# ---- block 1 ----
Fig. 1: block 1, cell area per tile
Scale: 4 px per um. 10 x 10 tiles, from white (low) to dark blue (high), 0 to 100% covered.
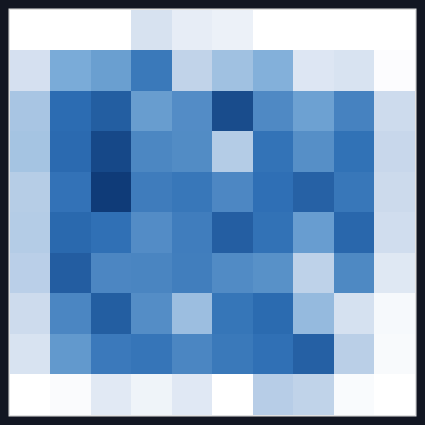

**config.mk**
```make
export PLATFORM = sky130hd
export DESIGN_NAME = seq_multiplier_display
export DESIGN_NICKNAME = d
export VERILOG_FILES = /design/src/rtl/seq_mult_pkg.sv /design/src/rtl/seven_seg_dec.sv /design/src/rtl/seq_multiplier_display.sv
export SDC_FILE = /design/constraint.sdc
export NUM_CORES = 1
export LEC_CHECK = 0
export CORE_MARGIN = 5
export CORE_UTILIZATION = 50
export DETAILED_ROUTE_END_ITERATION = 12
export PLACE_DENSITY = 0.71
export SYNTH_ARGS = -nofsm -noshare
export SYNTH_HDL_FRONTEND = slang
export SYNTH_HIERARCHICAL = 1
export SYNTH_SLANG_ARGS = --single-unit
```
**constraint.sdc**
```tcl
create_clock -name clk -period 3.8 [get_ports clk]
set_input_delay 0.38 -clock clk [delete_from_list [all_inputs] [get_ports clk]]
set_output_delay 0.38 -clock clk [all_outputs]
set_load 0.005 [all_outputs]
```
**src/rtl/seq_mult_pkg.sv**
```systemverilog
// Shared types, segment codes and helpers for the sequential multiplier display.
// Optional feature macro used by the top: LEADING_ZERO_BLANK_EN.
package seq_mult_pkg;

  typedef enum logic [1:0] {
    IDLE = 2'd0,
    MUL  = 2'd1,
    BCD  = 2'd2,
    DONE = 2'd3
  } state_t;

  localparam logic [6:0] SEG_0     = 7'b1000000;
  localparam logic [6:0] SEG_1     = 7'b1111001;
  localparam logic [6:0] SEG_2     = 7'b0100100;
  localparam logic [6:0] SEG_3     = 7'b0110000;
  localparam logic [6:0] SEG_4     = 7'b0011001;
  localparam logic [6:0] SEG_5     = 7'b0010010;
  localparam logic [6:0] SEG_6     = 7'b0000010;
  localparam logic [6:0] SEG_7     = 7'b1111000;
  localparam logic [6:0] SEG_8     = 7'b0000000;
  localparam logic [6:0] SEG_9     = 7'b0010000;
  localparam logic [6:0] SEG_DASH  = 7'b0111111;
  localparam logic [6:0] SEG_BLANK = 7'b1111111;

  // Smallest digit count whose decimal range covers (2^w-1)^2.
  function automatic int min_digits(input int width);
    longint unsigned mx;
    longint unsigned p;
    int d;
    mx = (64'd1 << width) - 64'd1;
    mx = mx * mx;
    p  = 64'd1;
    d  = 0;
    while (p <= mx) begin
      p = p * 64'd10;
      d++;
    end
    return d;
  endfunction

  // Double-dabble nibble correction ahead of the shift.
  function automatic logic [3:0] dd_adj(input logic [3:0] n);
    return (n >= 4'd5) ? n + 4'd3 : n;
  endfunction

endpackage

```
**src/rtl/seven_seg_dec.sv**
```systemverilog
// One BCD nibble to active-low {g,f,e,d,c,b,a}.
// Non-decimal nibbles show a dash.
module seven_seg_dec
  import seq_mult_pkg::*;
(
  input  logic [3:0] bcd,
  output logic [6:0] seg
);

  // Nibble to segment lookup.
  always_comb begin
    seg = SEG_DASH;
    unique case (bcd)
      4'd0:    seg = SEG_0;
      4'd1:    seg = SEG_1;
      4'd2:    seg = SEG_2;
      4'd3:    seg = SEG_3;
      4'd4:    seg = SEG_4;
      4'd5:    seg = SEG_5;
      4'd6:    seg = SEG_6;
      4'd7:    seg = SEG_7;
      4'd8:    seg = SEG_8;
      4'd9:    seg = SEG_9;
      default: seg = SEG_DASH;
    endcase
  end

endmodule

```
**src/rtl/seq_multiplier_display.sv**
```systemverilog
// Shift-add multiplier with sequential double-dabble and 7-seg output.
// Define LEADING_ZERO_BLANK_EN to blank leading zero digits.
module seq_multiplier_display
  import seq_mult_pkg::*;
#(
  parameter int WIDTH  = 4,
  parameter int DIGITS = 3
) (
  input  logic                  clk,
  input  logic                  rst_n,
  input  logic                  start,
  input  logic [WIDTH-1:0]      a,
  input  logic [WIDTH-1:0]      b,
  output logic                  busy,
  output logic                  done,
  output logic [2*WIDTH-1:0]    product,
  output logic [7*DIGITS-1:0]   hex
);

  localparam int PW = 2 * WIDTH;
  localparam int BW = 4 * DIGITS;
  localparam int CW = $clog2(PW + 1);

  if (DIGITS < min_digits(WIDTH)) begin : g_bad_digits
    $error("DIGITS too small to display WIDTH x WIDTH product");
  end

  state_t         state;
  logic [PW-1:0]  mcand;
  logic [WIDTH-1:0] mplier;
  logic [PW-1:0]  acc;
  logic [PW-1:0]  bin;
  logic [BW-1:0]  bcd_w;
  logic [BW-1:0]  bcd_q;
  logic [CW-1:0]  cnt;

  logic [PW-1:0]  acc_nxt;
  logic [BW-1:0]  bcd_adj;
  logic [BW-1:0]  bcd_shift;
  logic           unused_bcd_msb;

  // Next accumulator value for one shift-add step.
  always_comb begin
    acc_nxt = acc;
    if (mplier[0]) acc_nxt = acc + mcand;
  end

  // Add-3 correction then shift in the next binary MSB.
  always_comb begin
    bcd_adj = '0;
    for (int k = 0; k < DIGITS; k++) begin
      bcd_adj[4*k +: 4] = dd_adj(bcd_w[4*k +: 4]);
    end
    bcd_shift = {bcd_adj[BW-2:0], bin[PW-1]};
  end

  // Top BCD bit cannot be set given the digit-count check.
  assign unused_bcd_msb = bcd_adj[BW-1];

  assign busy = (state == MUL) || (state == BCD);
  assign done = (state == DONE);

  // Control FSM and datapath; outputs load only at the end of BCD.
  always_ff @(posedge clk or negedge rst_n) begin
    if (!rst_n) begin
      state   <= IDLE;
      mcand   <= '0;
      mplier  <= '0;
      acc     <= '0;
      bin     <= '0;
      bcd_w   <= '0;
      bcd_q   <= '0;
      cnt     <= '0;
      product <= '0;
    end else begin
      unique case (state)
        IDLE: begin
          if (start) begin
            mcand  <= {{WIDTH{1'b0}}, a};
            mplier <= b;
            acc    <= '0;
            cnt    <= '0;
            state  <= MUL;
          end
        end
        MUL: begin
          acc    <= acc_nxt;
          mcand  <= mcand << 1;
          mplier <= mplier >> 1;
          cnt    <= cnt + 1'b1;
          if (cnt == CW'(WIDTH - 1)) begin
            bin   <= acc_nxt;
            bcd_w <= '0;
            cnt   <= '0;
            state <= BCD;
          end
        end
        BCD: begin
          bcd_w <= bcd_shift;
          bin   <= bin << 1;
          cnt   <= cnt + 1'b1;
          if (cnt == CW'(PW - 1)) begin
            bcd_q   <= bcd_shift;
            product <= acc;
            cnt     <= '0;
            state   <= DONE;
          end
        end
        DONE: begin
          state <= IDLE;
        end
        default: state <= IDLE;
      endcase
    end
  end

`ifdef LEADING_ZERO_BLANK_EN
  logic [DIGITS-1:0] blank;

  // Blank every digit above the highest non-zero one; digit 0 stays lit.
  always_comb begin : blank_c
    logic lead;
    lead  = 1'b1;
    blank = '0;
    for (int k = DIGITS - 1; k >= 1; k--) begin
      lead     = lead & (bcd_q[4*k +: 4] == 4'd0);
      blank[k] = lead;
    end
  end
`endif

  for (genvar k = 0; k < DIGITS; k++) begin : g_dig
    logic [6:0] seg;

    seven_seg_dec u_dec (
      .bcd (bcd_q[4*k +: 4]),
      .seg (seg)
    );

`ifdef LEADING_ZERO_BLANK_EN
    assign hex[7*k +: 7] = blank[k] ? SEG_BLANK : seg;
`else
    assign hex[7*k +: 7] = seg;
`endif
  end

endmodule

```
# ---- block 2 ----
$ cat src/rtl/clkdiv_frac_mc.sv
// Multi-channel integer + fractional clock-enable generator using delta-sigma pulse swallowing.
// Define CLKDIV_FRAC_MASH2_EN to build every channel with a 2nd-order MASH 1-1 modulator instead of 1st order.
module clkdiv_frac_mc #(
    parameter int NCH        = 4,
    parameter int W_DIV_INT  = 16,
    parameter int W_DIV_FRAC = 8
) (
    input  logic                        clk,
    input  logic                        rst_n,
    input  logic [NCH-1:0]              en,
    input  logic                        sync,
    input  logic [NCH*W_DIV_INT-1:0]    div_int,
    input  logic [NCH*W_DIV_FRAC-1:0]   div_frac,
    input  logic [NCH-1:0]              div_load,
    output logic [NCH-1:0]              div_pending,
    output logic [NCH-1:0]              clk_en
);

    localparam logic [W_DIV_INT:0] CTR_ONE = (W_DIV_INT+1)'(1);
`ifdef CLKDIV_FRAC_MASH2_EN
    // The MASH offset can swallow one cycle, so the integer floor is 2 to keep periods >= 1.
    localparam logic [W_DIV_INT:0] MIN_INT = (W_DIV_INT+1)'(2);
`else
    localparam logic [W_DIV_INT:0] MIN_INT = (W_DIV_INT+1)'(1);
`endif

    for (genvar c = 0; c < NCH; c++) begin : g_ch
        logic [W_DIV_INT-1:0]  act_int;
        logic [W_DIV_INT-1:0]  sh_int;
        logic [W_DIV_FRAC-1:0] act_frac;
        logic [W_DIV_FRAC-1:0] sh_frac;
        logic                  pending;
        logic [W_DIV_INT:0]    ctr;
        logic [W_DIV_FRAC-1:0] acc;
        logic                  carry;
        logic                  pulse;

        logic [W_DIV_INT-1:0]  use_int;
        logic [W_DIV_FRAC-1:0] use_frac;
        logic [W_DIV_INT:0]    eff;
        logic [W_DIV_FRAC:0]   acc_sum;
        logic [W_DIV_INT:0]    ctr_reload;
`ifdef CLKDIV_FRAC_MASH2_EN
        logic [W_DIV_FRAC-1:0] acc2;
        logic                  c2;
        logic                  c2_prev;
        logic [W_DIV_FRAC:0]   acc2_sum;
`endif

        // A boundary that finds a pending shadow uses it immediately for this reload.
        always_comb begin
            use_int  = pending ? sh_int : act_int;
            use_frac = pending ? sh_frac : act_frac;
            eff      = {1'b0, use_int};
            if (eff < MIN_INT) begin
                eff = MIN_INT;
            end
            acc_sum = {1'b0, acc} + {1'b0, use_frac};
`ifdef CLKDIV_FRAC_MASH2_EN
            acc2_sum   = {1'b0, acc2} + {1'b0, acc_sum[W_DIV_FRAC-1:0]};
            ctr_reload = eff + {{W_DIV_INT{1'b0}}, carry} + {{W_DIV_INT{1'b0}}, c2}
                         - {{W_DIV_INT{1'b0}}, c2_prev};
`else
            ctr_reload = eff + {{W_DIV_INT{1'b0}}, carry};
`endif
        end

        always_ff @(posedge clk or negedge rst_n) begin
            if (!rst_n) begin
                act_int  <= W_DIV_INT'(1);
                act_frac <= '0;
                sh_int   <= W_DIV_INT'(1);
                sh_frac  <= '0;
                pending  <= 1'b0;
                ctr      <= CTR_ONE;
                acc      <= '0;
                carry    <= 1'b0;
                pulse    <= 1'b0;
`ifdef CLKDIV_FRAC_MASH2_EN
                acc2     <= '0;
                c2       <= 1'b0;
                c2_prev  <= 1'b0;
`endif
            end else begin
                if (!en[c]) begin
                    pulse <= 1'b0;
                    ctr   <= CTR_ONE;
                    acc   <= '0;
                    carry <= 1'b0;
`ifdef CLKDIV_FRAC_MASH2_EN
                    acc2    <= '0;
                    c2      <= 1'b0;
                    c2_prev <= 1'b0;
`endif
                    if (pending) begin
                        act_int  <= sh_int;
                        act_frac <= sh_frac;
                        pending  <= 1'b0;
                    end
                end else if (sync) begin
                    pulse <= 1'b0;
                    ctr   <= CTR_ONE;
                    acc   <= '0;
                    carry <= 1'b0;
`ifdef CLKDIV_FRAC_MASH2_EN
                    acc2    <= '0;
                    c2      <= 1'b0;
                    c2_prev <= 1'b0;
`endif
                end else if (ctr == CTR_ONE) begin
                    pulse <= 1'b1;
                    if (pending) begin
                        act_int  <= sh_int;
                        act_frac <= sh_frac;
                        pending  <= 1'b0;
                    end
                    acc   <= acc_sum[W_DIV_FRAC-1:0];
                    carry <= acc_sum[W_DIV_FRAC];
                    ctr   <= ctr_reload;
`ifdef CLKDIV_FRAC_MASH2_EN
                    acc2    <= acc2_sum[W_DIV_FRAC-1:0];
                    c2      <= acc2_sum[W_DIV_FRAC];
                    c2_prev <= c2;
`endif
                end else begin
                    pulse <= 1'b0;
                    ctr   <= ctr - CTR_ONE;
                end
                // A load always wins over the pending clear of a coincident boundary.
                if (div_load[c]) begin
                    sh_int  <= div_int[c*W_DIV_INT +: W_DIV_INT];
                    sh_frac <= div_frac[c*W_DIV_FRAC +: W_DIV_FRAC];
                    pending <= 1'b1;
                end
            end
        end

        assign clk_en[c]      = pulse;
        assign div_pending[c] = pending;
    end

endmodule

$ cat config.mk
export PLATFORM = sky130hd
export DESIGN_NAME = clkdiv_frac_mc
export DESIGN_NICKNAME = d
export VERILOG_FILES = /design/src/rtl/clkdiv_frac_mc.sv
export SDC_FILE = /design/constraint.sdc
export NUM_CORES = 1
export LEC_CHECK = 0
export ABC_AREA = 1
export CAP_MARGIN = 20
export CORE_MARGIN = 10
export CORE_UTILIZATION = 60
export DETAILED_ROUTE_END_ITERATION = 8
export GPL_ROUTABILITY_DRIVEN = 0
export PLACE_DENSITY = 0.81
export SYNTH_ARGS = -nofsm -noshare
export SYNTH_HDL_FRONTEND = slang
export SYNTH_SLANG_ARGS = --single-unit
$ cat constraint.sdc
create_clock -name clk -period 8.27 [get_ports clk]
set_clock_uncertainty 0.1 [all_clocks]
set_input_delay 1.654 -clock clk [delete_from_list [all_inputs] [get_ports clk]]
set_output_delay 1.654 -clock clk [all_outputs]
set_load 0.005 [all_outputs]
# ---- block 3 ----
<file path="src/rtl/wb_pkg.sv">
// Shared types and default sizes for the register-file writeback arbiter.
package wb_pkg;

    localparam int unsigned WB_N_SRC = 4;
    localparam int unsigned WB_ADDR  = 5;
    localparam int unsigned WB_WIDTH = 32;
    localparam int unsigned WB_TAG_W = 4;

    // One execution-unit result heading for the register file.
    typedef struct packed {
        logic [WB_ADDR-1:0]  rd;
        logic [WB_WIDTH-1:0] data;
        logic [WB_TAG_W-1:0] tag;
    } wb_req_t;

endpackage

</file>
<file path="src/rtl/rr_arbiter.sv">
// Round-robin arbiter: one-hot grant searching upward from the pointer,
// pointer advances past the winner on every grant and holds otherwise.
module rr_arbiter #(
    parameter int unsigned N = 4
) (
    input  logic         clk,
    input  logic         rst,
    input  logic [N-1:0] req,
    input  logic         en,
    output logic [N-1:0] gnt
);

    localparam int unsigned PW = (N > 1) ? $clog2(N) : 1;

    logic [PW-1:0] ptr;
    logic [PW-1:0] gidx;
    logic          found;
    int unsigned   idx;

    // First requester at or after the pointer, wrapping modulo N.
    always_comb begin
        gnt   = '0;
        gidx  = '0;
        found = 1'b0;
        idx   = 0;
        for (int unsigned k = 0; k < N; k++) begin
            idx = (32'(ptr) + k) % N;
            if (en && !found && req[idx]) begin
                gnt[idx] = 1'b1;
                gidx     = PW'(idx);
                found    = 1'b1;
            end
        end
    end

    // Pointer moves to the source after the winner; holds when nothing is granted.
    always_ff @(posedge clk or posedge rst) begin
        if (rst) begin
            ptr <= '0;
        end else if (found) begin
            ptr <= (gidx == PW'(N - 1)) ? '0 : gidx + PW'(1);
        end
    end

endmodule

</file>
<file path="src/rtl/rf_writeback_arbiter.sv">
// Serialises execution-unit results onto the single register-file write port
// with round-robin fairness and a one-cycle registered output stage.
// Optional build macro WB_STATS_EN adds stat_writes / stat_conflicts counters.
module rf_writeback_arbiter
    import wb_pkg::*;
#(
    parameter int unsigned N_SRC = WB_N_SRC,
    parameter int unsigned ADDR  = WB_ADDR,
    parameter int unsigned WIDTH = WB_WIDTH,
    parameter int unsigned TAG_W = WB_TAG_W
) (
    input  logic                   clk,
    input  logic                   rst,
    input  logic                   flush,
    input  logic [N_SRC-1:0]       src_valid,
    output logic [N_SRC-1:0]       src_ready,
    input  logic [N_SRC*ADDR-1:0]  src_rd,
    input  logic [N_SRC*WIDTH-1:0] src_data,
    input  logic [N_SRC*TAG_W-1:0] src_tag,
    output logic                   rf_we,
    output logic [ADDR-1:0]        rf_waddr,
    output logic [WIDTH-1:0]       rf_wdata,
    output logic                   cpl_valid,
    output logic [TAG_W-1:0]       cpl_tag
`ifdef WB_STATS_EN
    ,
    output logic [31:0]            stat_writes,
    output logic [31:0]            stat_conflicts
`endif
);

    wb_req_t          req [N_SRC];
    wb_req_t          sel;
    logic [N_SRC-1:0] gnt;
    logic             any_gnt;
    logic             arb_en;

    // No grants during flush or reset so nothing is handshaken and then lost.
    assign arb_en = !flush && !rst;

    rr_arbiter #(.N(N_SRC)) u_arb (
        .clk (clk),
        .rst (rst),
        .req (src_valid),
        .en  (arb_en),
        .gnt (gnt)
    );

    assign src_ready = gnt;
    assign any_gnt   = |gnt;

    // Unpack the flat source buses into per-source requests.
    always_comb begin
        for (int unsigned i = 0; i < N_SRC; i++) begin
            req[i].rd   = WB_ADDR'(src_rd[i*ADDR +: ADDR]);
            req[i].data = WB_WIDTH'(src_data[i*WIDTH +: WIDTH]);
            req[i].tag  = WB_TAG_W'(src_tag[i*TAG_W +: TAG_W]);
        end
    end

    // Pick the granted request; grant is one-hot so a priority loop is exact.
    always_comb begin
        sel = '0;
        for (int unsigned i = 0; i < N_SRC; i++) begin
            if (gnt[i]) begin
                sel = req[i];
            end
        end
    end

    // Output stage: pulse strobes per accepted result, hold payload when idle.
    always_ff @(posedge clk or posedge rst) begin
        if (rst) begin
            rf_we     <= 1'b0;
            rf_waddr  <= '0;
            rf_wdata  <= '0;
            cpl_valid <= 1'b0;
            cpl_tag   <= '0;
        end else begin
            rf_we     <= any_gnt && (sel.rd != '0);
            cpl_valid <= any_gnt;
            if (any_gnt) begin
                rf_waddr <= ADDR'(sel.rd);
                rf_wdata <= WIDTH'(sel.data);
                cpl_tag  <= TAG_W'(sel.tag);
            end
        end
    end

`ifdef WB_STATS_EN
    logic multi_valid;

    // Two or more bits set iff clearing the lowest set bit leaves something.
    assign multi_valid = |(src_valid & (src_valid - N_SRC'(1)));

    // Saturating activity counters.
    always_ff @(posedge clk or posedge rst) begin
        if (rst) begin
            stat_writes    <= '0;
            stat_conflicts <= '0;
        end else begin
            if (rf_we && (stat_writes != '1)) begin
                stat_writes <= stat_writes + 32'd1;
            end
            if (multi_valid && !flush && (stat_conflicts != '1)) begin
                stat_conflicts <= stat_conflicts + 32'd1;
            end
        end
    end
`endif

endmodule
</file>
<file path="config.mk">
export PLATFORM = sky130hd
export DESIGN_NAME = rf_writeback_arbiter
export DESIGN_NICKNAME = d
export VERILOG_FILES = /design/src/rtl/wb_pkg.sv /design/src/rtl/rr_arbiter.sv /design/src/rtl/rf_writeback_arbiter.sv
export SDC_FILE = /design/constraint.sdc
export NUM_CORES = 1
export LEC_CHECK = 0
export CAP_MARGIN = 20
export CORE_AREA = 2 2 97 99
export DETAILED_ROUTE_END_ITERATION = 16
export DIE_AREA = 0 0 99 101
export PLACE_DENSITY = 0.82
export SYNTH_ARGS = -nofsm -noshare
export SYNTH_HDL_FRONTEND = slang
export SYNTH_SLANG_ARGS = --single-unit
export TNS_END_PERCENT = 20
</file>
<file path="constraint.sdc">
create_clock -name clk -period 5.8 [get_ports clk]
set_input_delay 1.45 -clock clk [delete_from_list [all_inputs] [get_ports clk]]
set_output_delay 1.45 -clock clk [all_outputs]
set_load 0.1 [all_outputs]
</file>
# ---- block 4 ----
==> src/rtl/memlcd_pkg.sv <==
// Shared definitions for the memory-LCD serial receiver.
//   state_t          : receiver frame-parsing states
//   M0/M1/M2_BIT     : bit positions inside the 8-bit mode field
//   *_BITS           : serial field widths
//   MIN_SCLK_PERIOD  : minimum SCLK period in wb_clk_i cycles that the
//                      synchroniser path can follow reliably
package memlcd_pkg;

  typedef enum logic [2:0] {
    IDLE,
    MODE,
    ADDR,
    DATA,
    TRAIL
  } state_t;

  localparam int M0_BIT = 0;  // write command
  localparam int M1_BIT = 1;  // VCOM level
  localparam int M2_BIT = 2;  // all-clear command

  localparam int MODE_BITS  = 8;
  localparam int ADDR_BITS  = 8;
  localparam int TRAIL_BITS = 8;
  localparam int WORD_BITS  = 32;

  localparam int MIN_SCLK_PERIOD = 8;

endpackage

==> src/rtl/memlcd_sync.sv <==
// Two-flop synchroniser with edge detection for one asynchronous pin.
//   clk  : sampling clock
//   rst  : synchronous active-high reset
//   d    : asynchronous input pin
//   q    : synchronised level
//   rise : one-cycle pulse on a synchronised 0->1 transition
//   fall : one-cycle pulse on a synchronised 1->0 transition
module memlcd_sync (
  input  logic clk,
  input  logic rst,
  input  logic d,
  output logic q,
  output logic rise,
  output logic fall
);

  logic meta;
  logic sync;
  logic prev;

  // NOTE: sequential state uses non-blocking assignments so every flop in
  // the chain samples the pre-edge value of its predecessor.
  always_ff @(posedge clk) begin
    if (rst) begin
      meta <= 1'b0;
      sync <= 1'b0;
      prev <= 1'b0;
    end else begin
      meta <= d;
      sync <= meta;
      prev <= sync;
    end
  end

  assign q    = sync;
  assign rise = sync & ~prev;
  assign fall = ~sync & prev;

endmodule

==> src/rtl/memlcd_rx.sv <==
// Memory-LCD serial receiver: decodes the SCS/SCLK/SI write protocol into
// 32-bit pixel words on a valid/ready stream.
//   wb_clk_i, wb_rst_i        : clock, synchronous active-high reset
//   lcd_scs, lcd_sclk, lcd_si : asynchronous serial pins
//   m_valid/m_ready/m_data    : pixel word stream
//   m_line, m_word            : gate-line address and word index of m_data
//   vcom_o                    : last received M1 bit
//   clear_o, frame_done       : one-cycle event pulses
//   err_overflow, err_framing : sticky error flags, cleared by err_clr
//   lines_rcvd                : completed-line counter
// Build option: MEMLCD_RX_LINECNT_EN compiles in the line counter;
// without it lines_rcvd reads 0.
module memlcd_rx
  import memlcd_pkg::*;
#(
  parameter int LINE_BITS = 128
) (
  input  logic        wb_clk_i,
  input  logic        wb_rst_i,
  input  logic        lcd_scs,
  input  logic        lcd_sclk,
  input  logic        lcd_si,
  output logic        m_valid,
  input  logic        m_ready,
  output logic [31:0] m_data,
  output logic [7:0]  m_line,
  output logic [3:0]  m_word,
  output logic        vcom_o,
  output logic        clear_o,
  output logic        frame_done,
  output logic        err_overflow,
  output logic        err_framing,
  input  logic        err_clr,
  output logic [15:0] lines_rcvd
);

  localparam int CNT_W = $clog2(LINE_BITS) + 1;
  localparam int WSH   = $clog2(WORD_BITS);

  logic scs_q, scs_rise, scs_fall;
  logic sclk_q, sclk_rise, sclk_fall;
  logic si_q, si_rise, si_fall;

  memlcd_sync u_sync_scs (
    .clk(wb_clk_i), .rst(wb_rst_i), .d(lcd_scs),
    .q(scs_q), .rise(scs_rise), .fall(scs_fall)
  );
  memlcd_sync u_sync_sclk (
    .clk(wb_clk_i), .rst(wb_rst_i), .d(lcd_sclk),
    .q(sclk_q), .rise(sclk_rise), .fall(sclk_fall)
  );
  memlcd_sync u_sync_si (
    .clk(wb_clk_i), .rst(wb_rst_i), .d(lcd_si),
    .q(si_q), .rise(si_rise), .fall(si_fall)
  );

  state_t                 state, state_next;
  logic [CNT_W-1:0]       bit_cnt;
  logic [MODE_BITS-2:0]   mode_sr;
  logic [ADDR_BITS-2:0]   addr_sr;
  logic [WORD_BITS-2:0]   word_sr;
  logic [7:0]             cur_line;
  logic                   line_seen;
  logic [1:0]             settle;
  logic                   armed;

  // Shift registers hold all but the newest bit, so the full field is the
  // live SI bit on top of the register (LSB-first reception).
  logic [MODE_BITS-1:0]   mode_full;
  logic [ADDR_BITS-1:0]   addr_full;
  logic [WORD_BITS-1:0]   word_full;
  logic [3:0]             word_idx;

  logic sample, fall_evt, fall_legal;
  logic mode_done, addr_done, word_done, line_done;

  assign mode_full = {si_q, mode_sr};
  assign addr_full = {si_q, addr_sr};
  assign word_full = {si_q, word_sr};
  assign word_idx  = 4'(bit_cnt >> WSH);

  always_ff @(posedge wb_clk_i) begin
    if (wb_rst_i) state <= IDLE;
    else          state <= state_next;
  end

  // NOTE: every signal driven here gets a default first, so no path leaves
  // a value unassigned and no latch is inferred.
  always_comb begin
    state_next = state;
    sample     = 1'b0;
    fall_evt   = 1'b0;
    fall_legal = 1'b0;
    mode_done  = 1'b0;
    addr_done  = 1'b0;
    word_done  = 1'b0;
    line_done  = 1'b0;

    if (state != IDLE && scs_fall) begin
      // "ADDR with 8 bits collected" is DATA before its first bit.
      fall_evt   = 1'b1;
      fall_legal = (state == ADDR || state == DATA) && (bit_cnt == '0);
      state_next = IDLE;
    end else begin
      sample = sclk_rise && (state != IDLE);
      unique case (state)
        IDLE: if (scs_rise && armed) state_next = MODE;
        MODE: if (sclk_rise && bit_cnt == CNT_W'(MODE_BITS - 1)) begin
          mode_done  = 1'b1;
          state_next = mode_full[M0_BIT] ? ADDR : TRAIL;
        end
        ADDR: if (sclk_rise && bit_cnt == CNT_W'(ADDR_BITS - 1)) begin
          addr_done  = 1'b1;
          state_next = DATA;
        end
        DATA: if (sclk_rise) begin
          word_done = (bit_cnt[WSH-1:0] == '1);
          if (bit_cnt == CNT_W'(LINE_BITS - 1)) begin
            line_done  = 1'b1;
            state_next = TRAIL;
          end
        end
        TRAIL: if (sclk_rise && bit_cnt == CNT_W'(TRAIL_BITS - 1)) state_next = ADDR;
        default: state_next = IDLE;
      endcase
    end
  end

  always_ff @(posedge wb_clk_i) begin
    if (wb_rst_i) begin
      bit_cnt      <= '0;
      mode_sr      <= '0;
      addr_sr      <= '0;
      word_sr      <= '0;
      cur_line     <= '0;
      line_seen    <= 1'b0;
      settle       <= '0;
      armed        <= 1'b0;
      m_valid      <= 1'b0;
      m_data       <= '0;
      m_line       <= '0;
      m_word       <= '0;
      vcom_o       <= 1'b0;
      clear_o      <= 1'b0;
      frame_done   <= 1'b0;
      err_overflow <= 1'b0;
      err_framing  <= 1'b0;
    end else begin
      clear_o    <= 1'b0;
      frame_done <= 1'b0;

      // After reset the synchroniser needs two cycles to show the real pin;
      // an SCS already high at release must not look like a frame start.
      if (settle != 2'd3) settle <= settle + 2'd1;
      if (settle[1] && !scs_q) armed <= 1'b1;

      if (state_next != state) bit_cnt <= '0;
      else if (sample)         bit_cnt <= bit_cnt + CNT_W'(1);

      if (sample) begin
        if (state == MODE) mode_sr <= mode_full[MODE_BITS-1:1];
        if (state == ADDR) addr_sr <= addr_full[ADDR_BITS-1:1];
        if (state == DATA) word_sr <= word_full[WORD_BITS-1:1];
      end

      if (state == IDLE && state_next == MODE) line_seen <= 1'b0;
      if (line_done) line_seen <= 1'b1;

      if (mode_done) begin
        vcom_o <= mode_full[M1_BIT];
        if (!mode_full[M0_BIT] && mode_full[M2_BIT]) clear_o <= 1'b1;
      end

      if (addr_done) cur_line <= addr_full;

      // The new address shows on m_line at the first data bit unless a
      // held word still owns the output registers.
      if (sample && state == DATA && bit_cnt == '0 && !m_valid) m_line <= cur_line;

      if (word_done) begin
        if (m_valid && !m_ready) begin
          err_overflow <= 1'b1;
        end else begin
          m_valid <= 1'b1;
          m_data  <= word_full;
          m_line  <= cur_line;
          m_word  <= word_idx;
        end
      end else if (m_valid && m_ready) begin
        m_valid <= 1'b0;
      end

      if (word_done && m_valid && !m_ready) err_overflow <= 1'b1;
      else if (err_clr)                     err_overflow <= 1'b0;

      if (fall_evt && !fall_legal) err_framing <= 1'b1;
      else if (err_clr)            err_framing <= 1'b0;

      if (fall_evt && fall_legal && line_seen) frame_done <= 1'b1;
    end
  end

`ifdef MEMLCD_RX_LINECNT_EN
  logic [15:0] line_cnt;

  always_ff @(posedge wb_clk_i) begin
    if (wb_rst_i)       line_cnt <= '0;
    else if (line_done) line_cnt <= line_cnt + 16'd1;
  end

  assign lines_rcvd = line_cnt;
`else
  assign lines_rcvd = 16'd0;
`endif

  logic unused_sig;
  assign unused_sig = ^{sclk_q, sclk_fall, si_rise, si_fall,
                        mode_full[MODE_BITS-1:M2_BIT+1]};

endmodule

==> config.mk <==
export PLATFORM = sky130hd
export DESIGN_NAME = memlcd_rx
export DESIGN_NICKNAME = d
export VERILOG_FILES = /design/src/rtl/memlcd_pkg.sv /design/src/rtl/memlcd_sync.sv /design/src/rtl/memlcd_rx.sv
export SDC_FILE = /design/constraint.sdc
export NUM_CORES = 1
export LEC_CHECK = 0
export CAP_MARGIN = 30
export CORE_MARGIN = 2
export CORE_UTILIZATION = 50
export CTS_CLUSTER_SIZE = 14
export DETAILED_ROUTE_END_ITERATION = 10
export DONT_BUFFER_PORTS = 1
export GPL_TIMING_DRIVEN = 0
export PLACE_DENSITY = 0.69
export SYNTH_ARGS = -nofsm -noshare
export SYNTH_HDL_FRONTEND = slang
export SYNTH_SLANG_ARGS = --single-unit
==> constraint.sdc <==
create_clock -name wb_clk_i -period 2 [get_ports wb_clk_i]
set_clock_uncertainty 0.05 [all_clocks]
set_input_delay 0.2 -clock wb_clk_i [delete_from_list [all_inputs] [get_ports wb_clk_i]]
set_output_delay 0.2 -clock wb_clk_i [all_outputs]
set_load 0.05 [all_outputs]
Fig. 2: block 3, signal wires on met1
Scale: 3 px per um. Supply wires on this layer in grey.
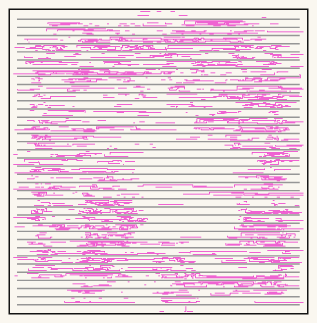
- wire length on this layer: 4810 um
- share of all routed wire: 39%
- nets with wire on the layer: 604
via count: 3648
GR Util met1: 26.9%

==> impl_metrics.json, block 3 <==
{
  "power_leader": "combinational logic",
  "gp_congestion": 0.878,
  "lay_top_cells": "clkdlybuf4s50_1, dfrtp_1, nor2_1, a221oi_1, o31ai_1",
  "post_cts_buffers": 0,
  "clk_latency_ps": 290,
  "yosysMostFrequentCell": "dfrtp_1",
  "cp.arrival_ps": 3720,
  "status": "completed",
  "finalPower_w": 0.00330,
  "clock_power_share_pct": 7.6,
  "seq_share_pct": 20.5,
  "grt_pass1_vias": 3796,
  "logic_gates": 243,
  "worstMarginPinSlew_ps": 1020,
  "layout-drive-gt1-share_pct": 7.55,
  "grt_max_degree": 83,
  "switchingPower_w": 0.00194,
  "fillers": 756,
  "clk_pin_slew_ps": 90,
  "rrSetupSlack_ps": 1160
}
block 3: flip-flops by register name, summed over array words and instances (netlist names), named ones only:
signal / count
cpl_valid: 1
rf_wdata: 32
rf_we: 1
u_arb.ptr: 1
cpl_tag: 4
rf_waddr: 5
block 3: cell families after synthesis:
kind of cell,Yosys count,share of synthesized area [%]
compound gates,143,36.0
xor+xnor,3,0.857
fa+ha+maj,7,2.86
buf+inv,42,6.25
flops,45,36.7
mux,12,5.67
simple gates,78,11.6
block 3: worst max-delay path by stage:
| stage | startpoint | endpoint | depth (start not counted) |
|---|---|---|---|
| detailed placement | src_valid[3] | src_ready[2] | 7 |
| global placement | src_valid[2] | src_ready[2] | 7 |
| CTS | src_valid[3] | src_ready[2] | 7 |
| finish | src_valid[0] | src_ready[2] | 7 |
| floorplan | src_valid[2] | src_ready[3] | 7 |
| global route | src_valid[2] | src_ready[2] | 7 |
block 3: per-stage QoR:
| stage | instance area, um2 | util (%) |
|---|---|---|
| 3_3_place_gp | 5340 | 59.5 |
| 4_1_cts | 5460 | 60.8 |
| 2_1_floorplan | 3070 | - |
| 6_report | 5490 | 61.1 |
| 5_1_grt | 5490 | 61.1 |
| 3_5_place_dp | 5340 | 59.5 |
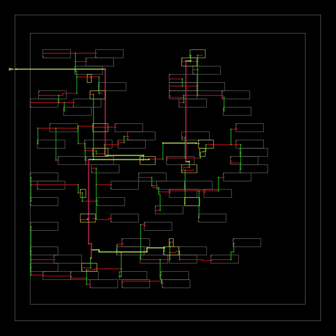
Fig. 3. The clock network (block 1).
clock network power: 0.000537 W
Worst-Skew Late Latency: 340 ps
Clock Skew: 4.77 ps
seq_cells: 66

About Fig. 1:
- mean over tiles: 45%
- fullest tile: 95%
- nearly empty tiles: 11%
- tiles over 75% full: 14%

==> impl_metrics.json, block 1 <==
{
  "status": "completed",
  "edf_count": 0,
  "routed_wl_um": 7820,
  "ys_seq_share_pct": 39.7,
  "clk_share_pct": 3.84,
  "placeableCoreArea_um2": 8180,
  "yosys_warnings": 6,
  "required_ps": 3420,
  "layout-drive-gt1-share_pct": 10.3,
  "syn_area_um2": 4160,
  "startpoint": "bcd_q[5]",
  "numPortBuffers": 41,
  "final_layout_top_logic_cell": "dfrtp_1",
  "taps": 105,
  "peakVddDrop_mv": 0.490,
  "comb-cell-share_pct": 48.0
}
block 1: cells in the mapped netlist, types with 9 or more instances:
library cell,number,area [um2]
mux2_2,16,180
o21ai_0,42,210
inv_1,21,78.8
ha_1,33,413
a21oi_1,23,115
mux2i_1,17,170
dfrtp_1,66,1650
nand2b_1,9,56.3
nand2_1,44,165
nor2_1,21,78.8
nor3b_1,13,97.6
buf_2,9,45.0
block 1: sequential cells by signal, summed over array words and instances, names as in the netlist:
name / flops
bcd_q: 12
bcd_w: 12
acc: 8
bin: 8
mcand: 8
product: 8
cnt: 4
mplier: 4
state: 2
block 1: power breakdown:
| group | internal, W | total (W) | switching, W |
|---|---|---|---|
| sequential | 0.000893 | 0.00108 | 0.000183 |
| clock | 0.000289 | 0.000537 | 0.000248 |
| combinational | 0.000555 | 0.00129 | 0.000734 |
| total | 0.00174 | 0.00290 | 0.00116 |
block 1: per-stage QoR:
step	utilization, %	area, um2
after floorplan	-	4160
after global placement	55.9	4570
after detailed placement	55.9	4570
after CTS	58.2	4760
after global routing	58.2	4760
final	58.2	4760
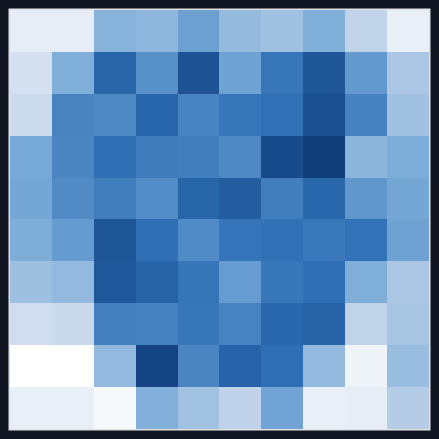
Fig. 4. Cell area per tile (block 4).
Scale: 4 px per um. 10 x 10 tiles, from white (low) to dark blue (high), 0 to 100% covered.
- densest ninth of the die: centre
- fullest tile: 94%
- nearly empty tiles: 2.0%

==> impl_metrics.json, block 4 <==
{
  "finalSetupViolations": 0,
  "hold_ws_ps": 265,
  "start_kind": "flop",
  "max_slew_margin_pct": 43.7,
  "largestClassByArea": "flip-flops and latches",
  "status": "completed",
  "clock_power_share_pct": 53.2,
  "path_cells": "ha_2, and4b_1, nand3_2, a221oi_4, buf_12, a221oi_1",
  "clock_buffers": 19,
  "p_int_w": 0.00454,
  "drc": 0,
  "finalPower_w": 0.00590,
  "fin_util_pct": 61.7,
  "met1Wirelength_um": 5420,
  "grt_max_degree": 17,
  "grt-ovfl-total": 0
}
-- block 4: tightest hold or removal path: cells and delay by family --
family,cells,cell delay [ps]
AND/OR/NAND/NOR,2,360
buffers and inverters,1,230
-- block 4: cell usage in the layout, fill, tap and decap left out, types with 5 or more instances in the layout --
cell type	instances
or3_1	7
clkbuf_1	20
dlygate4sd3_1	5
nor2b_1	10
nand3_1	55
o21ai_0	46
inv_1	8
buf_2	5
conb_1	17
clkbuf_4	5
clkbuf_16	16
nor2_1	19
mux2i_1	18
clkbuf_2	8
dfxtp_1	124
nand2_1	89
a21oi_1	90
buf_4	19
inv_6	7
-- block 4: kinds of logic after synthesis --
family,share of synthesized area [%]
compound gates,17.3
xor+xnor,0.518
fa+ha+maj,1.18
buf+inv,6.73
flops,49.3
mux,3.55
other cells,0.0739
simple gates,21.3
-- block 4: state kept, by name, indices dropped and copies added, names as in the netlist, 2 cells and up --
register and count:
addr_sr 7, bit_cnt 8, cur_line 8, m_data 32, m_line 8, m_word 3
mode_sr 7, settle 2, state 3, word_sr 31
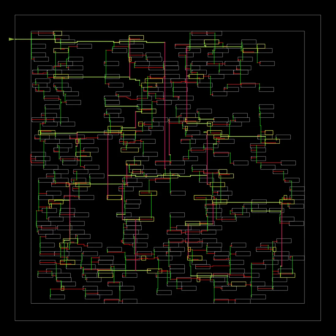
Fig. 5. The clock network (block 2).
seq_cells: 304
CTS sink count: 304
Worst-Skew Late Latency: 510 ps

==> impl_metrics.json, block 2 <==
{
  "switchingPower_w": 0.00283,
  "placed_cells": 2771,
  "hold_viol": 0,
  "fin_cells": 2830,
  "numPortBuffers": 114,
  "grt_max_degree": 184,
  "criticalPathCategory": "reg -> out",
  "numSynthFlops": 304,
  "clock_power_share_pct": 23.3,
  "required_ps": 6520,
  "finalPower_w": 0.00667,
  "lay_top_cells": "nand2_1, dfrtp_1, inv_1, o21ai_0, nor2_1",
  "yosys_warnings": 0,
  "startpoint": "g_ch[0].pending",
  "first_pass_iters": 5,
  "cp_num_cells": 1,
  "p_seq_w": 0.00219,
  "die_area_um2": 37000,
  "synth_nets": 2495,
  "p_per_area_nw_per_um2": 331,
  "postRouteAntennaNets": 0,
  "seqPwrFrac_pct": 32.8,
  "compound_area_share_pct": 11.6,
  "status": "completed"
}
==> block 2: worst min path at each step <==
stage                        from            endpoint  slack, ps  depth (start not counted)
4_1_cts        g_ch[3].sh_frac[0]  g_ch[3].sh_frac[0]        370                          2
6_report       g_ch[2].sh_frac[4]  g_ch[2].sh_frac[4]        370                          2
3_5_place_dp   g_ch[3].sh_frac[0]  g_ch[3].sh_frac[0]        360                          2
3_3_place_gp   g_ch[2].sh_frac[1]  g_ch[2].sh_frac[1]        360                          2
2_1_floorplan  g_ch[1].sh_frac[6]  g_ch[1].sh_frac[6]        340                          2
5_1_grt        g_ch[1].act_int[0]  g_ch[1].act_int[0]        390                          2
==> block 2: registers in the layout, indices dropped and copies added, names as in the netlist <==
register,cells
g_ch.pending,4
g_ch.carry,4
g_ch.sh_int,64
g_ch.act_frac,32
g_ch.act_int,64
g_ch.ctr,68
g_ch.pulse,4
g_ch.sh_frac,32
g_ch.acc,32
==> block 2: cell type report <==
cell class	instances	area, um2
sequential	304	7620
timing repair buffer	123	1230
clock buffer	46	977
fill	2389	9340
multi-input combinational	1686	8640
clock inverter	13	174
tap	390	488
inverter	268	1010

==> screenshots <==
Clock wires, drivers and flops.
picture 1
Scale: 4 px per um.
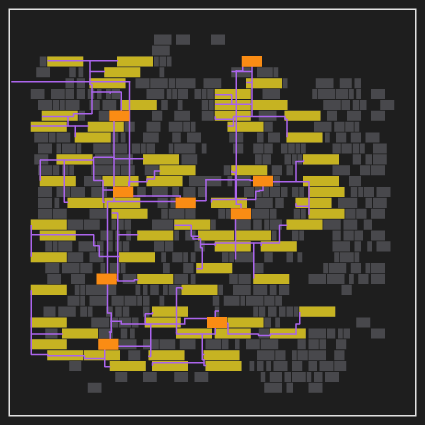
picture 2
Scale: 4 px per um.
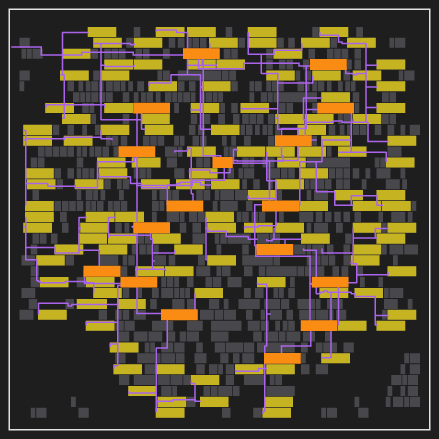
picture 3
Scale: 2 px per um.
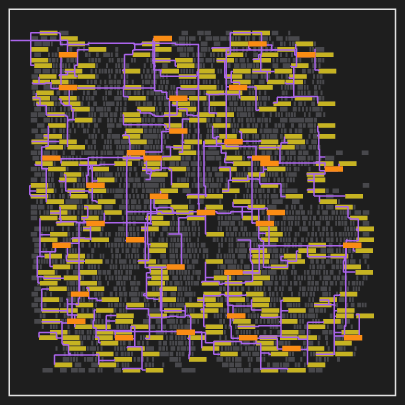
picture 4
Scale: 4 px per um.
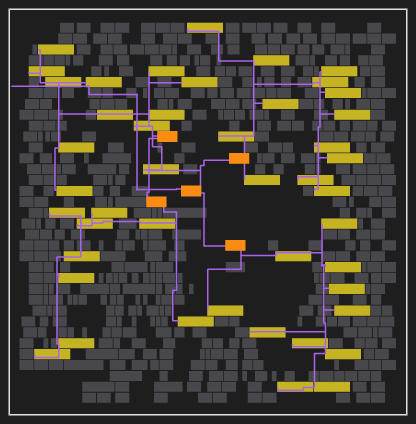
Of these, largest die: picture 3
Of these, most sequential cells: picture 3
picture 1 -> block 1
picture 4 -> block 3
picture 3 -> block 2
picture 2 -> block 4

Key to picture 2:
- yellow: flip-flops (count 125)
- purple: clock wires (length 1470 um)
- orange: clock-net drivers (count 17)
- routed clock nets: 18
- flops lie: all over the die


# ---- block 5 ----
Fig. 6: block 5, signal wires on met1
Scale: 3 px per um. Supply wires on this layer in grey.
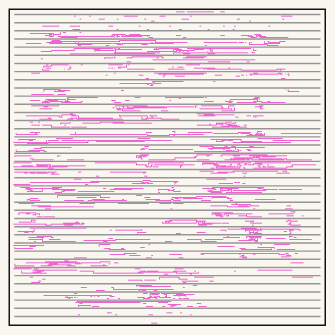

## src/rtl/alu593_op_sequencer.sv

```systemverilog
// Command sequencer for the ALU593 datapath: accepts one command, issues it to the
// ALU or data-memory port, waits with a timeout watchdog and returns result + error.
module alu593_op_sequencer #(
    parameter int unsigned DATA_W  = 8,
    parameter int unsigned TIMEOUT = 16
) (
    input  logic                  clk,
    input  logic                  rst_n,

    input  logic                  cmd_valid,
    output logic                  cmd_ready,
    input  logic [3:0]            cmd_op,
    input  logic [DATA_W-1:0]     cmd_a,
    input  logic [DATA_W-1:0]     cmd_b,

    output logic                  alu_start,
    output logic [3:0]            alu_op,
    output logic [DATA_W-1:0]     alu_a,
    output logic [DATA_W-1:0]     alu_b,
    input  logic                  alu_done,
    input  logic [2*DATA_W-1:0]   alu_result,

    output logic                  mem_req,
    output logic                  mem_we,
    output logic [DATA_W-1:0]     mem_addr,
    output logic [DATA_W-1:0]     mem_wdata,
    input  logic                  mem_ack,
    input  logic [DATA_W-1:0]     mem_rdata,

    output logic                  res_valid,
    input  logic                  res_ready,
    output logic [2*DATA_W-1:0]   res_data,
    output logic [1:0]            res_err
);

    typedef enum logic [3:0] {
        no_op    = 4'h0,
        add_op   = 4'h1,
        and_op   = 4'h2,
        xor_op   = 4'h3,
        mul_op   = 4'h4,
        sp_func1 = 4'h5,
        sp_func2 = 4'h6,
        sp_func3 = 4'h7,
        load     = 4'h8,
        store    = 4'h9,
        rsvd1    = 4'hA,
        rsvd2    = 4'hB,
        rsvd3    = 4'hC,
        rsvd4    = 4'hD,
        rsvd5    = 4'hE,
        no_op1   = 4'hF
    } operation_t;

    typedef enum logic [2:0] {
        IDLE,
        ISSUE,
        WAIT_ALU,
        WAIT_MEM,
        RESP
    } state_t;

    localparam logic [1:0] ERR_OK      = 2'b00;
    localparam logic [1:0] ERR_ILLEGAL = 2'b01;
    localparam logic [1:0] ERR_TIMEOUT = 2'b10;

    // TIMEOUT is bounded to 255, so an 8-bit wait counter always suffices
    localparam logic [7:0] CNT_LAST = 8'(TIMEOUT - 1);

    state_t                state_q, state_d;
    operation_t            op_q, op_d;
    logic [DATA_W-1:0]     a_q, a_d;
    logic [DATA_W-1:0]     b_q, b_d;
    logic [7:0]            cnt_q, cnt_d;
    logic [2*DATA_W-1:0]   res_data_q, res_data_d;
    logic [1:0]            res_err_q, res_err_d;

    function automatic logic is_nop(input operation_t op);
        return (op == no_op) || (op == no_op1);
    endfunction

    function automatic logic is_illegal(input operation_t op);
        return (op >= rsvd1) && (op <= rsvd5);
    endfunction

    function automatic logic is_mem(input operation_t op);
        return (op == load) || (op == store);
    endfunction

    always_ff @(posedge clk or negedge rst_n) begin
        if (!rst_n) begin
            state_q    <= IDLE;
            op_q       <= no_op;
            a_q        <= '0;
            b_q        <= '0;
            cnt_q      <= '0;
            res_data_q <= '0;
            res_err_q  <= ERR_OK;
        end else begin
            state_q    <= state_d;
            op_q       <= op_d;
            a_q        <= a_d;
            b_q        <= b_d;
            cnt_q      <= cnt_d;
            res_data_q <= res_data_d;
            res_err_q  <= res_err_d;
        end
    end

    always_comb begin
        state_d    = state_q;
        op_d       = op_q;
        a_d        = a_q;
        b_d        = b_q;
        cnt_d      = cnt_q;
        res_data_d = res_data_q;
        res_err_d  = res_err_q;

        case (state_q)
            IDLE: begin
                if (cmd_valid) begin
                    op_d       = operation_t'(cmd_op);
                    a_d        = cmd_a;
                    b_d        = cmd_b;
                    res_data_d = '0;
                    res_err_d  = ERR_OK;
                    if (is_nop(operation_t'(cmd_op))) begin
                        state_d = RESP;
                    end else if (is_illegal(operation_t'(cmd_op))) begin
                        res_err_d = ERR_ILLEGAL;
                        state_d   = RESP;
                    end else begin
                        state_d = ISSUE;
                    end
                end
            end

            ISSUE: begin
                cnt_d   = '0;
                state_d = is_mem(op_q) ? WAIT_MEM : WAIT_ALU;
            end

            WAIT_ALU: begin
                cnt_d = cnt_q + 8'd1;
                // completion takes priority over a watchdog expiry in the same cycle
                if (alu_done) begin
                    res_data_d = alu_result;
                    res_err_d  = ERR_OK;
                    state_d    = RESP;
                end else if (cnt_q == CNT_LAST) begin
                    res_data_d = '0;
                    res_err_d  = ERR_TIMEOUT;
                    state_d    = RESP;
                end
            end

            WAIT_MEM: begin
                cnt_d = cnt_q + 8'd1;
                if (mem_ack) begin
                    res_data_d = (op_q == load) ? {{DATA_W{1'b0}}, mem_rdata} : '0;
                    res_err_d  = ERR_OK;
                    state_d    = RESP;
                end else if (cnt_q == CNT_LAST) begin
                    res_data_d = '0;
                    res_err_d  = ERR_TIMEOUT;
                    state_d    = RESP;
                end
            end

            RESP: begin
                if (res_ready) begin
                    state_d = IDLE;
                end
            end

            default: begin
                state_d = IDLE;
            end
        endcase
    end

    always_comb begin
        cmd_ready = 1'b0;
        alu_start = 1'b0;
        alu_op    = '0;
        alu_a     = '0;
        alu_b     = '0;
        mem_req   = 1'b0;
        mem_we    = 1'b0;
        mem_addr  = '0;
        mem_wdata = '0;
        res_valid = 1'b0;
        res_data  = '0;
        res_err   = '0;

        case (state_q)
            IDLE: begin
                cmd_ready = 1'b1;
            end

            ISSUE, WAIT_ALU, WAIT_MEM: begin
                if (is_mem(op_q)) begin
                    mem_req   = (state_q == ISSUE);
                    mem_we    = (op_q == store);
                    mem_addr  = a_q;
                    mem_wdata = (op_q == store) ? b_q : '0;
                end else begin
                    alu_start = (state_q == ISSUE);
                    alu_op    = op_q;
                    alu_a     = a_q;
                    alu_b     = b_q;
                end
            end

            RESP: begin
                res_valid = 1'b1;
                res_data  = res_data_q;
                res_err   = res_err_q;
            end

            default: begin
                cmd_ready = 1'b0;
            end
        endcase
    end

endmodule
```

## config.mk

```make
export PLATFORM = sky130hd
export DESIGN_NAME = alu593_op_sequencer
export DESIGN_NICKNAME = d
export VERILOG_FILES = /design/src/rtl/alu593_op_sequencer.sv
export SDC_FILE = /design/constraint.sdc
export NUM_CORES = 1
export LEC_CHECK = 0
export CAP_MARGIN = 0
export CELL_PAD_IN_SITES_DETAIL_PLACEMENT = 0
export CELL_PAD_IN_SITES_GLOBAL_PLACEMENT = 1
export CORE_UTILIZATION = 25
export CTS_CLUSTER_DIAMETER = 200
export DETAILED_ROUTE_END_ITERATION = 16
export GPL_TIMING_DRIVEN = 1
export PLACE_DENSITY_LB_ADDON = 0.1
export SLEW_MARGIN = 20
export SYNTH_ARGS = -nofsm -noshare
export SYNTH_HDL_FRONTEND = slang
export SYNTH_SLANG_ARGS = --single-unit
```

## constraint.sdc

```tcl
create_clock -name clk -period 3.9 [get_ports clk]
set_input_delay 0.975 -clock clk [delete_from_list [all_inputs] [get_ports clk]]
set_output_delay 0.975 -clock clk [all_outputs]
set_load 0.02 [all_outputs]
```

# ---- block 6 ----
### config.mk
export PLATFORM = sky130hd
export DESIGN_NAME = pulse_shaper_multi
export DESIGN_NICKNAME = d
export VERILOG_FILES = /design/src/rtl/pulse_shaper_pkg.sv /design/src/rtl/pulse_shaper_ch.sv /design/src/rtl/pulse_shaper_multi.sv
export SDC_FILE = /design/constraint.sdc
export NUM_CORES = 1
export LEC_CHECK = 0
export CORE_AREA = 4 4 138 140
export CTS_CLUSTER_SIZE = 10
export DETAILED_ROUTE_END_ITERATION = 16
export DIE_AREA = 0 0 142 144
export PLACE_DENSITY = 0.69
export REMOVE_ABC_BUFFERS = 1
export SYNTH_ARGS = -nofsm -noshare
export SYNTH_HDL_FRONTEND = slang
export SYNTH_SLANG_ARGS = --single-unit
### constraint.sdc
create_clock -name clk -period 2.45 [get_ports clk]
set_input_delay 0.49 -clock clk [delete_from_list [all_inputs] [get_ports clk]]
set_output_delay 0.49 -clock clk [all_outputs]
set_load 0.05 [all_outputs]
### src/rtl/pulse_shaper_pkg.sv
// Shared types and defaults for the multi-channel photon pulse shaper.
package pulse_shaper_pkg;

    localparam int unsigned DefCntW  = 8;
    localparam int unsigned DefLostW = 16;

    typedef enum logic [1:0] {
        StIdle  = 2'd0,
        StPulse = 2'd1,
        StDead  = 2'd2
    } state_e;

endpackage

### src/rtl/pulse_shaper_ch.sv
// One shaper channel: trigger detect, pulse/dead-time FSM and saturating lost-event counter.
module pulse_shaper_ch
    import pulse_shaper_pkg::*;
#(
    parameter int unsigned CNT_W  = DefCntW,
    parameter int unsigned LOST_W = DefLostW
) (
    input  logic              clk,
    input  logic              rst_n,
    input  logic              din,
    input  logic              mode,
    input  logic [CNT_W-1:0]  cfg_width,
    input  logic [CNT_W-1:0]  cfg_dead,
    input  logic              lost_clr,
    output logic              pulse,
    output logic              busy,
    output logic [LOST_W-1:0] lost_count
);

    state_e             state_q, state_d;
    logic [CNT_W-1:0]   cnt_q, cnt_d;
    logic [CNT_W-1:0]   width_q, width_d;
    logic [CNT_W-1:0]   dead_q, dead_d;
    logic               pulse_q, pulse_d;
    logic               busy_q, busy_d;
    logic               prev_q;
    logic [LOST_W-1:0]  lost_q;
    logic               edge_det;
    logic               trig;

    // prev_q resets to 0, so an input already high at reset release reads as an edge
    assign edge_det = din & ~prev_q;
    assign trig     = mode ? edge_det : din;

    // State register; pulse/busy are flopped from the next state so they leave a flop
    always_ff @(posedge clk) begin
        if (!rst_n) begin
            state_q <= StIdle;
            cnt_q   <= '0;
            width_q <= '0;
            dead_q  <= '0;
            pulse_q <= 1'b0;
            busy_q  <= 1'b0;
            prev_q  <= 1'b0;
        end else begin
            state_q <= state_d;
            cnt_q   <= cnt_d;
            width_q <= width_d;
            dead_q  <= dead_d;
            pulse_q <= pulse_d;
            busy_q  <= busy_d;
            prev_q  <= din;
        end
    end

    // Next-state logic; width/dead are latched only on a trigger so a running sequence is fixed
    always_comb begin
        state_d = state_q;
        cnt_d   = cnt_q;
        width_d = width_q;
        dead_d  = dead_q;
        unique case (state_q)
            StIdle: begin
                if (trig) begin
                    state_d = StPulse;
                    cnt_d   = CNT_W'(1);
                    width_d = (cfg_width == '0) ? CNT_W'(1) : cfg_width;
                    dead_d  = cfg_dead;
                end
            end
            StPulse: begin
                if (cnt_q == width_q) begin
                    cnt_d   = CNT_W'(1);
                    state_d = (dead_q != '0) ? StDead : StIdle;
                end else begin
                    cnt_d = cnt_q + CNT_W'(1);
                end
            end
            StDead: begin
                if (cnt_q == dead_q) begin
                    state_d = StIdle;
                end else begin
                    cnt_d = cnt_q + CNT_W'(1);
                end
            end
            default: state_d = StIdle;
        endcase
    end

    // Output decode of the upcoming state
    always_comb begin
        pulse_d = (state_d == StPulse);
        busy_d  = (state_d != StIdle);
    end

    // Lost-event counter: edges seen while busy, saturating, clear has priority
    always_ff @(posedge clk) begin
        if (!rst_n) begin
            lost_q <= '0;
        end else if (lost_clr) begin
            lost_q <= '0;
        end else if (edge_det && busy_q && (lost_q != {LOST_W{1'b1}})) begin
            lost_q <= lost_q + LOST_W'(1);
        end
    end

    assign pulse      = pulse_q;
    assign busy       = busy_q;
    assign lost_count = lost_q;

endmodule

### src/rtl/pulse_shaper_multi.sv
// Multi-channel photon pulse shaper: N_CH independent channels sharing configuration.
module pulse_shaper_multi
    import pulse_shaper_pkg::*;
#(
    parameter int unsigned N_CH   = 4,
    parameter int unsigned CNT_W  = DefCntW,
    parameter int unsigned LOST_W = DefLostW
) (
    input  logic                     clk,
    input  logic                     rst_n,
    input  logic [N_CH-1:0]          channel,
    input  logic                     mode,
    input  logic [CNT_W-1:0]         cfg_width,
    input  logic [CNT_W-1:0]         cfg_dead,
    input  logic                     lost_clr,
    output logic [N_CH-1:0]          pulse,
    output logic [N_CH-1:0]          busy,
    output logic [N_CH*LOST_W-1:0]   lost_count
);

    for (genvar i = 0; i < N_CH; i++) begin : g_ch
        pulse_shaper_ch #(
            .CNT_W  (CNT_W),
            .LOST_W (LOST_W)
        ) u_ch (
            .clk        (clk),
            .rst_n      (rst_n),
            .din        (channel[i]),
            .mode       (mode),
            .cfg_width  (cfg_width),
            .cfg_dead   (cfg_dead),
            .lost_clr   (lost_clr),
            .pulse      (pulse[i]),
            .busy       (busy[i]),
            .lost_count (lost_count[i*LOST_W +: LOST_W])
        );
    end

endmodule

Fig. 7: block 5, the metal 3 layer
Scale: 4 px per um.
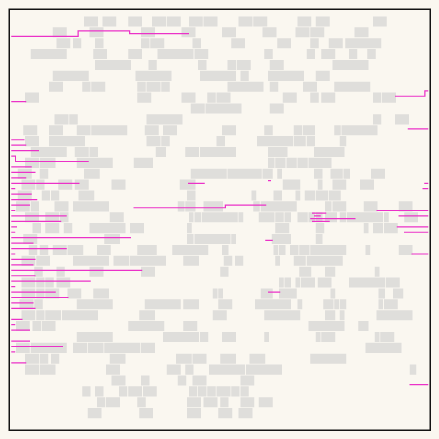
- nets with wire on the layer: 56
- main direction: horizontal
routed wire length: 7390 um
met3 Track Usage GR: 3.81%
via count: 2221

## Picture notes: Fig. 6
- nets with wire on the layer: 347
- main direction: horizontal
- longest straight run: 34.0 um
- wire length on this layer: 3380 um
GR Util met1: 18.3%

==> impl_metrics.json, block 5 <==
{
  "startpoint": "state_q[0]",
  "top_logic_kind": "simple AND/OR/NAND/NOR gates",
  "ys.flop_type": "dfrtp_1",
  "final_area_um2": 3930,
  "critPathMaxStageDelay_ps": 710,
  "post_cts_buffers": 0,
  "p_int_w": 0.00144,
  "track_usage_pct": 13.8,
  "status": "completed",
  "row_count": 37,
  "start_kind": "flop",
  "max-cap-violations": 0,
  "place_ws_ps": 610,
  "syn_area_um2": 2650,
  "gp_congestion": 0.739,
  "ys_chip_area_um2": 2650,
  "hold_path_end": "cnt_q[7]",
  "timing.rr.start": "state_q[0]",
  "reg2reg_depth": 4,
  "powerComb_w": 0.00131,
  "switchingPower_w": 0.00101,
  "power_leader": "combinational logic",
  "synth.avg_cell_area_um2": 10.8,
  "finalPower_w": 0.00245,
  "rrSetupSlack_ps": 1960,
  "p_per_area_nw_per_um2": 623,
  "grt_pass1_wl_um": 11900,
  "compound_area_share_pct": 13.9
}
block 5: layer usage:
layer	GRT usage [%]	part of all wire [%]	up-vias
li1	-	-	1093
met1	18.3	46	1059
met2	22.2	47	64
met3	3.81	6.2	5
met4	3.62	0.72	0
met5	0	0	-
block 5: final cells by class:
class | count | share of cell area [%]
inverters | 6 | 0.574
repair buffers | 114 | 28.6
multi-input cells | 177 | 33.4
well taps | 136 | 4.33
clock buffers | 5 | 1.75
flip-flops and latches | 49 | 31.2
clock inverters | 1 | 0.127
block 5: cell usage after synthesis, types with 3 or more instances:
cell,number,area [um2]
dfrtp_1,49,1230
and2_1,36,225
and3_1,27,169
mux2_1,15,169
nand2_1,13,48.8
a221o_1,8,80.1
a22o_2,8,80.1
nor2_1,7,26.3
mux2i_1,6,60.1
o21ai_0,6,30.0
clkbuf_1,5,18.8
inv_1,5,18.8
nand3_1,5,25.0
a21oi_1,4,20.0
buf_2,4,20.0
buf_6,4,45.0
a22o_1,3,26.3
mux2_2,3,33.8
nand2b_1,3,18.8
nor3_1,3,15.0
o31ai_1,3,22.5
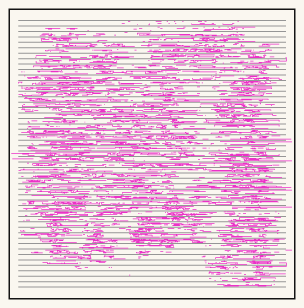
Fig. 8. Signal wires on met1 (block 6).
Scale: 2 px per um. Supply wires on this layer in grey.
- longest straight run: 39.1 um
- wire length on this layer: 9430 um
- main direction: horizontal
- share of all routed wire: 48%
- nets with wire on the layer: 1054

==> impl_metrics.json, block 6 <==
{
  "total_leakage_power_nw": 4.08,
  "initCoreUtil_pct": 49.3,
  "via_per_inst": 5.30,
  "status": "completed",
  "tns_ps": 0,
  "startpoint": "g_ch[2].u_ch.lost_count[6]",
  "clock_power_share_pct": 39.3,
  "grt-busiest-layer": "met2",
  "layout-drive-gt1-share_pct": 7.74,
  "ys_seq_share_pct": 40.9,
  "yosysMostFrequentCell": "dfxtp_1",
  "dr_wl_met2_um": 9120,
  "cts-hold-fix-buffers": 0,
  "taps": 229,
  "max-cap-violations": 0,
  "synthTopCellsByCount": "dfxtp_1, nand2_1, nor2_1, xor2_1, a21boi_0"
}
## block 6: power by group through the flow
stage	sequential (W)	combinational, W	clock [W]
final	0.00323	0.00115	0.00284
after floorplan	0.00335	0.000671	0
after global placement	0.00329	0.00114	0
after global routing	0.00325	0.00129	0.00302
after detailed placement	0.00329	0.00115	0
after CTS	0.00323	0.00116	0.00290
## block 6: placed cells by master, fill, tap and decap left out, types with 25 or more instances in the layout
cell             netlist  layout
nor2_1                95      95
xnor2_1               44      44
nand4_1               26      26
nand2_1              178     178
buf_4                  8      28
nand3_1               33      33
inv_1                 25      25
dfxtp_1              180     180
nor4_1                25      25
clkdlybuf4s50_1        0      94
xor2_1                91      91
a21boi_0              63      63
## block 6: cell families (layout without fill, tap and decap cells)
kind of cell    count (synthesis)  in the layout  share of synthesized area [%]
xor+xnor                      135            135                           13.4
simple gates                  453            453                           24.8
buf+inv                        71            183                           3.53
flops                         180            180                           40.9
mux                             5              5                          0.569
compound gates                157            157                           13.4
fa+ha+maj                      24             24                           3.41

==> screenshots <==
The clock network.
Plate I
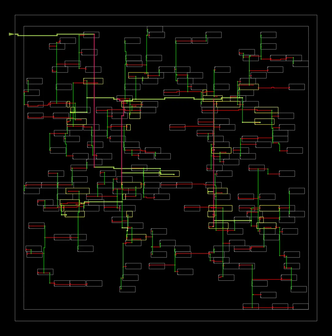
Plate II
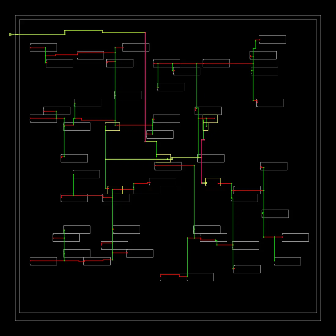
Of these, most sequential cells: Plate I
Of these, most clock buffers: Plate I
For block 6, see Plate I.
For block 5, see Plate II.


# ---- block 7 ----
Fig. 9: block 7, the metal 3 layer
Scale: 6 px per um.
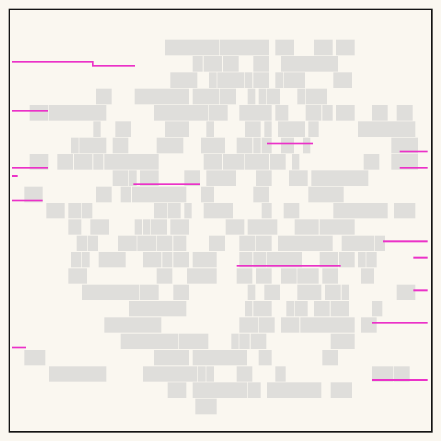

--- config.mk ---
export PLATFORM = sky130hd
export DESIGN_NAME = snake_heading_engine_flat
export DESIGN_NICKNAME = d
export VERILOG_FILES = /design/src/rtl/snake_heading_engine_if.sv /design/src/rtl/snake_heading_engine.sv /design/src/flat_wrapper.sv
export SDC_FILE = /design/constraint.sdc
export NUM_CORES = 1
export LEC_CHECK = 0
export CORE_MARGIN = 2
export CORE_UTILIZATION = 29
export DETAILED_ROUTE_END_ITERATION = 7
export PLACE_DENSITY_LB_ADDON = 0.12
export SETUP_SLACK_MARGIN = 0.1
export SLEW_MARGIN = 20
export SYNTH_ARGS = -nofsm -noshare
export SYNTH_HDL_FRONTEND = slang
export SYNTH_SLANG_ARGS = --single-unit
--- constraint.sdc ---
create_clock -name clk -period 1.81 [get_ports clk]
set_input_delay 0.543 -clock clk [delete_from_list [all_inputs] [get_ports clk]]
set_output_delay 0.543 -clock clk [all_outputs]
set_load 0.01 [all_outputs]
--- src/rtl/snake_heading_engine_if.sv ---
// Control/status bundle between the key reader (master) and the heading engine (slave).
interface snake_heading_engine_if #(
    parameter int X_W = 5,
    parameter int Y_W = 5
);
    logic [1:0]     control;
    logic [X_W-1:0] head_x;
    logic [Y_W-1:0] head_y;
    logic [1:0]     heading;
    logic           moved;
    logic           wrapped;
    logic           paused;
    logic           started;

    modport master (
        output control,
        input  head_x, head_y, heading, moved, wrapped, paused, started
    );

    modport slave (
        input  control,
        output head_x, head_y, heading, moved, wrapped, paused, started
    );
endinterface

--- src/rtl/snake_heading_engine.sv ---
// Snake head steering: synchronizes the game-step clock, decodes the control
// code once per step and updates heading / grid position with toroidal wrap.
module snake_heading_engine #(
    parameter int GRID_W    = 32,
    parameter int GRID_H    = 24,
    parameter int X_W       = 5,
    parameter int Y_W       = 5,
    parameter int START_X   = 16,
    parameter int START_Y   = 12,
    parameter int START_DIR = 0
) (
    input  logic                 clk,
    input  logic                 rst,
    input  logic                 step_clk,
    snake_heading_engine_if.slave bus
);
    typedef enum logic [1:0] {
        S_WAIT  = 2'd0,
        S_RUN   = 2'd1,
        S_PAUSE = 2'd2
    } state_t;

    localparam logic [1:0] C_CCW   = 2'b00;
    localparam logic [1:0] C_CW    = 2'b01;
    localparam logic [1:0] C_PAUSE = 2'b10;

    localparam logic [1:0] D_E = 2'd0;
    localparam logic [1:0] D_S = 2'd1;
    localparam logic [1:0] D_W = 2'd2;

    localparam logic [X_W-1:0] X_MAX   = X_W'(GRID_W - 1);
    localparam logic [Y_W-1:0] Y_MAX   = Y_W'(GRID_H - 1);
    localparam logic [X_W-1:0] X_START = X_W'(START_X);
    localparam logic [Y_W-1:0] Y_START = Y_W'(START_Y);
    localparam logic [1:0]     D_START = 2'(START_DIR);

    // Synchronizer and edge history idle high so a high step_clk at release is not an edge.
    logic sync1_q, sync2_q, hist_q;
    logic step_stb;

    state_t         state_q, state_d;
    logic [X_W-1:0] head_x_q, head_x_d;
    logic [Y_W-1:0] head_y_q, head_y_d;
    logic [1:0]     heading_q, heading_d;
    logic           moved_q, moved_d;
    logic           wrapped_q, wrapped_d;
    logic           paused_q, paused_d;
    logic           started_q, started_d;

    logic [1:0]     dir_turn;
    logic [X_W-1:0] adv_x;
    logic [Y_W-1:0] adv_y;
    logic           adv_wrap;
    logic           do_move;

    assign step_stb = sync2_q & ~hist_q;

    // Heading after applying this step's turn code (CW +1, CCW -1, mod 4).
    always_comb begin
        dir_turn = heading_q;
        if (bus.control == C_CW) begin
            dir_turn = heading_q + 2'd1;
        end else if (bus.control == C_CCW) begin
            dir_turn = heading_q - 2'd1;
        end
    end

    // One-cell advance along the post-turn heading, wrapping at the grid size.
    always_comb begin
        adv_x    = head_x_q;
        adv_y    = head_y_q;
        adv_wrap = 1'b0;
        case (dir_turn)
            D_E: begin
                if (head_x_q == X_MAX) begin
                    adv_x    = '0;
                    adv_wrap = 1'b1;
                end else begin
                    adv_x = head_x_q + X_W'(1);
                end
            end
            D_S: begin
                if (head_y_q == Y_MAX) begin
                    adv_y    = '0;
                    adv_wrap = 1'b1;
                end else begin
                    adv_y = head_y_q + Y_W'(1);
                end
            end
            D_W: begin
                if (head_x_q == '0) begin
                    adv_x    = X_MAX;
                    adv_wrap = 1'b1;
                end else begin
                    adv_x = head_x_q - X_W'(1);
                end
            end
            default: begin
                if (head_y_q == '0) begin
                    adv_y    = Y_MAX;
                    adv_wrap = 1'b1;
                end else begin
                    adv_y = head_y_q - Y_W'(1);
                end
            end
        endcase
    end

    // Step decode: choose next state and whether this strobe moves the head.
    always_comb begin
        state_d = state_q;
        do_move = 1'b0;
        if (step_stb) begin
            case (state_q)
                S_WAIT: begin
                    if (bus.control == C_PAUSE) begin
                        state_d = S_RUN;
                    end else if (bus.control != 2'b11) begin
                        state_d = S_RUN;
                        do_move = 1'b1;
                    end
                end
                S_RUN: begin
                    if (bus.control == C_PAUSE) begin
                        state_d = S_PAUSE;
                    end else begin
                        do_move = 1'b1;
                    end
                end
                S_PAUSE: begin
                    if (bus.control == C_PAUSE) begin
                        state_d = S_RUN;
                    end
                end
                default: state_d = S_WAIT;
            endcase
        end
    end

    // Next values for the registered outputs; pulses default low.
    always_comb begin
        head_x_d  = head_x_q;
        head_y_d  = head_y_q;
        heading_d = heading_q;
        moved_d   = 1'b0;
        wrapped_d = 1'b0;
        if (do_move) begin
            head_x_d  = adv_x;
            head_y_d  = adv_y;
            heading_d = dir_turn;
            moved_d   = 1'b1;
            wrapped_d = adv_wrap;
        end
        paused_d  = (state_d == S_PAUSE);
        started_d = (state_d != S_WAIT);
    end

    // All state, including the FSM and the step-clock synchronizer.
    always_ff @(posedge clk or negedge rst) begin
        if (!rst) begin
            sync1_q   <= 1'b1;
            sync2_q   <= 1'b1;
            hist_q    <= 1'b1;
            state_q   <= S_WAIT;
            head_x_q  <= X_START;
            head_y_q  <= Y_START;
            heading_q <= D_START;
            moved_q   <= 1'b0;
            wrapped_q <= 1'b0;
            paused_q  <= 1'b0;
            started_q <= 1'b0;
        end else begin
            sync1_q   <= step_clk;
            sync2_q   <= sync1_q;
            hist_q    <= sync2_q;
            state_q   <= state_d;
            head_x_q  <= head_x_d;
            head_y_q  <= head_y_d;
            heading_q <= heading_d;
            moved_q   <= moved_d;
            wrapped_q <= wrapped_d;
            paused_q  <= paused_d;
            started_q <= started_d;
        end
    end

    assign bus.head_x  = head_x_q;
    assign bus.head_y  = head_y_q;
    assign bus.heading = heading_q;
    assign bus.moved   = moved_q;
    assign bus.wrapped = wrapped_q;
    assign bus.paused  = paused_q;
    assign bus.started = started_q;
endmodule

--- src/flat_wrapper.sv ---
// flat-port wrapper written by rule: the top's interface ports become plain ports
module snake_heading_engine_flat 
#(
    parameter int GRID_W    = 32,
    parameter int GRID_H    = 24,
    parameter int X_W       = 5,
    parameter int Y_W       = 5,
    parameter int START_X   = 16,
    parameter int START_Y   = 12,
    parameter int START_DIR = 0
)
  (clk, rst, step_clk, bus_control, bus_head_x, bus_head_y, bus_heading, bus_moved, bus_wrapped, bus_paused, bus_started);
  snake_heading_engine_if #(.X_W(X_W), .Y_W(Y_W)) bus_i ();
  input  logic clk;
  input  logic rst;
  input  logic step_clk;
  input wire logic [$bits(bus_i.control)-1:0] bus_control;
  output wire logic [$bits(bus_i.head_x)-1:0] bus_head_x;
  output wire logic [$bits(bus_i.head_y)-1:0] bus_head_y;
  output wire logic [$bits(bus_i.heading)-1:0] bus_heading;
  output wire logic [$bits(bus_i.moved)-1:0] bus_moved;
  output wire logic [$bits(bus_i.wrapped)-1:0] bus_wrapped;
  output wire logic [$bits(bus_i.paused)-1:0] bus_paused;
  output wire logic [$bits(bus_i.started)-1:0] bus_started;
  assign bus_i.control = bus_control;
  assign bus_head_x = bus_i.head_x;
  assign bus_head_y = bus_i.head_y;
  assign bus_heading = bus_i.heading;
  assign bus_moved = bus_i.moved;
  assign bus_wrapped = bus_i.wrapped;
  assign bus_paused = bus_i.paused;
  assign bus_started = bus_i.started;
  snake_heading_engine #(.GRID_W(GRID_W), .GRID_H(GRID_H), .X_W(X_W), .Y_W(Y_W), .START_X(START_X), .START_Y(START_Y), .START_DIR(START_DIR)) u_core (.clk(clk), .rst(rst), .step_clk(step_clk), .bus(bus_i));
endmodule
# ---- block 8 ----
[config.mk]
export PLATFORM = sky130hd
export DESIGN_NAME = pifo_task_ingress
export DESIGN_NICKNAME = d
export VERILOG_FILES = /design/src/rtl/pifo_task_ingress.sv
export SDC_FILE = /design/constraint.sdc
export NUM_CORES = 1
export LEC_CHECK = 0
export CAP_MARGIN = 0
export CORE_MARGIN = 4
export CORE_UTILIZATION = 59
export CTS_BUF_LIST = sky130_fd_sc_hd__clkbuf_4 sky130_fd_sc_hd__clkbuf_8 sky130_fd_sc_hd__clkbuf_16
export DETAILED_ROUTE_END_ITERATION = 10
export PLACE_DENSITY = 0.8
export SLEW_MARGIN = 20
export SYNTH_ARGS = -nofsm -noshare
export SYNTH_HDL_FRONTEND = slang
export SYNTH_SLANG_ARGS = --single-unit
export TNS_END_PERCENT = 30
[constraint.sdc]
create_clock -name i_clk -period 4.9 [get_ports i_clk]
set_input_delay 0.735 -clock i_clk [delete_from_list [all_inputs] [get_ports i_clk]]
set_output_delay 0.735 -clock i_clk [all_outputs]
set_load 0.01 [all_outputs]
[src/rtl/pifo_task_ingress.sv]
// Multi-lane PIFO ingress: pairs per-level push/pop requests into task words and
// queues them per lane behind a show-ahead FIFO with drop accounting and latch flush.
module pifo_task_ingress #(
    parameter int CH       = 4,
    parameter int DW       = 18,
    parameter int TREE_NUM = 4,
    parameter int DEPTH    = 8,
    parameter int TIMEOUT  = 16,
    parameter int DCW      = 16,
    localparam int TID_W   = (TREE_NUM > 1) ? $clog2(TREE_NUM) : 1,
    localparam int CW      = $clog2(DEPTH) + 1,
    localparam int TW      = 2 + 2 * TID_W + DW
) (
    input  logic             i_clk,
    input  logic             i_arst_n,
    input  logic [CH-1:0]    i_push,
    input  logic [TID_W-1:0] i_push_tree_id [0:CH-1],
    input  logic [DW-1:0]    i_push_data    [0:CH-1],
    input  logic [CH-1:0]    i_pop,
    input  logic [TID_W-1:0] i_pop_tree_id  [0:CH-1],
    output logic [CH-1:0]    o_ready,
    output logic [CH-1:0]    o_task_valid,
    input  logic [CH-1:0]    i_task_ready,
    output logic [TW-1:0]    o_task         [0:CH-1],
    output logic [CW-1:0]    o_fifo_count   [0:CH-1],
    output logic [DCW-1:0]   o_drop_cnt     [0:CH-1],
    output logic [CH-1:0]    o_overflow
);

    localparam int AW    = $clog2(DEPTH);
    localparam int TMW   = (TIMEOUT > 0) ? $clog2(TIMEOUT + 1) : 1;
    localparam int TLAST = (TIMEOUT > 0) ? TIMEOUT - 1 : 0;

    for (genvar g = 0; g < CH; g++) begin : g_lane
        logic             latch_q, latch_d;
        logic [TID_W-1:0] ltid_q, ltid_d;
        logic [DW-1:0]    ldata_q, ldata_d;
        logic [TMW-1:0]   timer_q, timer_d;
        logic [TW-1:0]    mem [DEPTH];
        logic [AW-1:0]    wr_ptr_q, rd_ptr_q;
        logic [CW-1:0]    count_q;
        logic [DCW-1:0]   drop_q;
        logic             ovf_q;
        logic             full, req, accept, drop, wr_en, rd_en;
        logic [TW-1:0]    wr_data;

        always_comb begin
            full    = (count_q == CW'(DEPTH));
            req     = i_push[g] | i_pop[g];
            accept  = req & ~full;
            drop    = req & full;
            rd_en   = (count_q != '0) & i_task_ready[g];
            wr_en   = 1'b0;
            wr_data = '0;
            latch_d = latch_q;
            ltid_d  = ltid_q;
            ldata_d = ldata_q;
            timer_d = timer_q;
            if (accept) begin
                if (latch_q) begin
                    // The latched push always leaves; a new push takes its place.
                    wr_en   = 1'b1;
                    wr_data = {1'b1, i_pop[g], ltid_q, i_pop_tree_id[g], ldata_q};
                    if (i_push[g]) begin
                        ltid_d  = i_push_tree_id[g];
                        ldata_d = i_push_data[g];
                        timer_d = '0;
                    end else begin
                        latch_d = 1'b0;
                    end
                end else if (i_pop[g]) begin
                    wr_en   = 1'b1;
                    wr_data = {i_push[g], 1'b1, i_push_tree_id[g], i_pop_tree_id[g], i_push_data[g]};
                end else begin
                    latch_d = 1'b1;
                    ltid_d  = i_push_tree_id[g];
                    ldata_d = i_push_data[g];
                    timer_d = '0;
                end
            end else if (latch_q && TIMEOUT != 0) begin
                // At the last timer value the flush retries each cycle until space frees up.
                if (timer_q == TMW'(TLAST)) begin
                    if (!full) begin
                        wr_en   = 1'b1;
                        wr_data = {1'b1, 1'b0, ltid_q, {TID_W{1'b0}}, ldata_q};
                        latch_d = 1'b0;
                        timer_d = '0;
                    end
                end else begin
                    timer_d = timer_q + TMW'(1);
                end
            end
        end

        always_ff @(posedge i_clk or negedge i_arst_n) begin
            if (!i_arst_n) begin
                latch_q  <= 1'b0;
                ltid_q   <= '0;
                ldata_q  <= '0;
                timer_q  <= '0;
                wr_ptr_q <= '0;
                rd_ptr_q <= '0;
                count_q  <= '0;
                drop_q   <= '0;
                ovf_q    <= 1'b0;
            end else begin
                latch_q <= latch_d;
                ltid_q  <= ltid_d;
                ldata_q <= ldata_d;
                timer_q <= timer_d;
                if (wr_en) wr_ptr_q <= wr_ptr_q + AW'(1);
                if (rd_en) rd_ptr_q <= rd_ptr_q + AW'(1);
                count_q <= count_q + CW'(wr_en) - CW'(rd_en);
                if (drop) begin
                    if (drop_q != '1) drop_q <= drop_q + DCW'(1);
                    ovf_q <= 1'b1;
                end
            end
        end

        // Storage needs no reset: the head is gated to zero while the FIFO is empty.
        always_ff @(posedge i_clk) begin
            if (wr_en) mem[wr_ptr_q] <= wr_data;
        end

        assign o_ready[g]      = ~full;
        assign o_task_valid[g] = (count_q != '0);
        assign o_task[g]       = (count_q != '0) ? mem[rd_ptr_q] : '0;
        assign o_fifo_count[g] = count_q;
        assign o_drop_cnt[g]   = drop_q;
        assign o_overflow[g]   = ovf_q;
    end

endmodule

# ---- block 9 ----
[config.mk]
export PLATFORM = sky130hd
export DESIGN_NAME = imem_port_arbiter
export DESIGN_NICKNAME = d
export VERILOG_FILES = /design/src/rtl/imem_port_arbiter_pkg.sv /design/src/rtl/imem_addr_check.sv /design/src/rtl/imem_port_arbiter.sv
export SDC_FILE = /design/constraint.sdc
export NUM_CORES = 1
export LEC_CHECK = 0
export CORE_AREA = 5 5 100 102
export CTS_CLUSTER_SIZE = 25
export DETAILED_ROUTE_END_ITERATION = 10
export DIE_AREA = 0 0 105 107
export GPL_TIMING_DRIVEN = 1
export HOLD_SLACK_MARGIN = 0.08
export PLACE_DENSITY_LB_ADDON = 0.05
export SLEW_MARGIN = 5
export SYNTH_ARGS = -nofsm -noshare
export SYNTH_HDL_FRONTEND = slang
export SYNTH_SLANG_ARGS = --single-unit
[constraint.sdc]
create_clock -name clock -period 2.14 [get_ports clock]
set_input_delay 0.428 -clock clock [delete_from_list [all_inputs] [get_ports clock]]
set_output_delay 0.428 -clock clock [all_outputs]
set_load 0.02 [all_outputs]
[src/rtl/imem_port_arbiter_pkg.sv]
// Shared definitions for the instruction-memory port arbiter.
//  - Default memory window (base address and size in bytes).
//  - Owner encoding carried in the response tag.
//  - Word-alignment mask used by the address checker.
package imem_port_arbiter_pkg;

  localparam logic [31:0] ADDR_BASE_DEFAULT  = 32'h0100_0000;
  localparam logic [31:0] MEM_BYTES_DEFAULT  = 32'h0010_0000;
  localparam int          STARVE_LIMIT_DEFAULT = 4;

  // Low address bits that must be zero for a word access.
  localparam logic [31:0] WORD_ALIGN_MASK = 32'h0000_0003;

  // Requester that owns the access issued in the previous cycle.
  typedef enum logic [1:0] {
    OWN_NONE = 2'd0,
    OWN_IF   = 2'd1,
    OWN_LS   = 2'd2
  } owner_e;

endpackage : imem_port_arbiter_pkg

[src/rtl/imem_addr_check.sv]
// Combinational address checker for one requester.
// Flags an access that is not word aligned or falls outside the
// window [ADDR_BASE, ADDR_BASE + MEM_BYTES).
// Ports:
//  addr  in   32  byte address of the request
//  err   out  1   1 = misaligned or out of range
module imem_addr_check
  import imem_port_arbiter_pkg::*;
#(
  parameter logic [31:0] ADDR_BASE = ADDR_BASE_DEFAULT,
  parameter logic [31:0] MEM_BYTES = MEM_BYTES_DEFAULT
) (
  input  logic [31:0] addr,
  output logic        err
);

  // 33-bit arithmetic so a window ending at 4 GiB does not wrap to zero.
  logic [32:0] addr_ext;
  logic [32:0] lo_bound;
  logic [32:0] hi_bound;
  logic        misaligned;
  logic        out_of_range;

  assign addr_ext     = {1'b0, addr};
  assign lo_bound     = {1'b0, ADDR_BASE};
  assign hi_bound     = {1'b0, ADDR_BASE} + {1'b0, MEM_BYTES};
  assign misaligned   = (addr & WORD_ALIGN_MASK) != 32'd0;
  assign out_of_range = (addr_ext < lo_bound) || (addr_ext >= hi_bound);
  assign err          = misaligned || out_of_range;

endmodule : imem_addr_check

[src/rtl/imem_port_arbiter.sv]
// Shares the single-port instruction memory between instruction fetch
// (IF, read-only) and load/store (LS, read/write). One request is issued
// per cycle; the owner gets its response in the following cycle, built
// from a registered tag and the memory's registered read data.
// LS has priority, but after STARVE_LIMIT consecutive LS grants with IF
// waiting, IF is forced through.
// Ports:
//  clock, reset                   clock / synchronous active-high reset
//  if_req_*  / if_flush           fetch request channel and redirect
//  if_rsp_*                       fetch response (valid, data, err)
//  ls_req_*                       load/store request channel
//  ls_rsp_*                       load/store response (valid, data, err)
//  mem_address/read_write/data_in to the memory instance
//  mem_data_out                   from the memory, valid cycle after address
module imem_port_arbiter
  import imem_port_arbiter_pkg::*;
#(
  parameter logic [31:0] ADDR_BASE    = ADDR_BASE_DEFAULT,
  parameter logic [31:0] MEM_BYTES    = MEM_BYTES_DEFAULT,
  parameter int          STARVE_LIMIT = STARVE_LIMIT_DEFAULT
) (
  input  logic        clock,
  input  logic        reset,
  // fetch port
  input  logic        if_req_valid,
  output logic        if_req_ready,
  input  logic [31:0] if_req_addr,
  input  logic        if_flush,
  output logic        if_rsp_valid,
  output logic [31:0] if_rsp_data,
  output logic        if_rsp_err,
  // load/store port
  input  logic        ls_req_valid,
  output logic        ls_req_ready,
  input  logic [31:0] ls_req_addr,
  input  logic        ls_req_we,
  input  logic [31:0] ls_req_wdata,
  output logic        ls_rsp_valid,
  output logic [31:0] ls_rsp_data,
  output logic        ls_rsp_err,
  // memory side
  output logic [31:0] mem_address,
  output logic        mem_read_write,
  output logic [31:0] mem_data_in,
  input  logic [31:0] mem_data_out
);

  localparam int CW = $clog2(STARVE_LIMIT + 1);
  localparam logic [CW-1:0] STARVE_MAX = CW'(STARVE_LIMIT);

  logic if_err;
  logic ls_err;

  imem_addr_check #(.ADDR_BASE(ADDR_BASE), .MEM_BYTES(MEM_BYTES)) u_if_check (
    .addr (if_req_addr),
    .err  (if_err)
  );

  imem_addr_check #(.ADDR_BASE(ADDR_BASE), .MEM_BYTES(MEM_BYTES)) u_ls_check (
    .addr (ls_req_addr),
    .err  (ls_err)
  );

  logic [CW-1:0] starve_cnt_reg;
  owner_e        tag_owner_reg;
  logic          tag_err_reg;
  logic          tag_store_reg;

  // ---------------- arbitration ----------------
  logic if_eligible;
  logic ls_grant;
  logic if_grant;

  assign if_eligible = if_req_valid && !if_flush;
  // LS also wins past the starvation limit when IF cannot take the slot
  // (not valid or blocked by flush), so the port is never left idle.
  assign ls_grant = !reset && ls_req_valid &&
                    ((starve_cnt_reg < STARVE_MAX) || !if_eligible);
  assign if_grant = !reset && if_eligible && !ls_grant;

  assign ls_req_ready = ls_grant;
  assign if_req_ready = if_grant;

  // ---------------- memory drive (issue cycle) ----------------
  always_comb begin
    mem_address    = ADDR_BASE;
    mem_read_write = 1'b0;
    mem_data_in    = 32'd0;
    if (ls_grant) begin
      mem_address    = ls_req_addr;
      mem_read_write = ls_req_we && !ls_err;
      mem_data_in    = ls_req_wdata;
    end else if (if_grant) begin
      mem_address    = if_req_addr;
    end
  end

  // ---------------- starve counter and response tag ----------------
  always_ff @(posedge clock) begin
    if (reset) begin
      starve_cnt_reg <= '0;
      tag_owner_reg  <= OWN_NONE;
      tag_err_reg    <= 1'b0;
      tag_store_reg  <= 1'b0;
    end else begin
      if (if_grant || !if_req_valid) begin
        starve_cnt_reg <= '0;
      end else if (ls_grant && (starve_cnt_reg != STARVE_MAX)) begin
        starve_cnt_reg <= starve_cnt_reg + 1'b1;
      end

      if (ls_grant) begin
        tag_owner_reg <= OWN_LS;
        tag_err_reg   <= ls_err;
        tag_store_reg <= ls_req_we;
      end else if (if_grant) begin
        tag_owner_reg <= OWN_IF;
        tag_err_reg   <= if_err;
        tag_store_reg <= 1'b0;
      end else begin
        tag_owner_reg <= OWN_NONE;
        tag_err_reg   <= 1'b0;
        tag_store_reg <= 1'b0;
      end
    end
  end

  // ---------------- response (cycle after issue) ----------------
  // Reset masks the response in the reset cycle itself; the tag is
  // cleared by then, so nothing appears in the cycle after reset either.
  // A flush drops a fetch response presented in the same cycle.
  logic        if_pending;
  logic        ls_pending;
  logic [31:0] rsp_data;

  assign if_pending = !reset && !if_flush && (tag_owner_reg == OWN_IF);
  assign ls_pending = !reset && (tag_owner_reg == OWN_LS);
  assign rsp_data   = (tag_err_reg || tag_store_reg) ? 32'd0 : mem_data_out;

  assign if_rsp_valid = if_pending;
  assign if_rsp_err   = if_pending && tag_err_reg;
  assign if_rsp_data  = if_pending ? rsp_data : 32'd0;

  assign ls_rsp_valid = ls_pending;
  assign ls_rsp_err   = ls_pending && tag_err_reg;
  assign ls_rsp_data  = ls_pending ? rsp_data : 32'd0;

endmodule : imem_port_arbiter

# ---- block 10 ----
**src/rtl/wb_fwd_mux.sv**
```systemverilog
// Writeback source select with a registered writeback stage and a short history
// of recent register writes that forwards fresh results to the register-read ports.
module wb_fwd_mux #(
  parameter int DW    = 32,
  parameter int AW    = 5,
  parameter int NSRC  = 3,
  parameter int SW    = 2,
  parameter int DEPTH = 3,
  parameter int NRD   = 2
) (
  input  logic                clk,
  input  logic                rst_n,
  input  logic [NSRC*DW-1:0]  wb_src,
  input  logic [SW-1:0]       wb_sel,
  input  logic [AW-1:0]       wb_addr,
  input  logic                wb_we,
  input  logic                stall,
  input  logic                flush,
  input  logic [NRD*AW-1:0]   rd_addr,
  input  logic [NRD*DW-1:0]   rf_data,
  output logic [NRD*DW-1:0]   rd_data,
  output logic [NRD-1:0]      fwd_hit,
  output logic                wb_we_q,
  output logic [AW-1:0]       wb_addr_q,
  output logic [DW-1:0]       wb_data_q
);

  logic [DW-1:0]                sel_data;
  logic                         eff_we;

  logic [DEPTH-1:0]             valid_q, valid_d;
  logic [DEPTH-1:0][AW-1:0]     addr_q,  addr_d;
  logic [DEPTH-1:0][DW-1:0]     data_q,  data_d;

  // Out-of-range selects resolve to zero rather than an undefined source.
  always_comb begin
    sel_data = '0;
    for (int k = 0; k < NSRC; k++) begin
      if (int'(wb_sel) == k) sel_data = wb_src[k*DW +: DW];
    end
  end

  assign eff_we = wb_we && (wb_addr != '0);

  always_comb begin
    valid_d = valid_q;
    addr_d  = addr_q;
    data_d  = data_q;
    if (flush) begin
      valid_d = '0;
    end else if (!stall) begin
      for (int i = 1; i < DEPTH; i++) begin
        valid_d[i] = valid_q[i-1];
        addr_d[i]  = addr_q[i-1];
        data_d[i]  = data_q[i-1];
      end
      valid_d[0] = eff_we;
      addr_d[0]  = wb_addr;
      data_d[0]  = sel_data;
    end
  end

  always_ff @(posedge clk or negedge rst_n) begin
    if (!rst_n) begin
      valid_q <= '0;
      addr_q  <= '0;
      data_q  <= '0;
    end else begin
      valid_q <= valid_d;
      addr_q  <= addr_d;
      data_q  <= data_d;
    end
  end

  assign wb_we_q   = valid_q[0];
  assign wb_addr_q = addr_q[0];
  assign wb_data_q = data_q[0];

  // Scan oldest to newest so the lowest-index (newest) match is the one kept.
  always_comb begin
    rd_data = rf_data;
    fwd_hit = '0;
    for (int p = 0; p < NRD; p++) begin
      if (rd_addr[p*AW +: AW] != '0) begin
        for (int i = DEPTH - 1; i >= 0; i--) begin
          if (valid_q[i] && (addr_q[i] == rd_addr[p*AW +: AW])) begin
            fwd_hit[p]           = 1'b1;
            rd_data[p*DW +: DW]  = data_q[i];
          end
        end
      end
    end
  end

endmodule
```
**config.mk**
```make
export PLATFORM = sky130hd
export DESIGN_NAME = wb_fwd_mux
export DESIGN_NICKNAME = d
export VERILOG_FILES = /design/src/rtl/wb_fwd_mux.sv
export SDC_FILE = /design/constraint.sdc
export NUM_CORES = 1
export LEC_CHECK = 0
export ABC_AREA = 0
export CORE_MARGIN = 5
export CORE_UTILIZATION = 25
export DETAILED_ROUTE_END_ITERATION = 10
export MAX_ROUTING_LAYER = met4
export PLACE_DENSITY_LB_ADDON = 0.05
export SLEW_MARGIN = 20
export SYNTH_ARGS = -nofsm -noshare
export SYNTH_HDL_FRONTEND = slang
export SYNTH_SLANG_ARGS = --single-unit
```
**constraint.sdc**
```tcl
create_clock -name clk -period 2.7 [get_ports clk]
set_clock_uncertainty 0.15 [all_clocks]
set_input_delay 0.405 -clock clk [delete_from_list [all_inputs] [get_ports clk]]
set_output_delay 0.405 -clock clk [all_outputs]
set_load 0.01 [all_outputs]
```
Fig. 10: block 10, signal wires on met1
Scale: 1.5 px per um. Supply wires on this layer in grey.
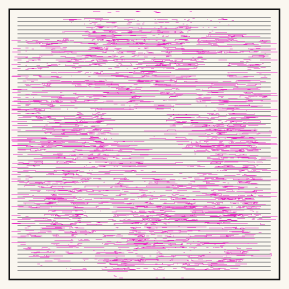
- main direction: horizontal
- wire length on this layer: 13900 um
- longest straight run: 72.2 um
- nets with wire on the layer: 1116
- share of all routed wire: 45%

==> impl_metrics.json, block 10 <==
{
  "grt-ovfl-total": 0,
  "hold_path_end": "data_q[95]",
  "top_register": "data_q",
  "violations": "setup timing",
  "synth_nets": 907,
  "initCoreUtil_pct": 25.1,
  "cts_htree_levels": 4,
  "drc": 0,
  "finalSetupViolations": 66,
  "routed_wl_um": 30800,
  "grt_pass1_wl_um": 45600,
  "ys_chip_area_um2": 7150,
  "antenna_found_initial": 1,
  "buf_share_pct": 31.1,
  "rrSetupSlack_ps": 1540,
  "cts-hold-fix-buffers": 1,
  "worst_slack_ps": -348,
  "grt_pass1_vias": 7461,
  "start_kind": "flop",
  "required_ps": 2140,
  "die_area_um2": 32100,
  "max_slew_margin_pct": 35.7,
  "status": "finished, violations left"
}
==> block 10: through the flow <==
stage / power, W / setup WS (ps) / setup TNS [ps]
CTS: 0.00661 / -431 / -19460
floorplan: 0.00330 / 380 / 0
global route: 0.00703 / -491 / -25350
finish: 0.00667 / -348 / -15230
detailed placement: 0.00417 / -1040 / -60240
global placement: 0.00416 / -1070 / -61060
==> block 10: cell usage in the layout (no fill, tap or decap), drive strengths merged, types with 2 or more instances in the layout <==
cell and n:
clkinvlp 3, clkinv 5, inv 4, nor2 75
nand2 8, o21ai 3, or2 4, o211ai 2
buf 185, and2 2, dfrtp 114, o32ai 2
a2bb2oi 62, a31oi 2, xnor2 22, mux2 77
o221ai 62, xor2 8, nor4 2, o221a 2
or4 3, bufinv 2, dlygate4sd2 9, mux2i 34
a21oi 127, clkbuf 26, nand4 4, clkdlybuf4s50 206
==> block 10: worst max-delay path, delay by kind of cell, from the launching register on <==
| family | cells | cell delay (ps) |
|---|---|---|
| buf+inv | 5 | 790 |
| compound gates | 3 | 470 |
| flops | 1 | 400 |
| simple gates | 1 | 270 |
| xor+xnor | 1 | 140 |
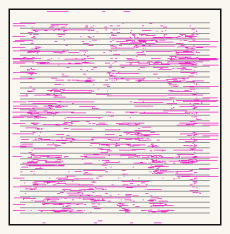
Fig. 11. Signal wires on met1 (block 9).
Scale: 2 px per um. Supply wires on this layer in grey.
- share of all routed wire: 34%
- longest straight run: 56.6 um
- main direction: horizontal
- nets with wire on the layer: 523
- wire length on this layer: 3410 um
via count: 2755
routed wire length: 10000 um
GR Util met1: 14.8%

==> impl_metrics.json, block 9 <==
{
  "worst_slack_ps": 46.1,
  "compound_area_share_pct": 21.8,
  "simple_gate_share_pct": 56.5,
  "cp_slowest_cell": "nor4b_4",
  "top_layer": "met4",
  "clock_power_share_pct": 19.4,
  "hold_path_end": "starve_cnt_reg[1]",
  "clock_buffers": 4,
  "cp.buffers_inverters": 5,
  "rr_endpoint": "starve_cnt_reg[1]",
  "signal_buffers": 301,
  "numSynthFlops": 7,
  "cts_tree": "done",
  "syn_area_um2": 1500,
  "fin_cells": 599,
  "seq_share_pct": 3.20,
  "yosys_warnings": 0,
  "synth.avg_cell_area_um2": 7.20,
  "status": "completed",
  "postRouteAntennaNets": 0,
  "antenna_found_initial": 0,
  "area_growth_pct": 192,
  "track_usage_pct": 16.0,
  "cp.arrival_ps": 1670
}
[block 9: cells in the mapped netlist, drive strengths merged]
master   instances  area [um2]
and2             4        25.0
clkbuf          11        41.3
nor2b            3        18.8
o31ai            2        15.0
and4             1        8.76
o211ai           1        7.51
nand3b           1        11.3
buf             14        96.3
a21oi            3        15.0
nand4            4        25.0
and3b            1        8.76
dfxtp            7         140
nor3b            2        20.0
a22o            31         272
ha               2        25.0
a2bb2oi          1        8.76
nand2b           2        12.5
nor4b            3        41.3
nor2             3        11.3
inv              6        22.5
nor4             4        25.0
nand2            2        10.0
nor3             2        21.3
and3            97         607
o2bb2ai          1        8.76
[block 9: placed cells by master, fill, tap and decap left out, types with 4 or more instances in the layout]
cell	synthesis	final
buf_2	8	63
dfxtp_1	7	7
dlygate4sd2_1	0	29
and3_1	97	95
clkdlybuf4s15_1	0	23
buf_12	0	7
inv_1	4	4
clkdlybuf4s15_2	0	15
nand4_1	4	4
buf_4	3	23
a22o_1	31	31
clkdlybuf4s50_1	0	128
buf_6	3	7
[block 9: timing repair]
item                       4_1_cts  5_1_grt
gates cloned                     6        0
hold buffers                     0        0
setup endpoints to repair      135       21
pin swaps                        3        2
gates resized                  415       26
setup buffers                    8        0
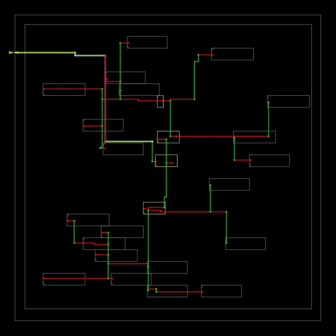
Fig. 12. The clock network (block 7).
Worst-Skew Late Latency: 260 ps
clkbuf count: 4
CTS sink count: 21

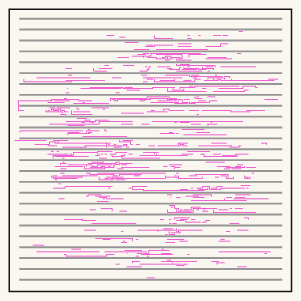
Fig. 13. Signal wires on met1 (block 7).
Scale: 4 px per um. Supply wires on this layer in grey.
- nets with wire on the layer: 174
- longest straight run: 22.5 um
- share of all routed wire: 47%
- wire length on this layer: 1520 um
- main direction: horizontal
routed wire length: 3220 um
via count: 1147

## Picture notes: Fig. 9
- main direction: horizontal
- share of all routed wire: 3.5%
- wire length on this layer: 113 um
- longest straight run: 17.0 um
- nets with wire on the layer: 15
met3 Track Usage GR: 2.89%

==> impl_metrics.json, block 7 <==
{
  "rsz0062_at_grt": "yes",
  "clk_pin_slew_ps": 80,
  "hold_viol": 0,
  "synthTopCellsByCount": "dfrtp_1, nor2_1, nand2_1, o21ai_0",
  "start_kind": "flop",
  "criticalPathCategory": "reg -> reg",
  "timing.rr.start": "u_core.bus.heading[0]",
  "synthCells": 133,
  "simple_gate_share_pct": 19.0,
  "fin_cells": 241,
  "yosys_warnings": 0,
  "grt_pass1_vias": 1256,
  "violations": "setup timing",
  "drc": 0,
  "syn_area_um2": 1270,
  "finalSetupViolations": 1,
  "startpoint": "u_core.bus.heading[0]",
  "synth.area.top_cells": "dfrtp_1, dfstp_2, ha_1",
  "worst_slack_ps": -6.37,
  "synthMuxAreaShare_pct": 3.65,
  "worstMarginPinSlew_ps": 286,
  "status": "finished, violations left",
  "ff_count": 21,
  "initCoreUtil_pct": 29.6,
  "nets": 200,
  "signal_buffers": 57,
  "comb-cell-share_pct": 40.4
}
## block 7: worst max-delay path, cell delays in order (launching register included)
cell,delay [ps]
dfrtp_1,390
buf_6,130
xor2_2,170
or3_4,360
and2_4,190
mux2_4,290
a22o_1,170
## block 7: power by group through the flow
stage	clock, W	sequential [W]	combinational [W]
detailed placement	0	0.000805	0.00150
global route	0.000354	0.000773	0.00204
finish	0.000313	0.000748	0.00185
global placement	0	0.000797	0.00149
floorplan	0	0.000876	0.000764
CTS	0.000330	0.000753	0.00170
## block 7: metal layers
| layer | GRT usage (%) | vias up | wire [um] |
|---|---|---|---|
| met5 | 0 | - | 0 |
| met4 | 4.49 | 0 | 19 |
| met3 | 2.89 | 2 | 113 |
| met2 | 22.1 | 17 | 1570 |
| met1 | 18.6 | 544 | 1520 |
| li1 | - | 584 | - |
## block 7: final timing paths
check / to / cells past startpoint / slack [ps]
min: u_core.sync2_q / 0 / 360
max: u_core.bus.head_x[2] / 6 / -6
max in group asynchronous: u_core.bus.head_y[3] / 2 / 910
min in group asynchronous: u_core.bus.moved / 2 / 620
max reg2reg: u_core.bus.head_x[2] / 6 / -6
min reg2reg: u_core.sync2_q / 0 / 360
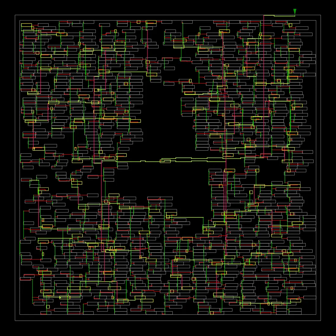
Fig. 14. The clock network (block 8).
clock network power: 0.00740 W
clkbuf count: 117
CTS sink count: 980
TritonCTS Buffers: 97
Worst-Skew Late Latency: 650 ps

==> impl_metrics.json, block 8 <==
{
  "combPwrFrac_pct": 32.8,
  "startpoint": "g_lane[1].rd_ptr_q[0]",
  "ys_types": 65,
  "drt_iter0_markers": 1828,
  "max_freq_mhz": 248,
  "status": "completed",
  "critPathMaxStageDelay_ps": 730,
  "end_kind": "output port",
  "grtUsageMet1_pct": 33.4,
  "start_kind": "flop",
  "grt_use_met2_pct": 42.2,
  "clockBufferDepth": 3,
  "num_vias": 21800,
  "p_per_area_nw_per_um2": 630,
  "crit_end": "o_task[63]",
  "die_x_um": 269,
  "reg2reg_depth": 7,
  "synthArstFlopShare_pct": 21.6,
  "dr_wl_met2_um": 45400,
  "finalSetupViolations": 0,
  "yosysMostFrequentCell": "edfxtp_1"
}
[block 8: power by group through the flow]
| stage | Combinational (W) | Clock [W] | Sequential (W) |
|---|---|---|---|
| floorplan | 0.00628 | 0 | 0.0121 |
| global placement | 0.00953 | 0 | 0.0127 |
| detailed placement | 0.00979 | 0 | 0.0129 |
| CTS | 0.00991 | 0.00752 | 0.0128 |
| global route | 0.0106 | 0.00791 | 0.0129 |
| finish | 0.00982 | 0.00740 | 0.0127 |
[block 8: worst max-delay path, delay by kind of cell (launching register included)]
kind / cells / cell delay, ps
AND/OR/NAND/NOR: 1 / 90
multiplexers: 2 / 820
buffers and inverters: 2 / 1000
flip-flops: 1 / 730
[block 8: final cells by class]
| type | instances | area (um2) | share of cell area, % |
|---|---|---|---|
| tap | 873 | 1090 | 2.30 |
| multi-input combinational | 1068 | 11200 | 23.6 |
| inverter | 62 | 233 | 0.489 |
| clock buffer | 117 | 2580 | 5.43 |
| clock inverter | 67 | 657 | 1.38 |
| timing repair buffer | 346 | 3390 | 7.12 |
| sequential | 980 | 28400 | 59.7 |
| antenna | 1 | 2.50 | 0.00526 |

==> layout pictures side by side <==
Clock wires, drivers and flops.
(a)
Scale: 6 px per um.
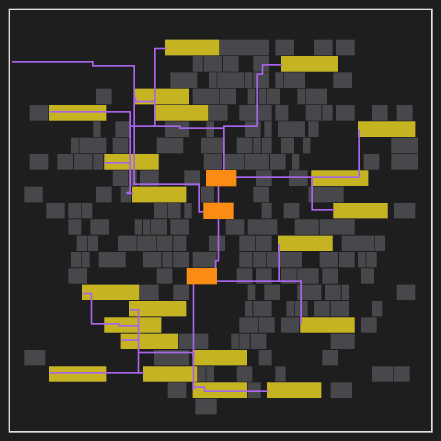
(b)
Scale: 4 px per um.
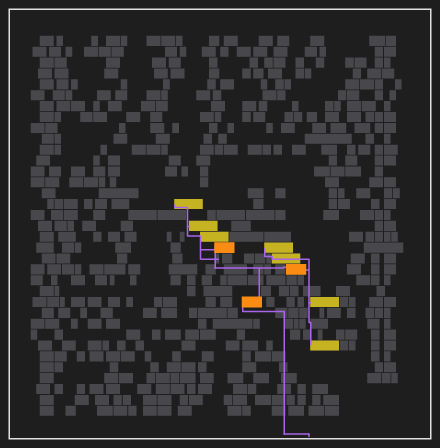
(c)
Scale: 2 px per um.
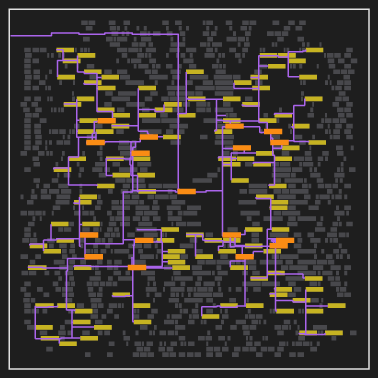
(d)
Scale: 1.5 px per um.
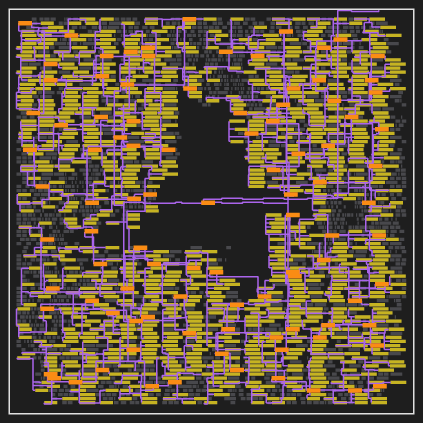
Block 9 is (b).
Block 7 is (a).
Block 8 is (d).
Block 10 is (c).
- largest die: (d)


# ---- block 11 ----
Fig. 15: block 11, clock wires, drivers and flops
Scale: 2 px per um.
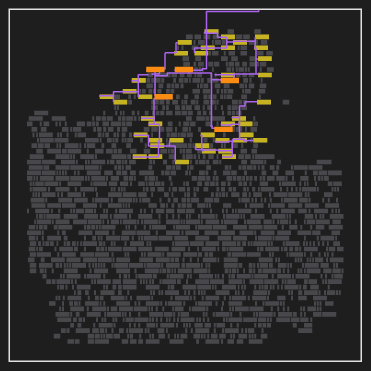

File: src/rtl/multiplicador_pkg.sv
// Shared defaults for the Q12.12 x Q1.11 -> Q1.11 fixed-point multiplier.
package multiplicador_pkg;

   localparam int unsigned DEF_W1    = 24;
   localparam int unsigned DEF_W2    = 12;
   localparam int unsigned DEF_WO    = 12;
   localparam int unsigned DEF_SHIFT = 12;

   localparam int unsigned PROD_W = DEF_W1 + DEF_W2;

   localparam logic [DEF_WO-1:0] OUT_MAX = {1'b0, {(DEF_WO-1){1'b1}}};
   localparam logic [DEF_WO-1:0] OUT_MIN = {1'b1, {(DEF_WO-1){1'b0}}};

endpackage

File: src/rtl/mult_round_sat.sv
// Combinational round-half-up, arithmetic shift and clamp of a full-width product.
module mult_round_sat
   import multiplicador_pkg::*;
#(
   parameter int unsigned WP    = PROD_W,
   parameter int unsigned WO    = DEF_WO,
   parameter int unsigned SHIFT = DEF_SHIFT
) (
   input  logic signed [WP-1:0] prod,
   output logic        [WO-1:0] res,
   output logic                 sat
);

   // One guard bit so adding the rounding constant can never wrap.
   localparam logic signed [WP:0] MAXV = (WP+1)'((64'd1 << (WO-1)) - 64'd1);
   localparam logic signed [WP:0] MINV = ~MAXV;

   logic signed [WP:0] ext;
   logic signed [WP:0] half;
   logic signed [WP:0] rnd;

   always_comb begin
      ext            = {prod[WP-1], prod};
      half           = '0;
      half[SHIFT-1]  = 1'b1;
      rnd            = (ext + half) >>> SHIFT;
      res            = rnd[WO-1:0];
      sat            = 1'b0;
      if (rnd > MAXV) begin
         res = {1'b0, {(WO-1){1'b1}}};
         sat = 1'b1;
      end else if (rnd < MINV) begin
         res = {1'b1, {(WO-1){1'b0}}};
         sat = 1'b1;
      end
   end

endmodule

File: src/rtl/multiplicador.sv
// Two-stage signed fixed-point multiplier: full product, then round and saturate.
module multiplicador
   import multiplicador_pkg::*;
#(
   parameter int unsigned W1    = DEF_W1,
   parameter int unsigned W2    = DEF_W2,
   parameter int unsigned WO    = DEF_WO,
   parameter int unsigned SHIFT = DEF_SHIFT
) (
   input  logic                 clk,
   input  logic                 rst,
   input  logic                 in_valid,
   input  logic signed [W1-1:0] in1,
   input  logic signed [W2-1:0] in2,
   output logic                 out_valid,
   output logic        [WO-1:0] out,
   output logic                 ovf
);

   localparam int unsigned WP = W1 + W2;

   logic signed [WP-1:0] p_q;
   logic                 v1_q;
   logic        [WO-1:0] res;
   logic                 sat;

   always_ff @(posedge clk) begin
      if (rst) begin
         p_q  <= '0;
         v1_q <= 1'b0;
      end else begin
         v1_q <= in_valid;
         if (in_valid) begin
            p_q <= in1 * in2;
         end
      end
   end

   mult_round_sat #(
      .WP    (WP),
      .WO    (WO),
      .SHIFT (SHIFT)
   ) u_round_sat (
      .prod (p_q),
      .res  (res),
      .sat  (sat)
   );

   // Bubbles leave out/ovf untouched; only out_valid drops.
   always_ff @(posedge clk) begin
      if (rst) begin
         out_valid <= 1'b0;
         out       <= '0;
         ovf       <= 1'b0;
      end else begin
         out_valid <= v1_q;
         if (v1_q) begin
            out <= res;
            ovf <= sat;
         end
      end
   end

endmodule

File: config.mk
export PLATFORM = sky130hd
export DESIGN_NAME = multiplicador
export DESIGN_NICKNAME = d
export VERILOG_FILES = /design/src/rtl/multiplicador_pkg.sv /design/src/rtl/mult_round_sat.sv /design/src/rtl/multiplicador.sv
export SDC_FILE = /design/constraint.sdc
export NUM_CORES = 1
export LEC_CHECK = 0
export CAP_MARGIN = 20
export CORE_MARGIN = 8
export CORE_UTILIZATION = 50
export CTS_BUF_LIST = sky130_fd_sc_hd__clkbuf_16
export DETAILED_ROUTE_END_ITERATION = 7
export GPL_ROUTABILITY_DRIVEN = 0
export HOLD_SLACK_MARGIN = 0.1
export PLACE_DENSITY = 0.73
export SLEW_MARGIN = 40
export SYNTH_ARGS = -nofsm -noshare
export SYNTH_HDL_FRONTEND = slang
export SYNTH_HIERARCHICAL = 1
export SYNTH_SLANG_ARGS = --single-unit
File: constraint.sdc
create_clock -name clk -period 12 [get_ports clk]
set_clock_uncertainty 0.05 [all_clocks]
set_input_delay 1.2 -clock clk [delete_from_list [all_inputs] [get_ports clk]]
set_output_delay 1.2 -clock clk [all_outputs]
set_load 0.02 [all_outputs]
# ---- block 12 ----
$ cat src/rtl/lc3b_types.sv
// Shared LC-3b type definitions.
// Provides the cache-line type and the state encoding used by the
// cache/memory arbiter.
package lc3b_types;

  typedef logic [127:0] lc3b_c_line;

  // Arbiter states: idle, memory transaction in flight for I or D,
  // one-cycle response back to I or D.
  typedef enum logic [2:0] {
    StIdle  = 3'd0,
    StBusyI = 3'd1,
    StBusyD = 3'd2,
    StRespI = 3'd3,
    StRespD = 3'd4
  } arb_state_t;

endpackage

$ cat src/rtl/arb_line_reg.sv
// Loadable line-wide register with asynchronous active-high reset to zero.
// Ports:
//   clk    - clock
//   reset  - asynchronous, active-high; clears q
//   load   - capture d on the rising edge
//   d      - next line value
//   q      - held line value
module arb_line_reg #(
  parameter int unsigned LINE_W = 128
) (
  input  logic              clk,
  input  logic              reset,
  input  logic              load,
  input  logic [LINE_W-1:0] d,
  output logic [LINE_W-1:0] q
);

  always_ff @(posedge clk or posedge reset) begin
    if (reset) begin
      q <= '0;
    end else if (load) begin
      q <= d;
    end
  end

endmodule

$ cat src/rtl/cache_mem_arbiter.sv
// Arbitrates the single physical-memory line port between the icache and
// dcache miss interfaces. One requester is granted at a time; address, write
// line and operation are registered for the whole transaction. The returned
// line is captured per side and a one-cycle resp is sent to the granted cache.
// Simultaneous requests are resolved round-robin via last_i_q.
// Ports:
//   clk, reset                       - clock, async active-high reset
//   i_read, i_address                - icache line-fill request
//   i_rdata, i_resp                  - line and completion pulse to icache
//   d_read, d_write, d_address,
//   d_wdata                          - dcache fill / write-back request
//   d_rdata, d_resp                  - line and completion pulse to dcache
//   mem_read, mem_write, mem_address,
//   mem_wdata                        - registered memory-side request
//   mem_rdata, mem_resp              - memory read line and completion
//   busy                             - high whenever not idle
module cache_mem_arbiter
  import lc3b_types::*;
#(
  parameter int unsigned ADDR_W = 16,
  parameter int unsigned LINE_W = 128
) (
  input  logic              clk,
  input  logic              reset,
  input  logic              i_read,
  input  logic [ADDR_W-1:0] i_address,
  output logic [LINE_W-1:0] i_rdata,
  output logic              i_resp,
  input  logic              d_read,
  input  logic              d_write,
  input  logic [ADDR_W-1:0] d_address,
  input  logic [LINE_W-1:0] d_wdata,
  output logic [LINE_W-1:0] d_rdata,
  output logic              d_resp,
  output logic              mem_read,
  output logic              mem_write,
  output logic [ADDR_W-1:0] mem_address,
  output logic [LINE_W-1:0] mem_wdata,
  input  logic [LINE_W-1:0] mem_rdata,
  input  logic              mem_resp,
  output logic              busy
);

  arb_state_t        state_q, state_d;
  logic              last_i_q, last_i_d;
  logic              mem_read_q, mem_read_d;
  logic              mem_write_q, mem_write_d;
  logic [ADDR_W-1:0] mem_address_q, mem_address_d;
  logic              wdata_load;
  logic              i_load;
  logic              d_load;
  logic              d_req;
  logic              grant_i;
  logic              grant_d;

  assign d_req = d_read | d_write;
  // last_i_q set means I won the previous grant, so D wins a tie.
  assign grant_d = d_req & (~i_read | last_i_q);
  assign grant_i = i_read & (~d_req | ~last_i_q);

  always_comb begin
    state_d       = state_q;
    last_i_d      = last_i_q;
    mem_read_d    = mem_read_q;
    mem_write_d   = mem_write_q;
    mem_address_d = mem_address_q;
    wdata_load    = 1'b0;
    i_load        = 1'b0;
    d_load        = 1'b0;
    unique case (state_q)
      StIdle: begin
        if (grant_d) begin
          state_d       = StBusyD;
          last_i_d      = 1'b0;
          // read+write together is treated as a write
          mem_write_d   = d_write;
          mem_read_d    = ~d_write;
          mem_address_d = d_address;
          wdata_load    = 1'b1;
        end else if (grant_i) begin
          state_d       = StBusyI;
          last_i_d      = 1'b1;
          mem_write_d   = 1'b0;
          mem_read_d    = 1'b1;
          mem_address_d = i_address;
        end
      end
      StBusyI: begin
        if (mem_resp) begin
          i_load      = 1'b1;
          mem_read_d  = 1'b0;
          mem_write_d = 1'b0;
          state_d     = StRespI;
        end
      end
      StBusyD: begin
        if (mem_resp) begin
          // write-backs leave d_rdata untouched
          d_load      = mem_read_q;
          mem_read_d  = 1'b0;
          mem_write_d = 1'b0;
          state_d     = StRespD;
        end
      end
      StRespI, StRespD: begin
        state_d = StIdle;
      end
      default: begin
        state_d     = StIdle;
        mem_read_d  = 1'b0;
        mem_write_d = 1'b0;
      end
    endcase
  end

  always_ff @(posedge clk or posedge reset) begin
    if (reset) begin
      state_q       <= StIdle;
      last_i_q      <= 1'b1;
      mem_read_q    <= 1'b0;
      mem_write_q   <= 1'b0;
      mem_address_q <= '0;
    end else begin
      state_q       <= state_d;
      last_i_q      <= last_i_d;
      mem_read_q    <= mem_read_d;
      mem_write_q   <= mem_write_d;
      mem_address_q <= mem_address_d;
    end
  end

  arb_line_reg #(
    .LINE_W(LINE_W)
  ) u_wdata_reg (
    .clk  (clk),
    .reset(reset),
    .load (wdata_load),
    .d    (d_wdata),
    .q    (mem_wdata)
  );

  arb_line_reg #(
    .LINE_W(LINE_W)
  ) u_i_rdata_reg (
    .clk  (clk),
    .reset(reset),
    .load (i_load),
    .d    (mem_rdata),
    .q    (i_rdata)
  );

  arb_line_reg #(
    .LINE_W(LINE_W)
  ) u_d_rdata_reg (
    .clk  (clk),
    .reset(reset),
    .load (d_load),
    .d    (mem_rdata),
    .q    (d_rdata)
  );

  assign mem_read    = mem_read_q;
  assign mem_write   = mem_write_q;
  assign mem_address = mem_address_q;
  assign i_resp      = (state_q == StRespI);
  assign d_resp      = (state_q == StRespD);
  assign busy        = (state_q != StIdle);

endmodule

$ cat config.mk
export PLATFORM = sky130hd
export DESIGN_NAME = cache_mem_arbiter
export DESIGN_NICKNAME = d
export VERILOG_FILES = /design/src/rtl/lc3b_types.sv /design/src/rtl/arb_line_reg.sv /design/src/rtl/cache_mem_arbiter.sv
export SDC_FILE = /design/constraint.sdc
export NUM_CORES = 1
export LEC_CHECK = 0
export CAP_MARGIN = 20
export CORE_AREA = 2 2 268 270
export CTS_CLUSTER_DIAMETER = 200
export DETAILED_ROUTE_END_ITERATION = 10
export DIE_AREA = 0 0 270 272
export PLACE_DENSITY = 0.47
export SYNTH_ARGS = -nofsm -noshare
export SYNTH_HDL_FRONTEND = slang
export SYNTH_HIERARCHICAL = 1
export SYNTH_SLANG_ARGS = --single-unit
$ cat constraint.sdc
create_clock -name clk -period 4.4 [get_ports clk]
set_input_delay 0.88 -clock clk [delete_from_list [all_inputs] [get_ports clk]]
set_output_delay 0.88 -clock clk [all_outputs]
set_load 0.05 [all_outputs]

==> notes/layouts.md <==
Pictures saved along the way, in no particular order.

The metal 3 layer.
panel A
Scale: 3 px per um.
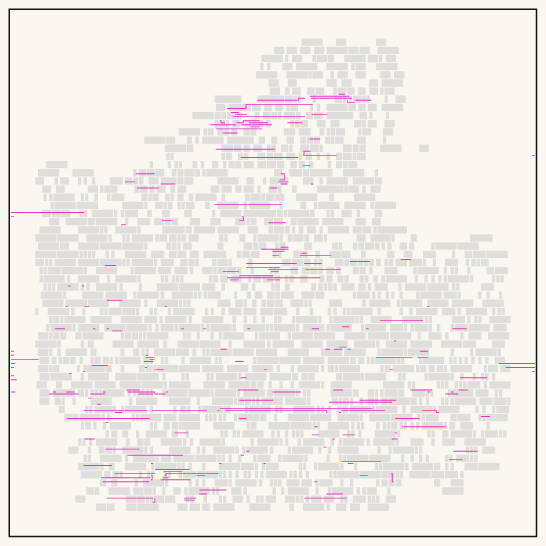
panel B
Scale: 1.5 px per um.
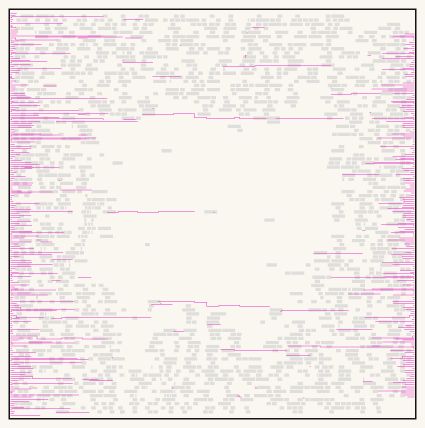
The one with the largest die is panel B.
Panel B comes from block 12.
Panel A comes from block 11.

Fig. 16: block 11, cell area per tile
Scale: 2 px per um. 18 x 18 tiles, from white (low) to dark blue (high), 0 to 100% covered.
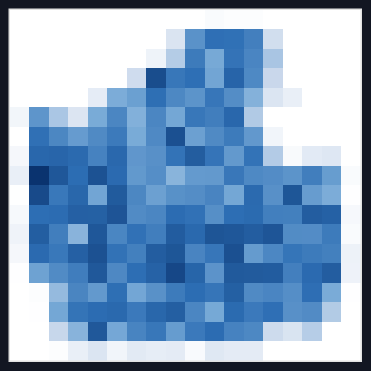
- tiles over 75% full: 18%
- fullest tile: 99%
- emptiest ninth of the die: upper left
- nearly empty tiles: 28%

## Picture notes: Fig. 15
- orange: clock-net drivers (count 5)
- purple: clock wires (length 528 um)
- yellow: flip-flops (count 40)
- routed clock nets: 6
Worst-Skew Late Latency: 280 ps

==> impl_metrics.json, block 11 <==
{
  "via_per_inst": 5.47,
  "end_kind": "flop",
  "seq_share_pct": 5.96,
  "antenna_cells": 0,
  "required_ps": 12120,
  "max_freq_mhz": 132,
  "start_kind": "input port",
  "grt-ovfl-total": 0,
  "rsz0062_at_grt": "no",
  "place_ws_ps": 4220,
  "die_h_um": 175,
  "crit_fanout": 17,
  "nets": 1858,
  "status": "completed",
  "clk_share_pct": 1.25,
  "logic_gates": 1038,
  "rrSetupSlack_ps": 8430,
  "numPortBuffers": 52
}
## block 11: routing by layer
| metal | track usage [%] | share of wire [%] |
|---|---|---|
| met1 | 22.2 | 39 |
| met2 | 37.0 | 53 |
| met3 | 2.04 | 4.1 |
| met4 | 7.95 | 3.9 |
| met5 | 0 | 0 |
## block 11: final timing paths
check | end | startpoint | cells past startpoint
max | p_q[35] | in2[11] | 18
min | out[0] | out[0] | 2
max reg2reg | out[3] | p_q[12] | 9
min reg2reg | out[0] | out[0] | 2
## block 11: critical path, delay by kind of cell
kind            cells  cell delay (ps)
simple gates        3              650
fa+ha+maj           6             2990
compound gates      5             1260
buf+inv             4             1570
## block 11: registers in the layout (all words and copies together) (netlist names)
signal     count
out           12
out_valid      1
ovf            1
p_q           25
v1_q           1
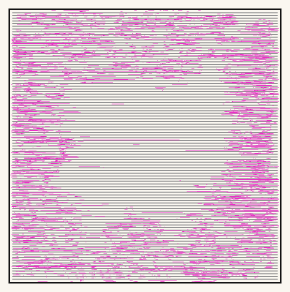
Fig. 17. Signal wires on met1 (block 12).
Scale: 1 px per um. Supply wires on this layer in grey.
- longest straight run: 96.1 um
- wire length on this layer: 19600 um
- nets with wire on the layer: 1695
- share of all routed wire: 36%
routed wire length: 53800 um
GR Util met1: 15.4%
via count: 10500

==> impl_metrics.json, block 12 <==
{
  "clk_share_pct": 6.57,
  "clk_pin_slew_ps": 60,
  "hold_ws_ps": 464,
  "finClkSkew_ps": 19.2,
  "nets": 1930,
  "postRouteAntennaNets": 0,
  "startpoint": "state_q[2]",
  "logic_gates": 460,
  "max_freq_mhz": 314,
  "status": "completed",
  "period_used_pct": 72.3,
  "die_h_um": 272,
  "placed_cells": 2534,
  "cts_htree_levels": 2,
  "tool_warnings": 29,
  "synthTopCellsByCount": "dfrtp_1, mux2_2, clkbuf_8, buf_6, nand2_1",
  "fillers": 6925,
  "period_needed_ps": 3180,
  "max-cap-violations": 0,
  "ys_types": 28,
  "ys_cells": 919,
  "numCtsBuffers": 49,
  "via_per_inst": 3.99,
  "rsz0062_at_grt": "no",
  "clk_latency_ps": 580
}
-- block 12: critical path, cell delays in order (launching register included) --
cell	delay, ps
dfrtp_1	460
or3_1	490
clkdlybuf4s50_1	770
-- block 12: cells by family after synthesis --
family | Yosys count | synth area share (%)
AOI/OAI and AO/OA | 25 | 1.21
buffers and inverters | 53 | 3.88
DFF | 406 | 65.1
muxes | 400 | 28.7
and+or+nand+nor | 35 | 1.15
-- block 12: routing by layer --
metal  vias to the layer above  part of all wire (%)
met5                         -                  0.19
met4                        16                   1.8
met3                        80                    10
met2                       450                    51
met1                      5255                    36
li1                       4689                     -
-- block 12: how the worst min path moves through the flow --
stage | to | slack [ps]
after global placement | last_i_q | 460
after global routing | last_i_q | 500
after detailed placement | last_i_q | 460
after CTS | last_i_q | 470
after floorplan | last_i_q | 440
final | last_i_q | 460
-- block 12: state kept, by name, indices dropped and copies added, names as in the netlist --
| signal | cells |
|---|---|
| u_i_rdata_reg/q | 128 |
| u_d_rdata_reg/q | 128 |
| mem_write | 1 |
| u_wdata_reg/q | 128 |
| mem_read | 1 |
| last_i_q | 1 |
| mem_address | 16 |
| state_q | 3 |


==> layout pictures side by side <==
Signal wires on met1.
image #1
Scale: 3 px per um. Supply wires on this layer in grey.
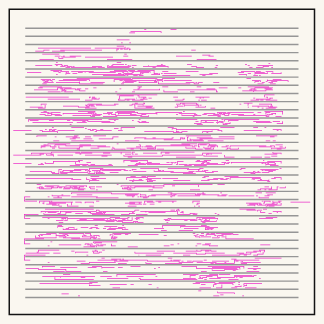
image #2
Scale: 1.5 px per um. Supply wires on this layer in grey.
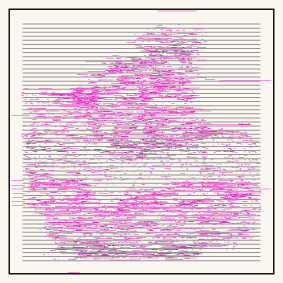
image #3
Scale: 1.5 px per um. Supply wires on this layer in grey.
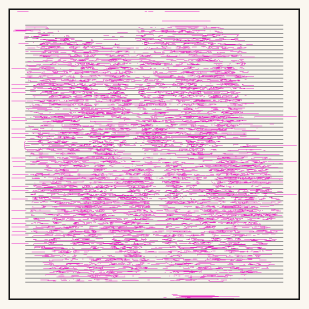
image #4
Scale: 1 px per um. Supply wires on this layer in grey.
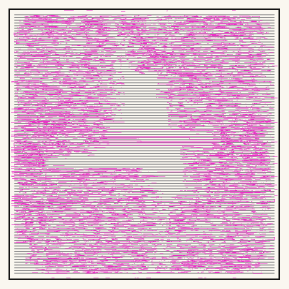
image #5
Scale: 3 px per um. Supply wires on this layer in grey.
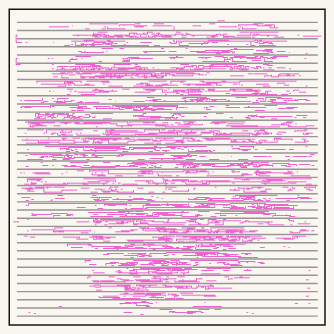
block 4: image #5
block 1: image #1
block 8: image #4
block 2: image #3
block 11: image #2


==> layout pictures side by side <==
The clock network.
shot_01.png
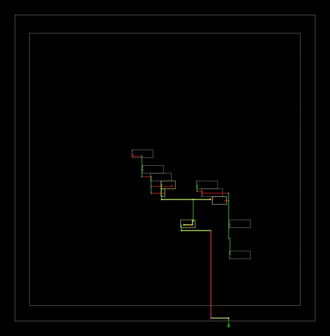
shot_02.png
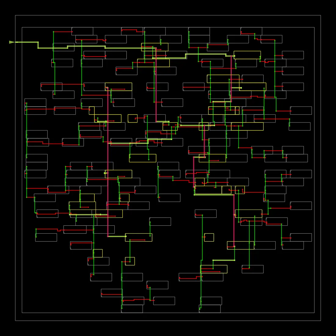
shot_03.png
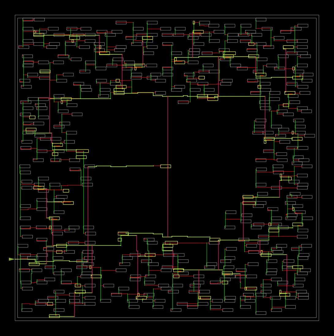
shot_04.png
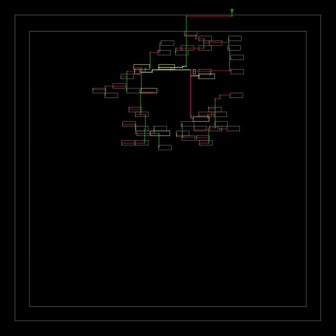
shot_05.png
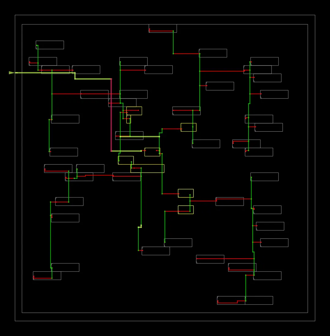
shot_06.png
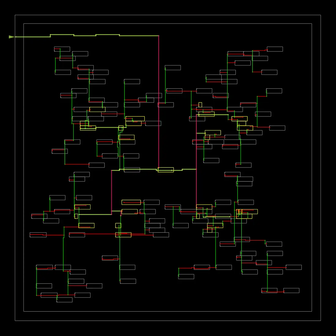
shot_05.png: block 3
shot_01.png: block 9
shot_06.png: block 10
shot_04.png: block 11
shot_02.png: block 4
shot_03.png: block 12

No activity file was given, so power comes from the tool's default toggle rates.
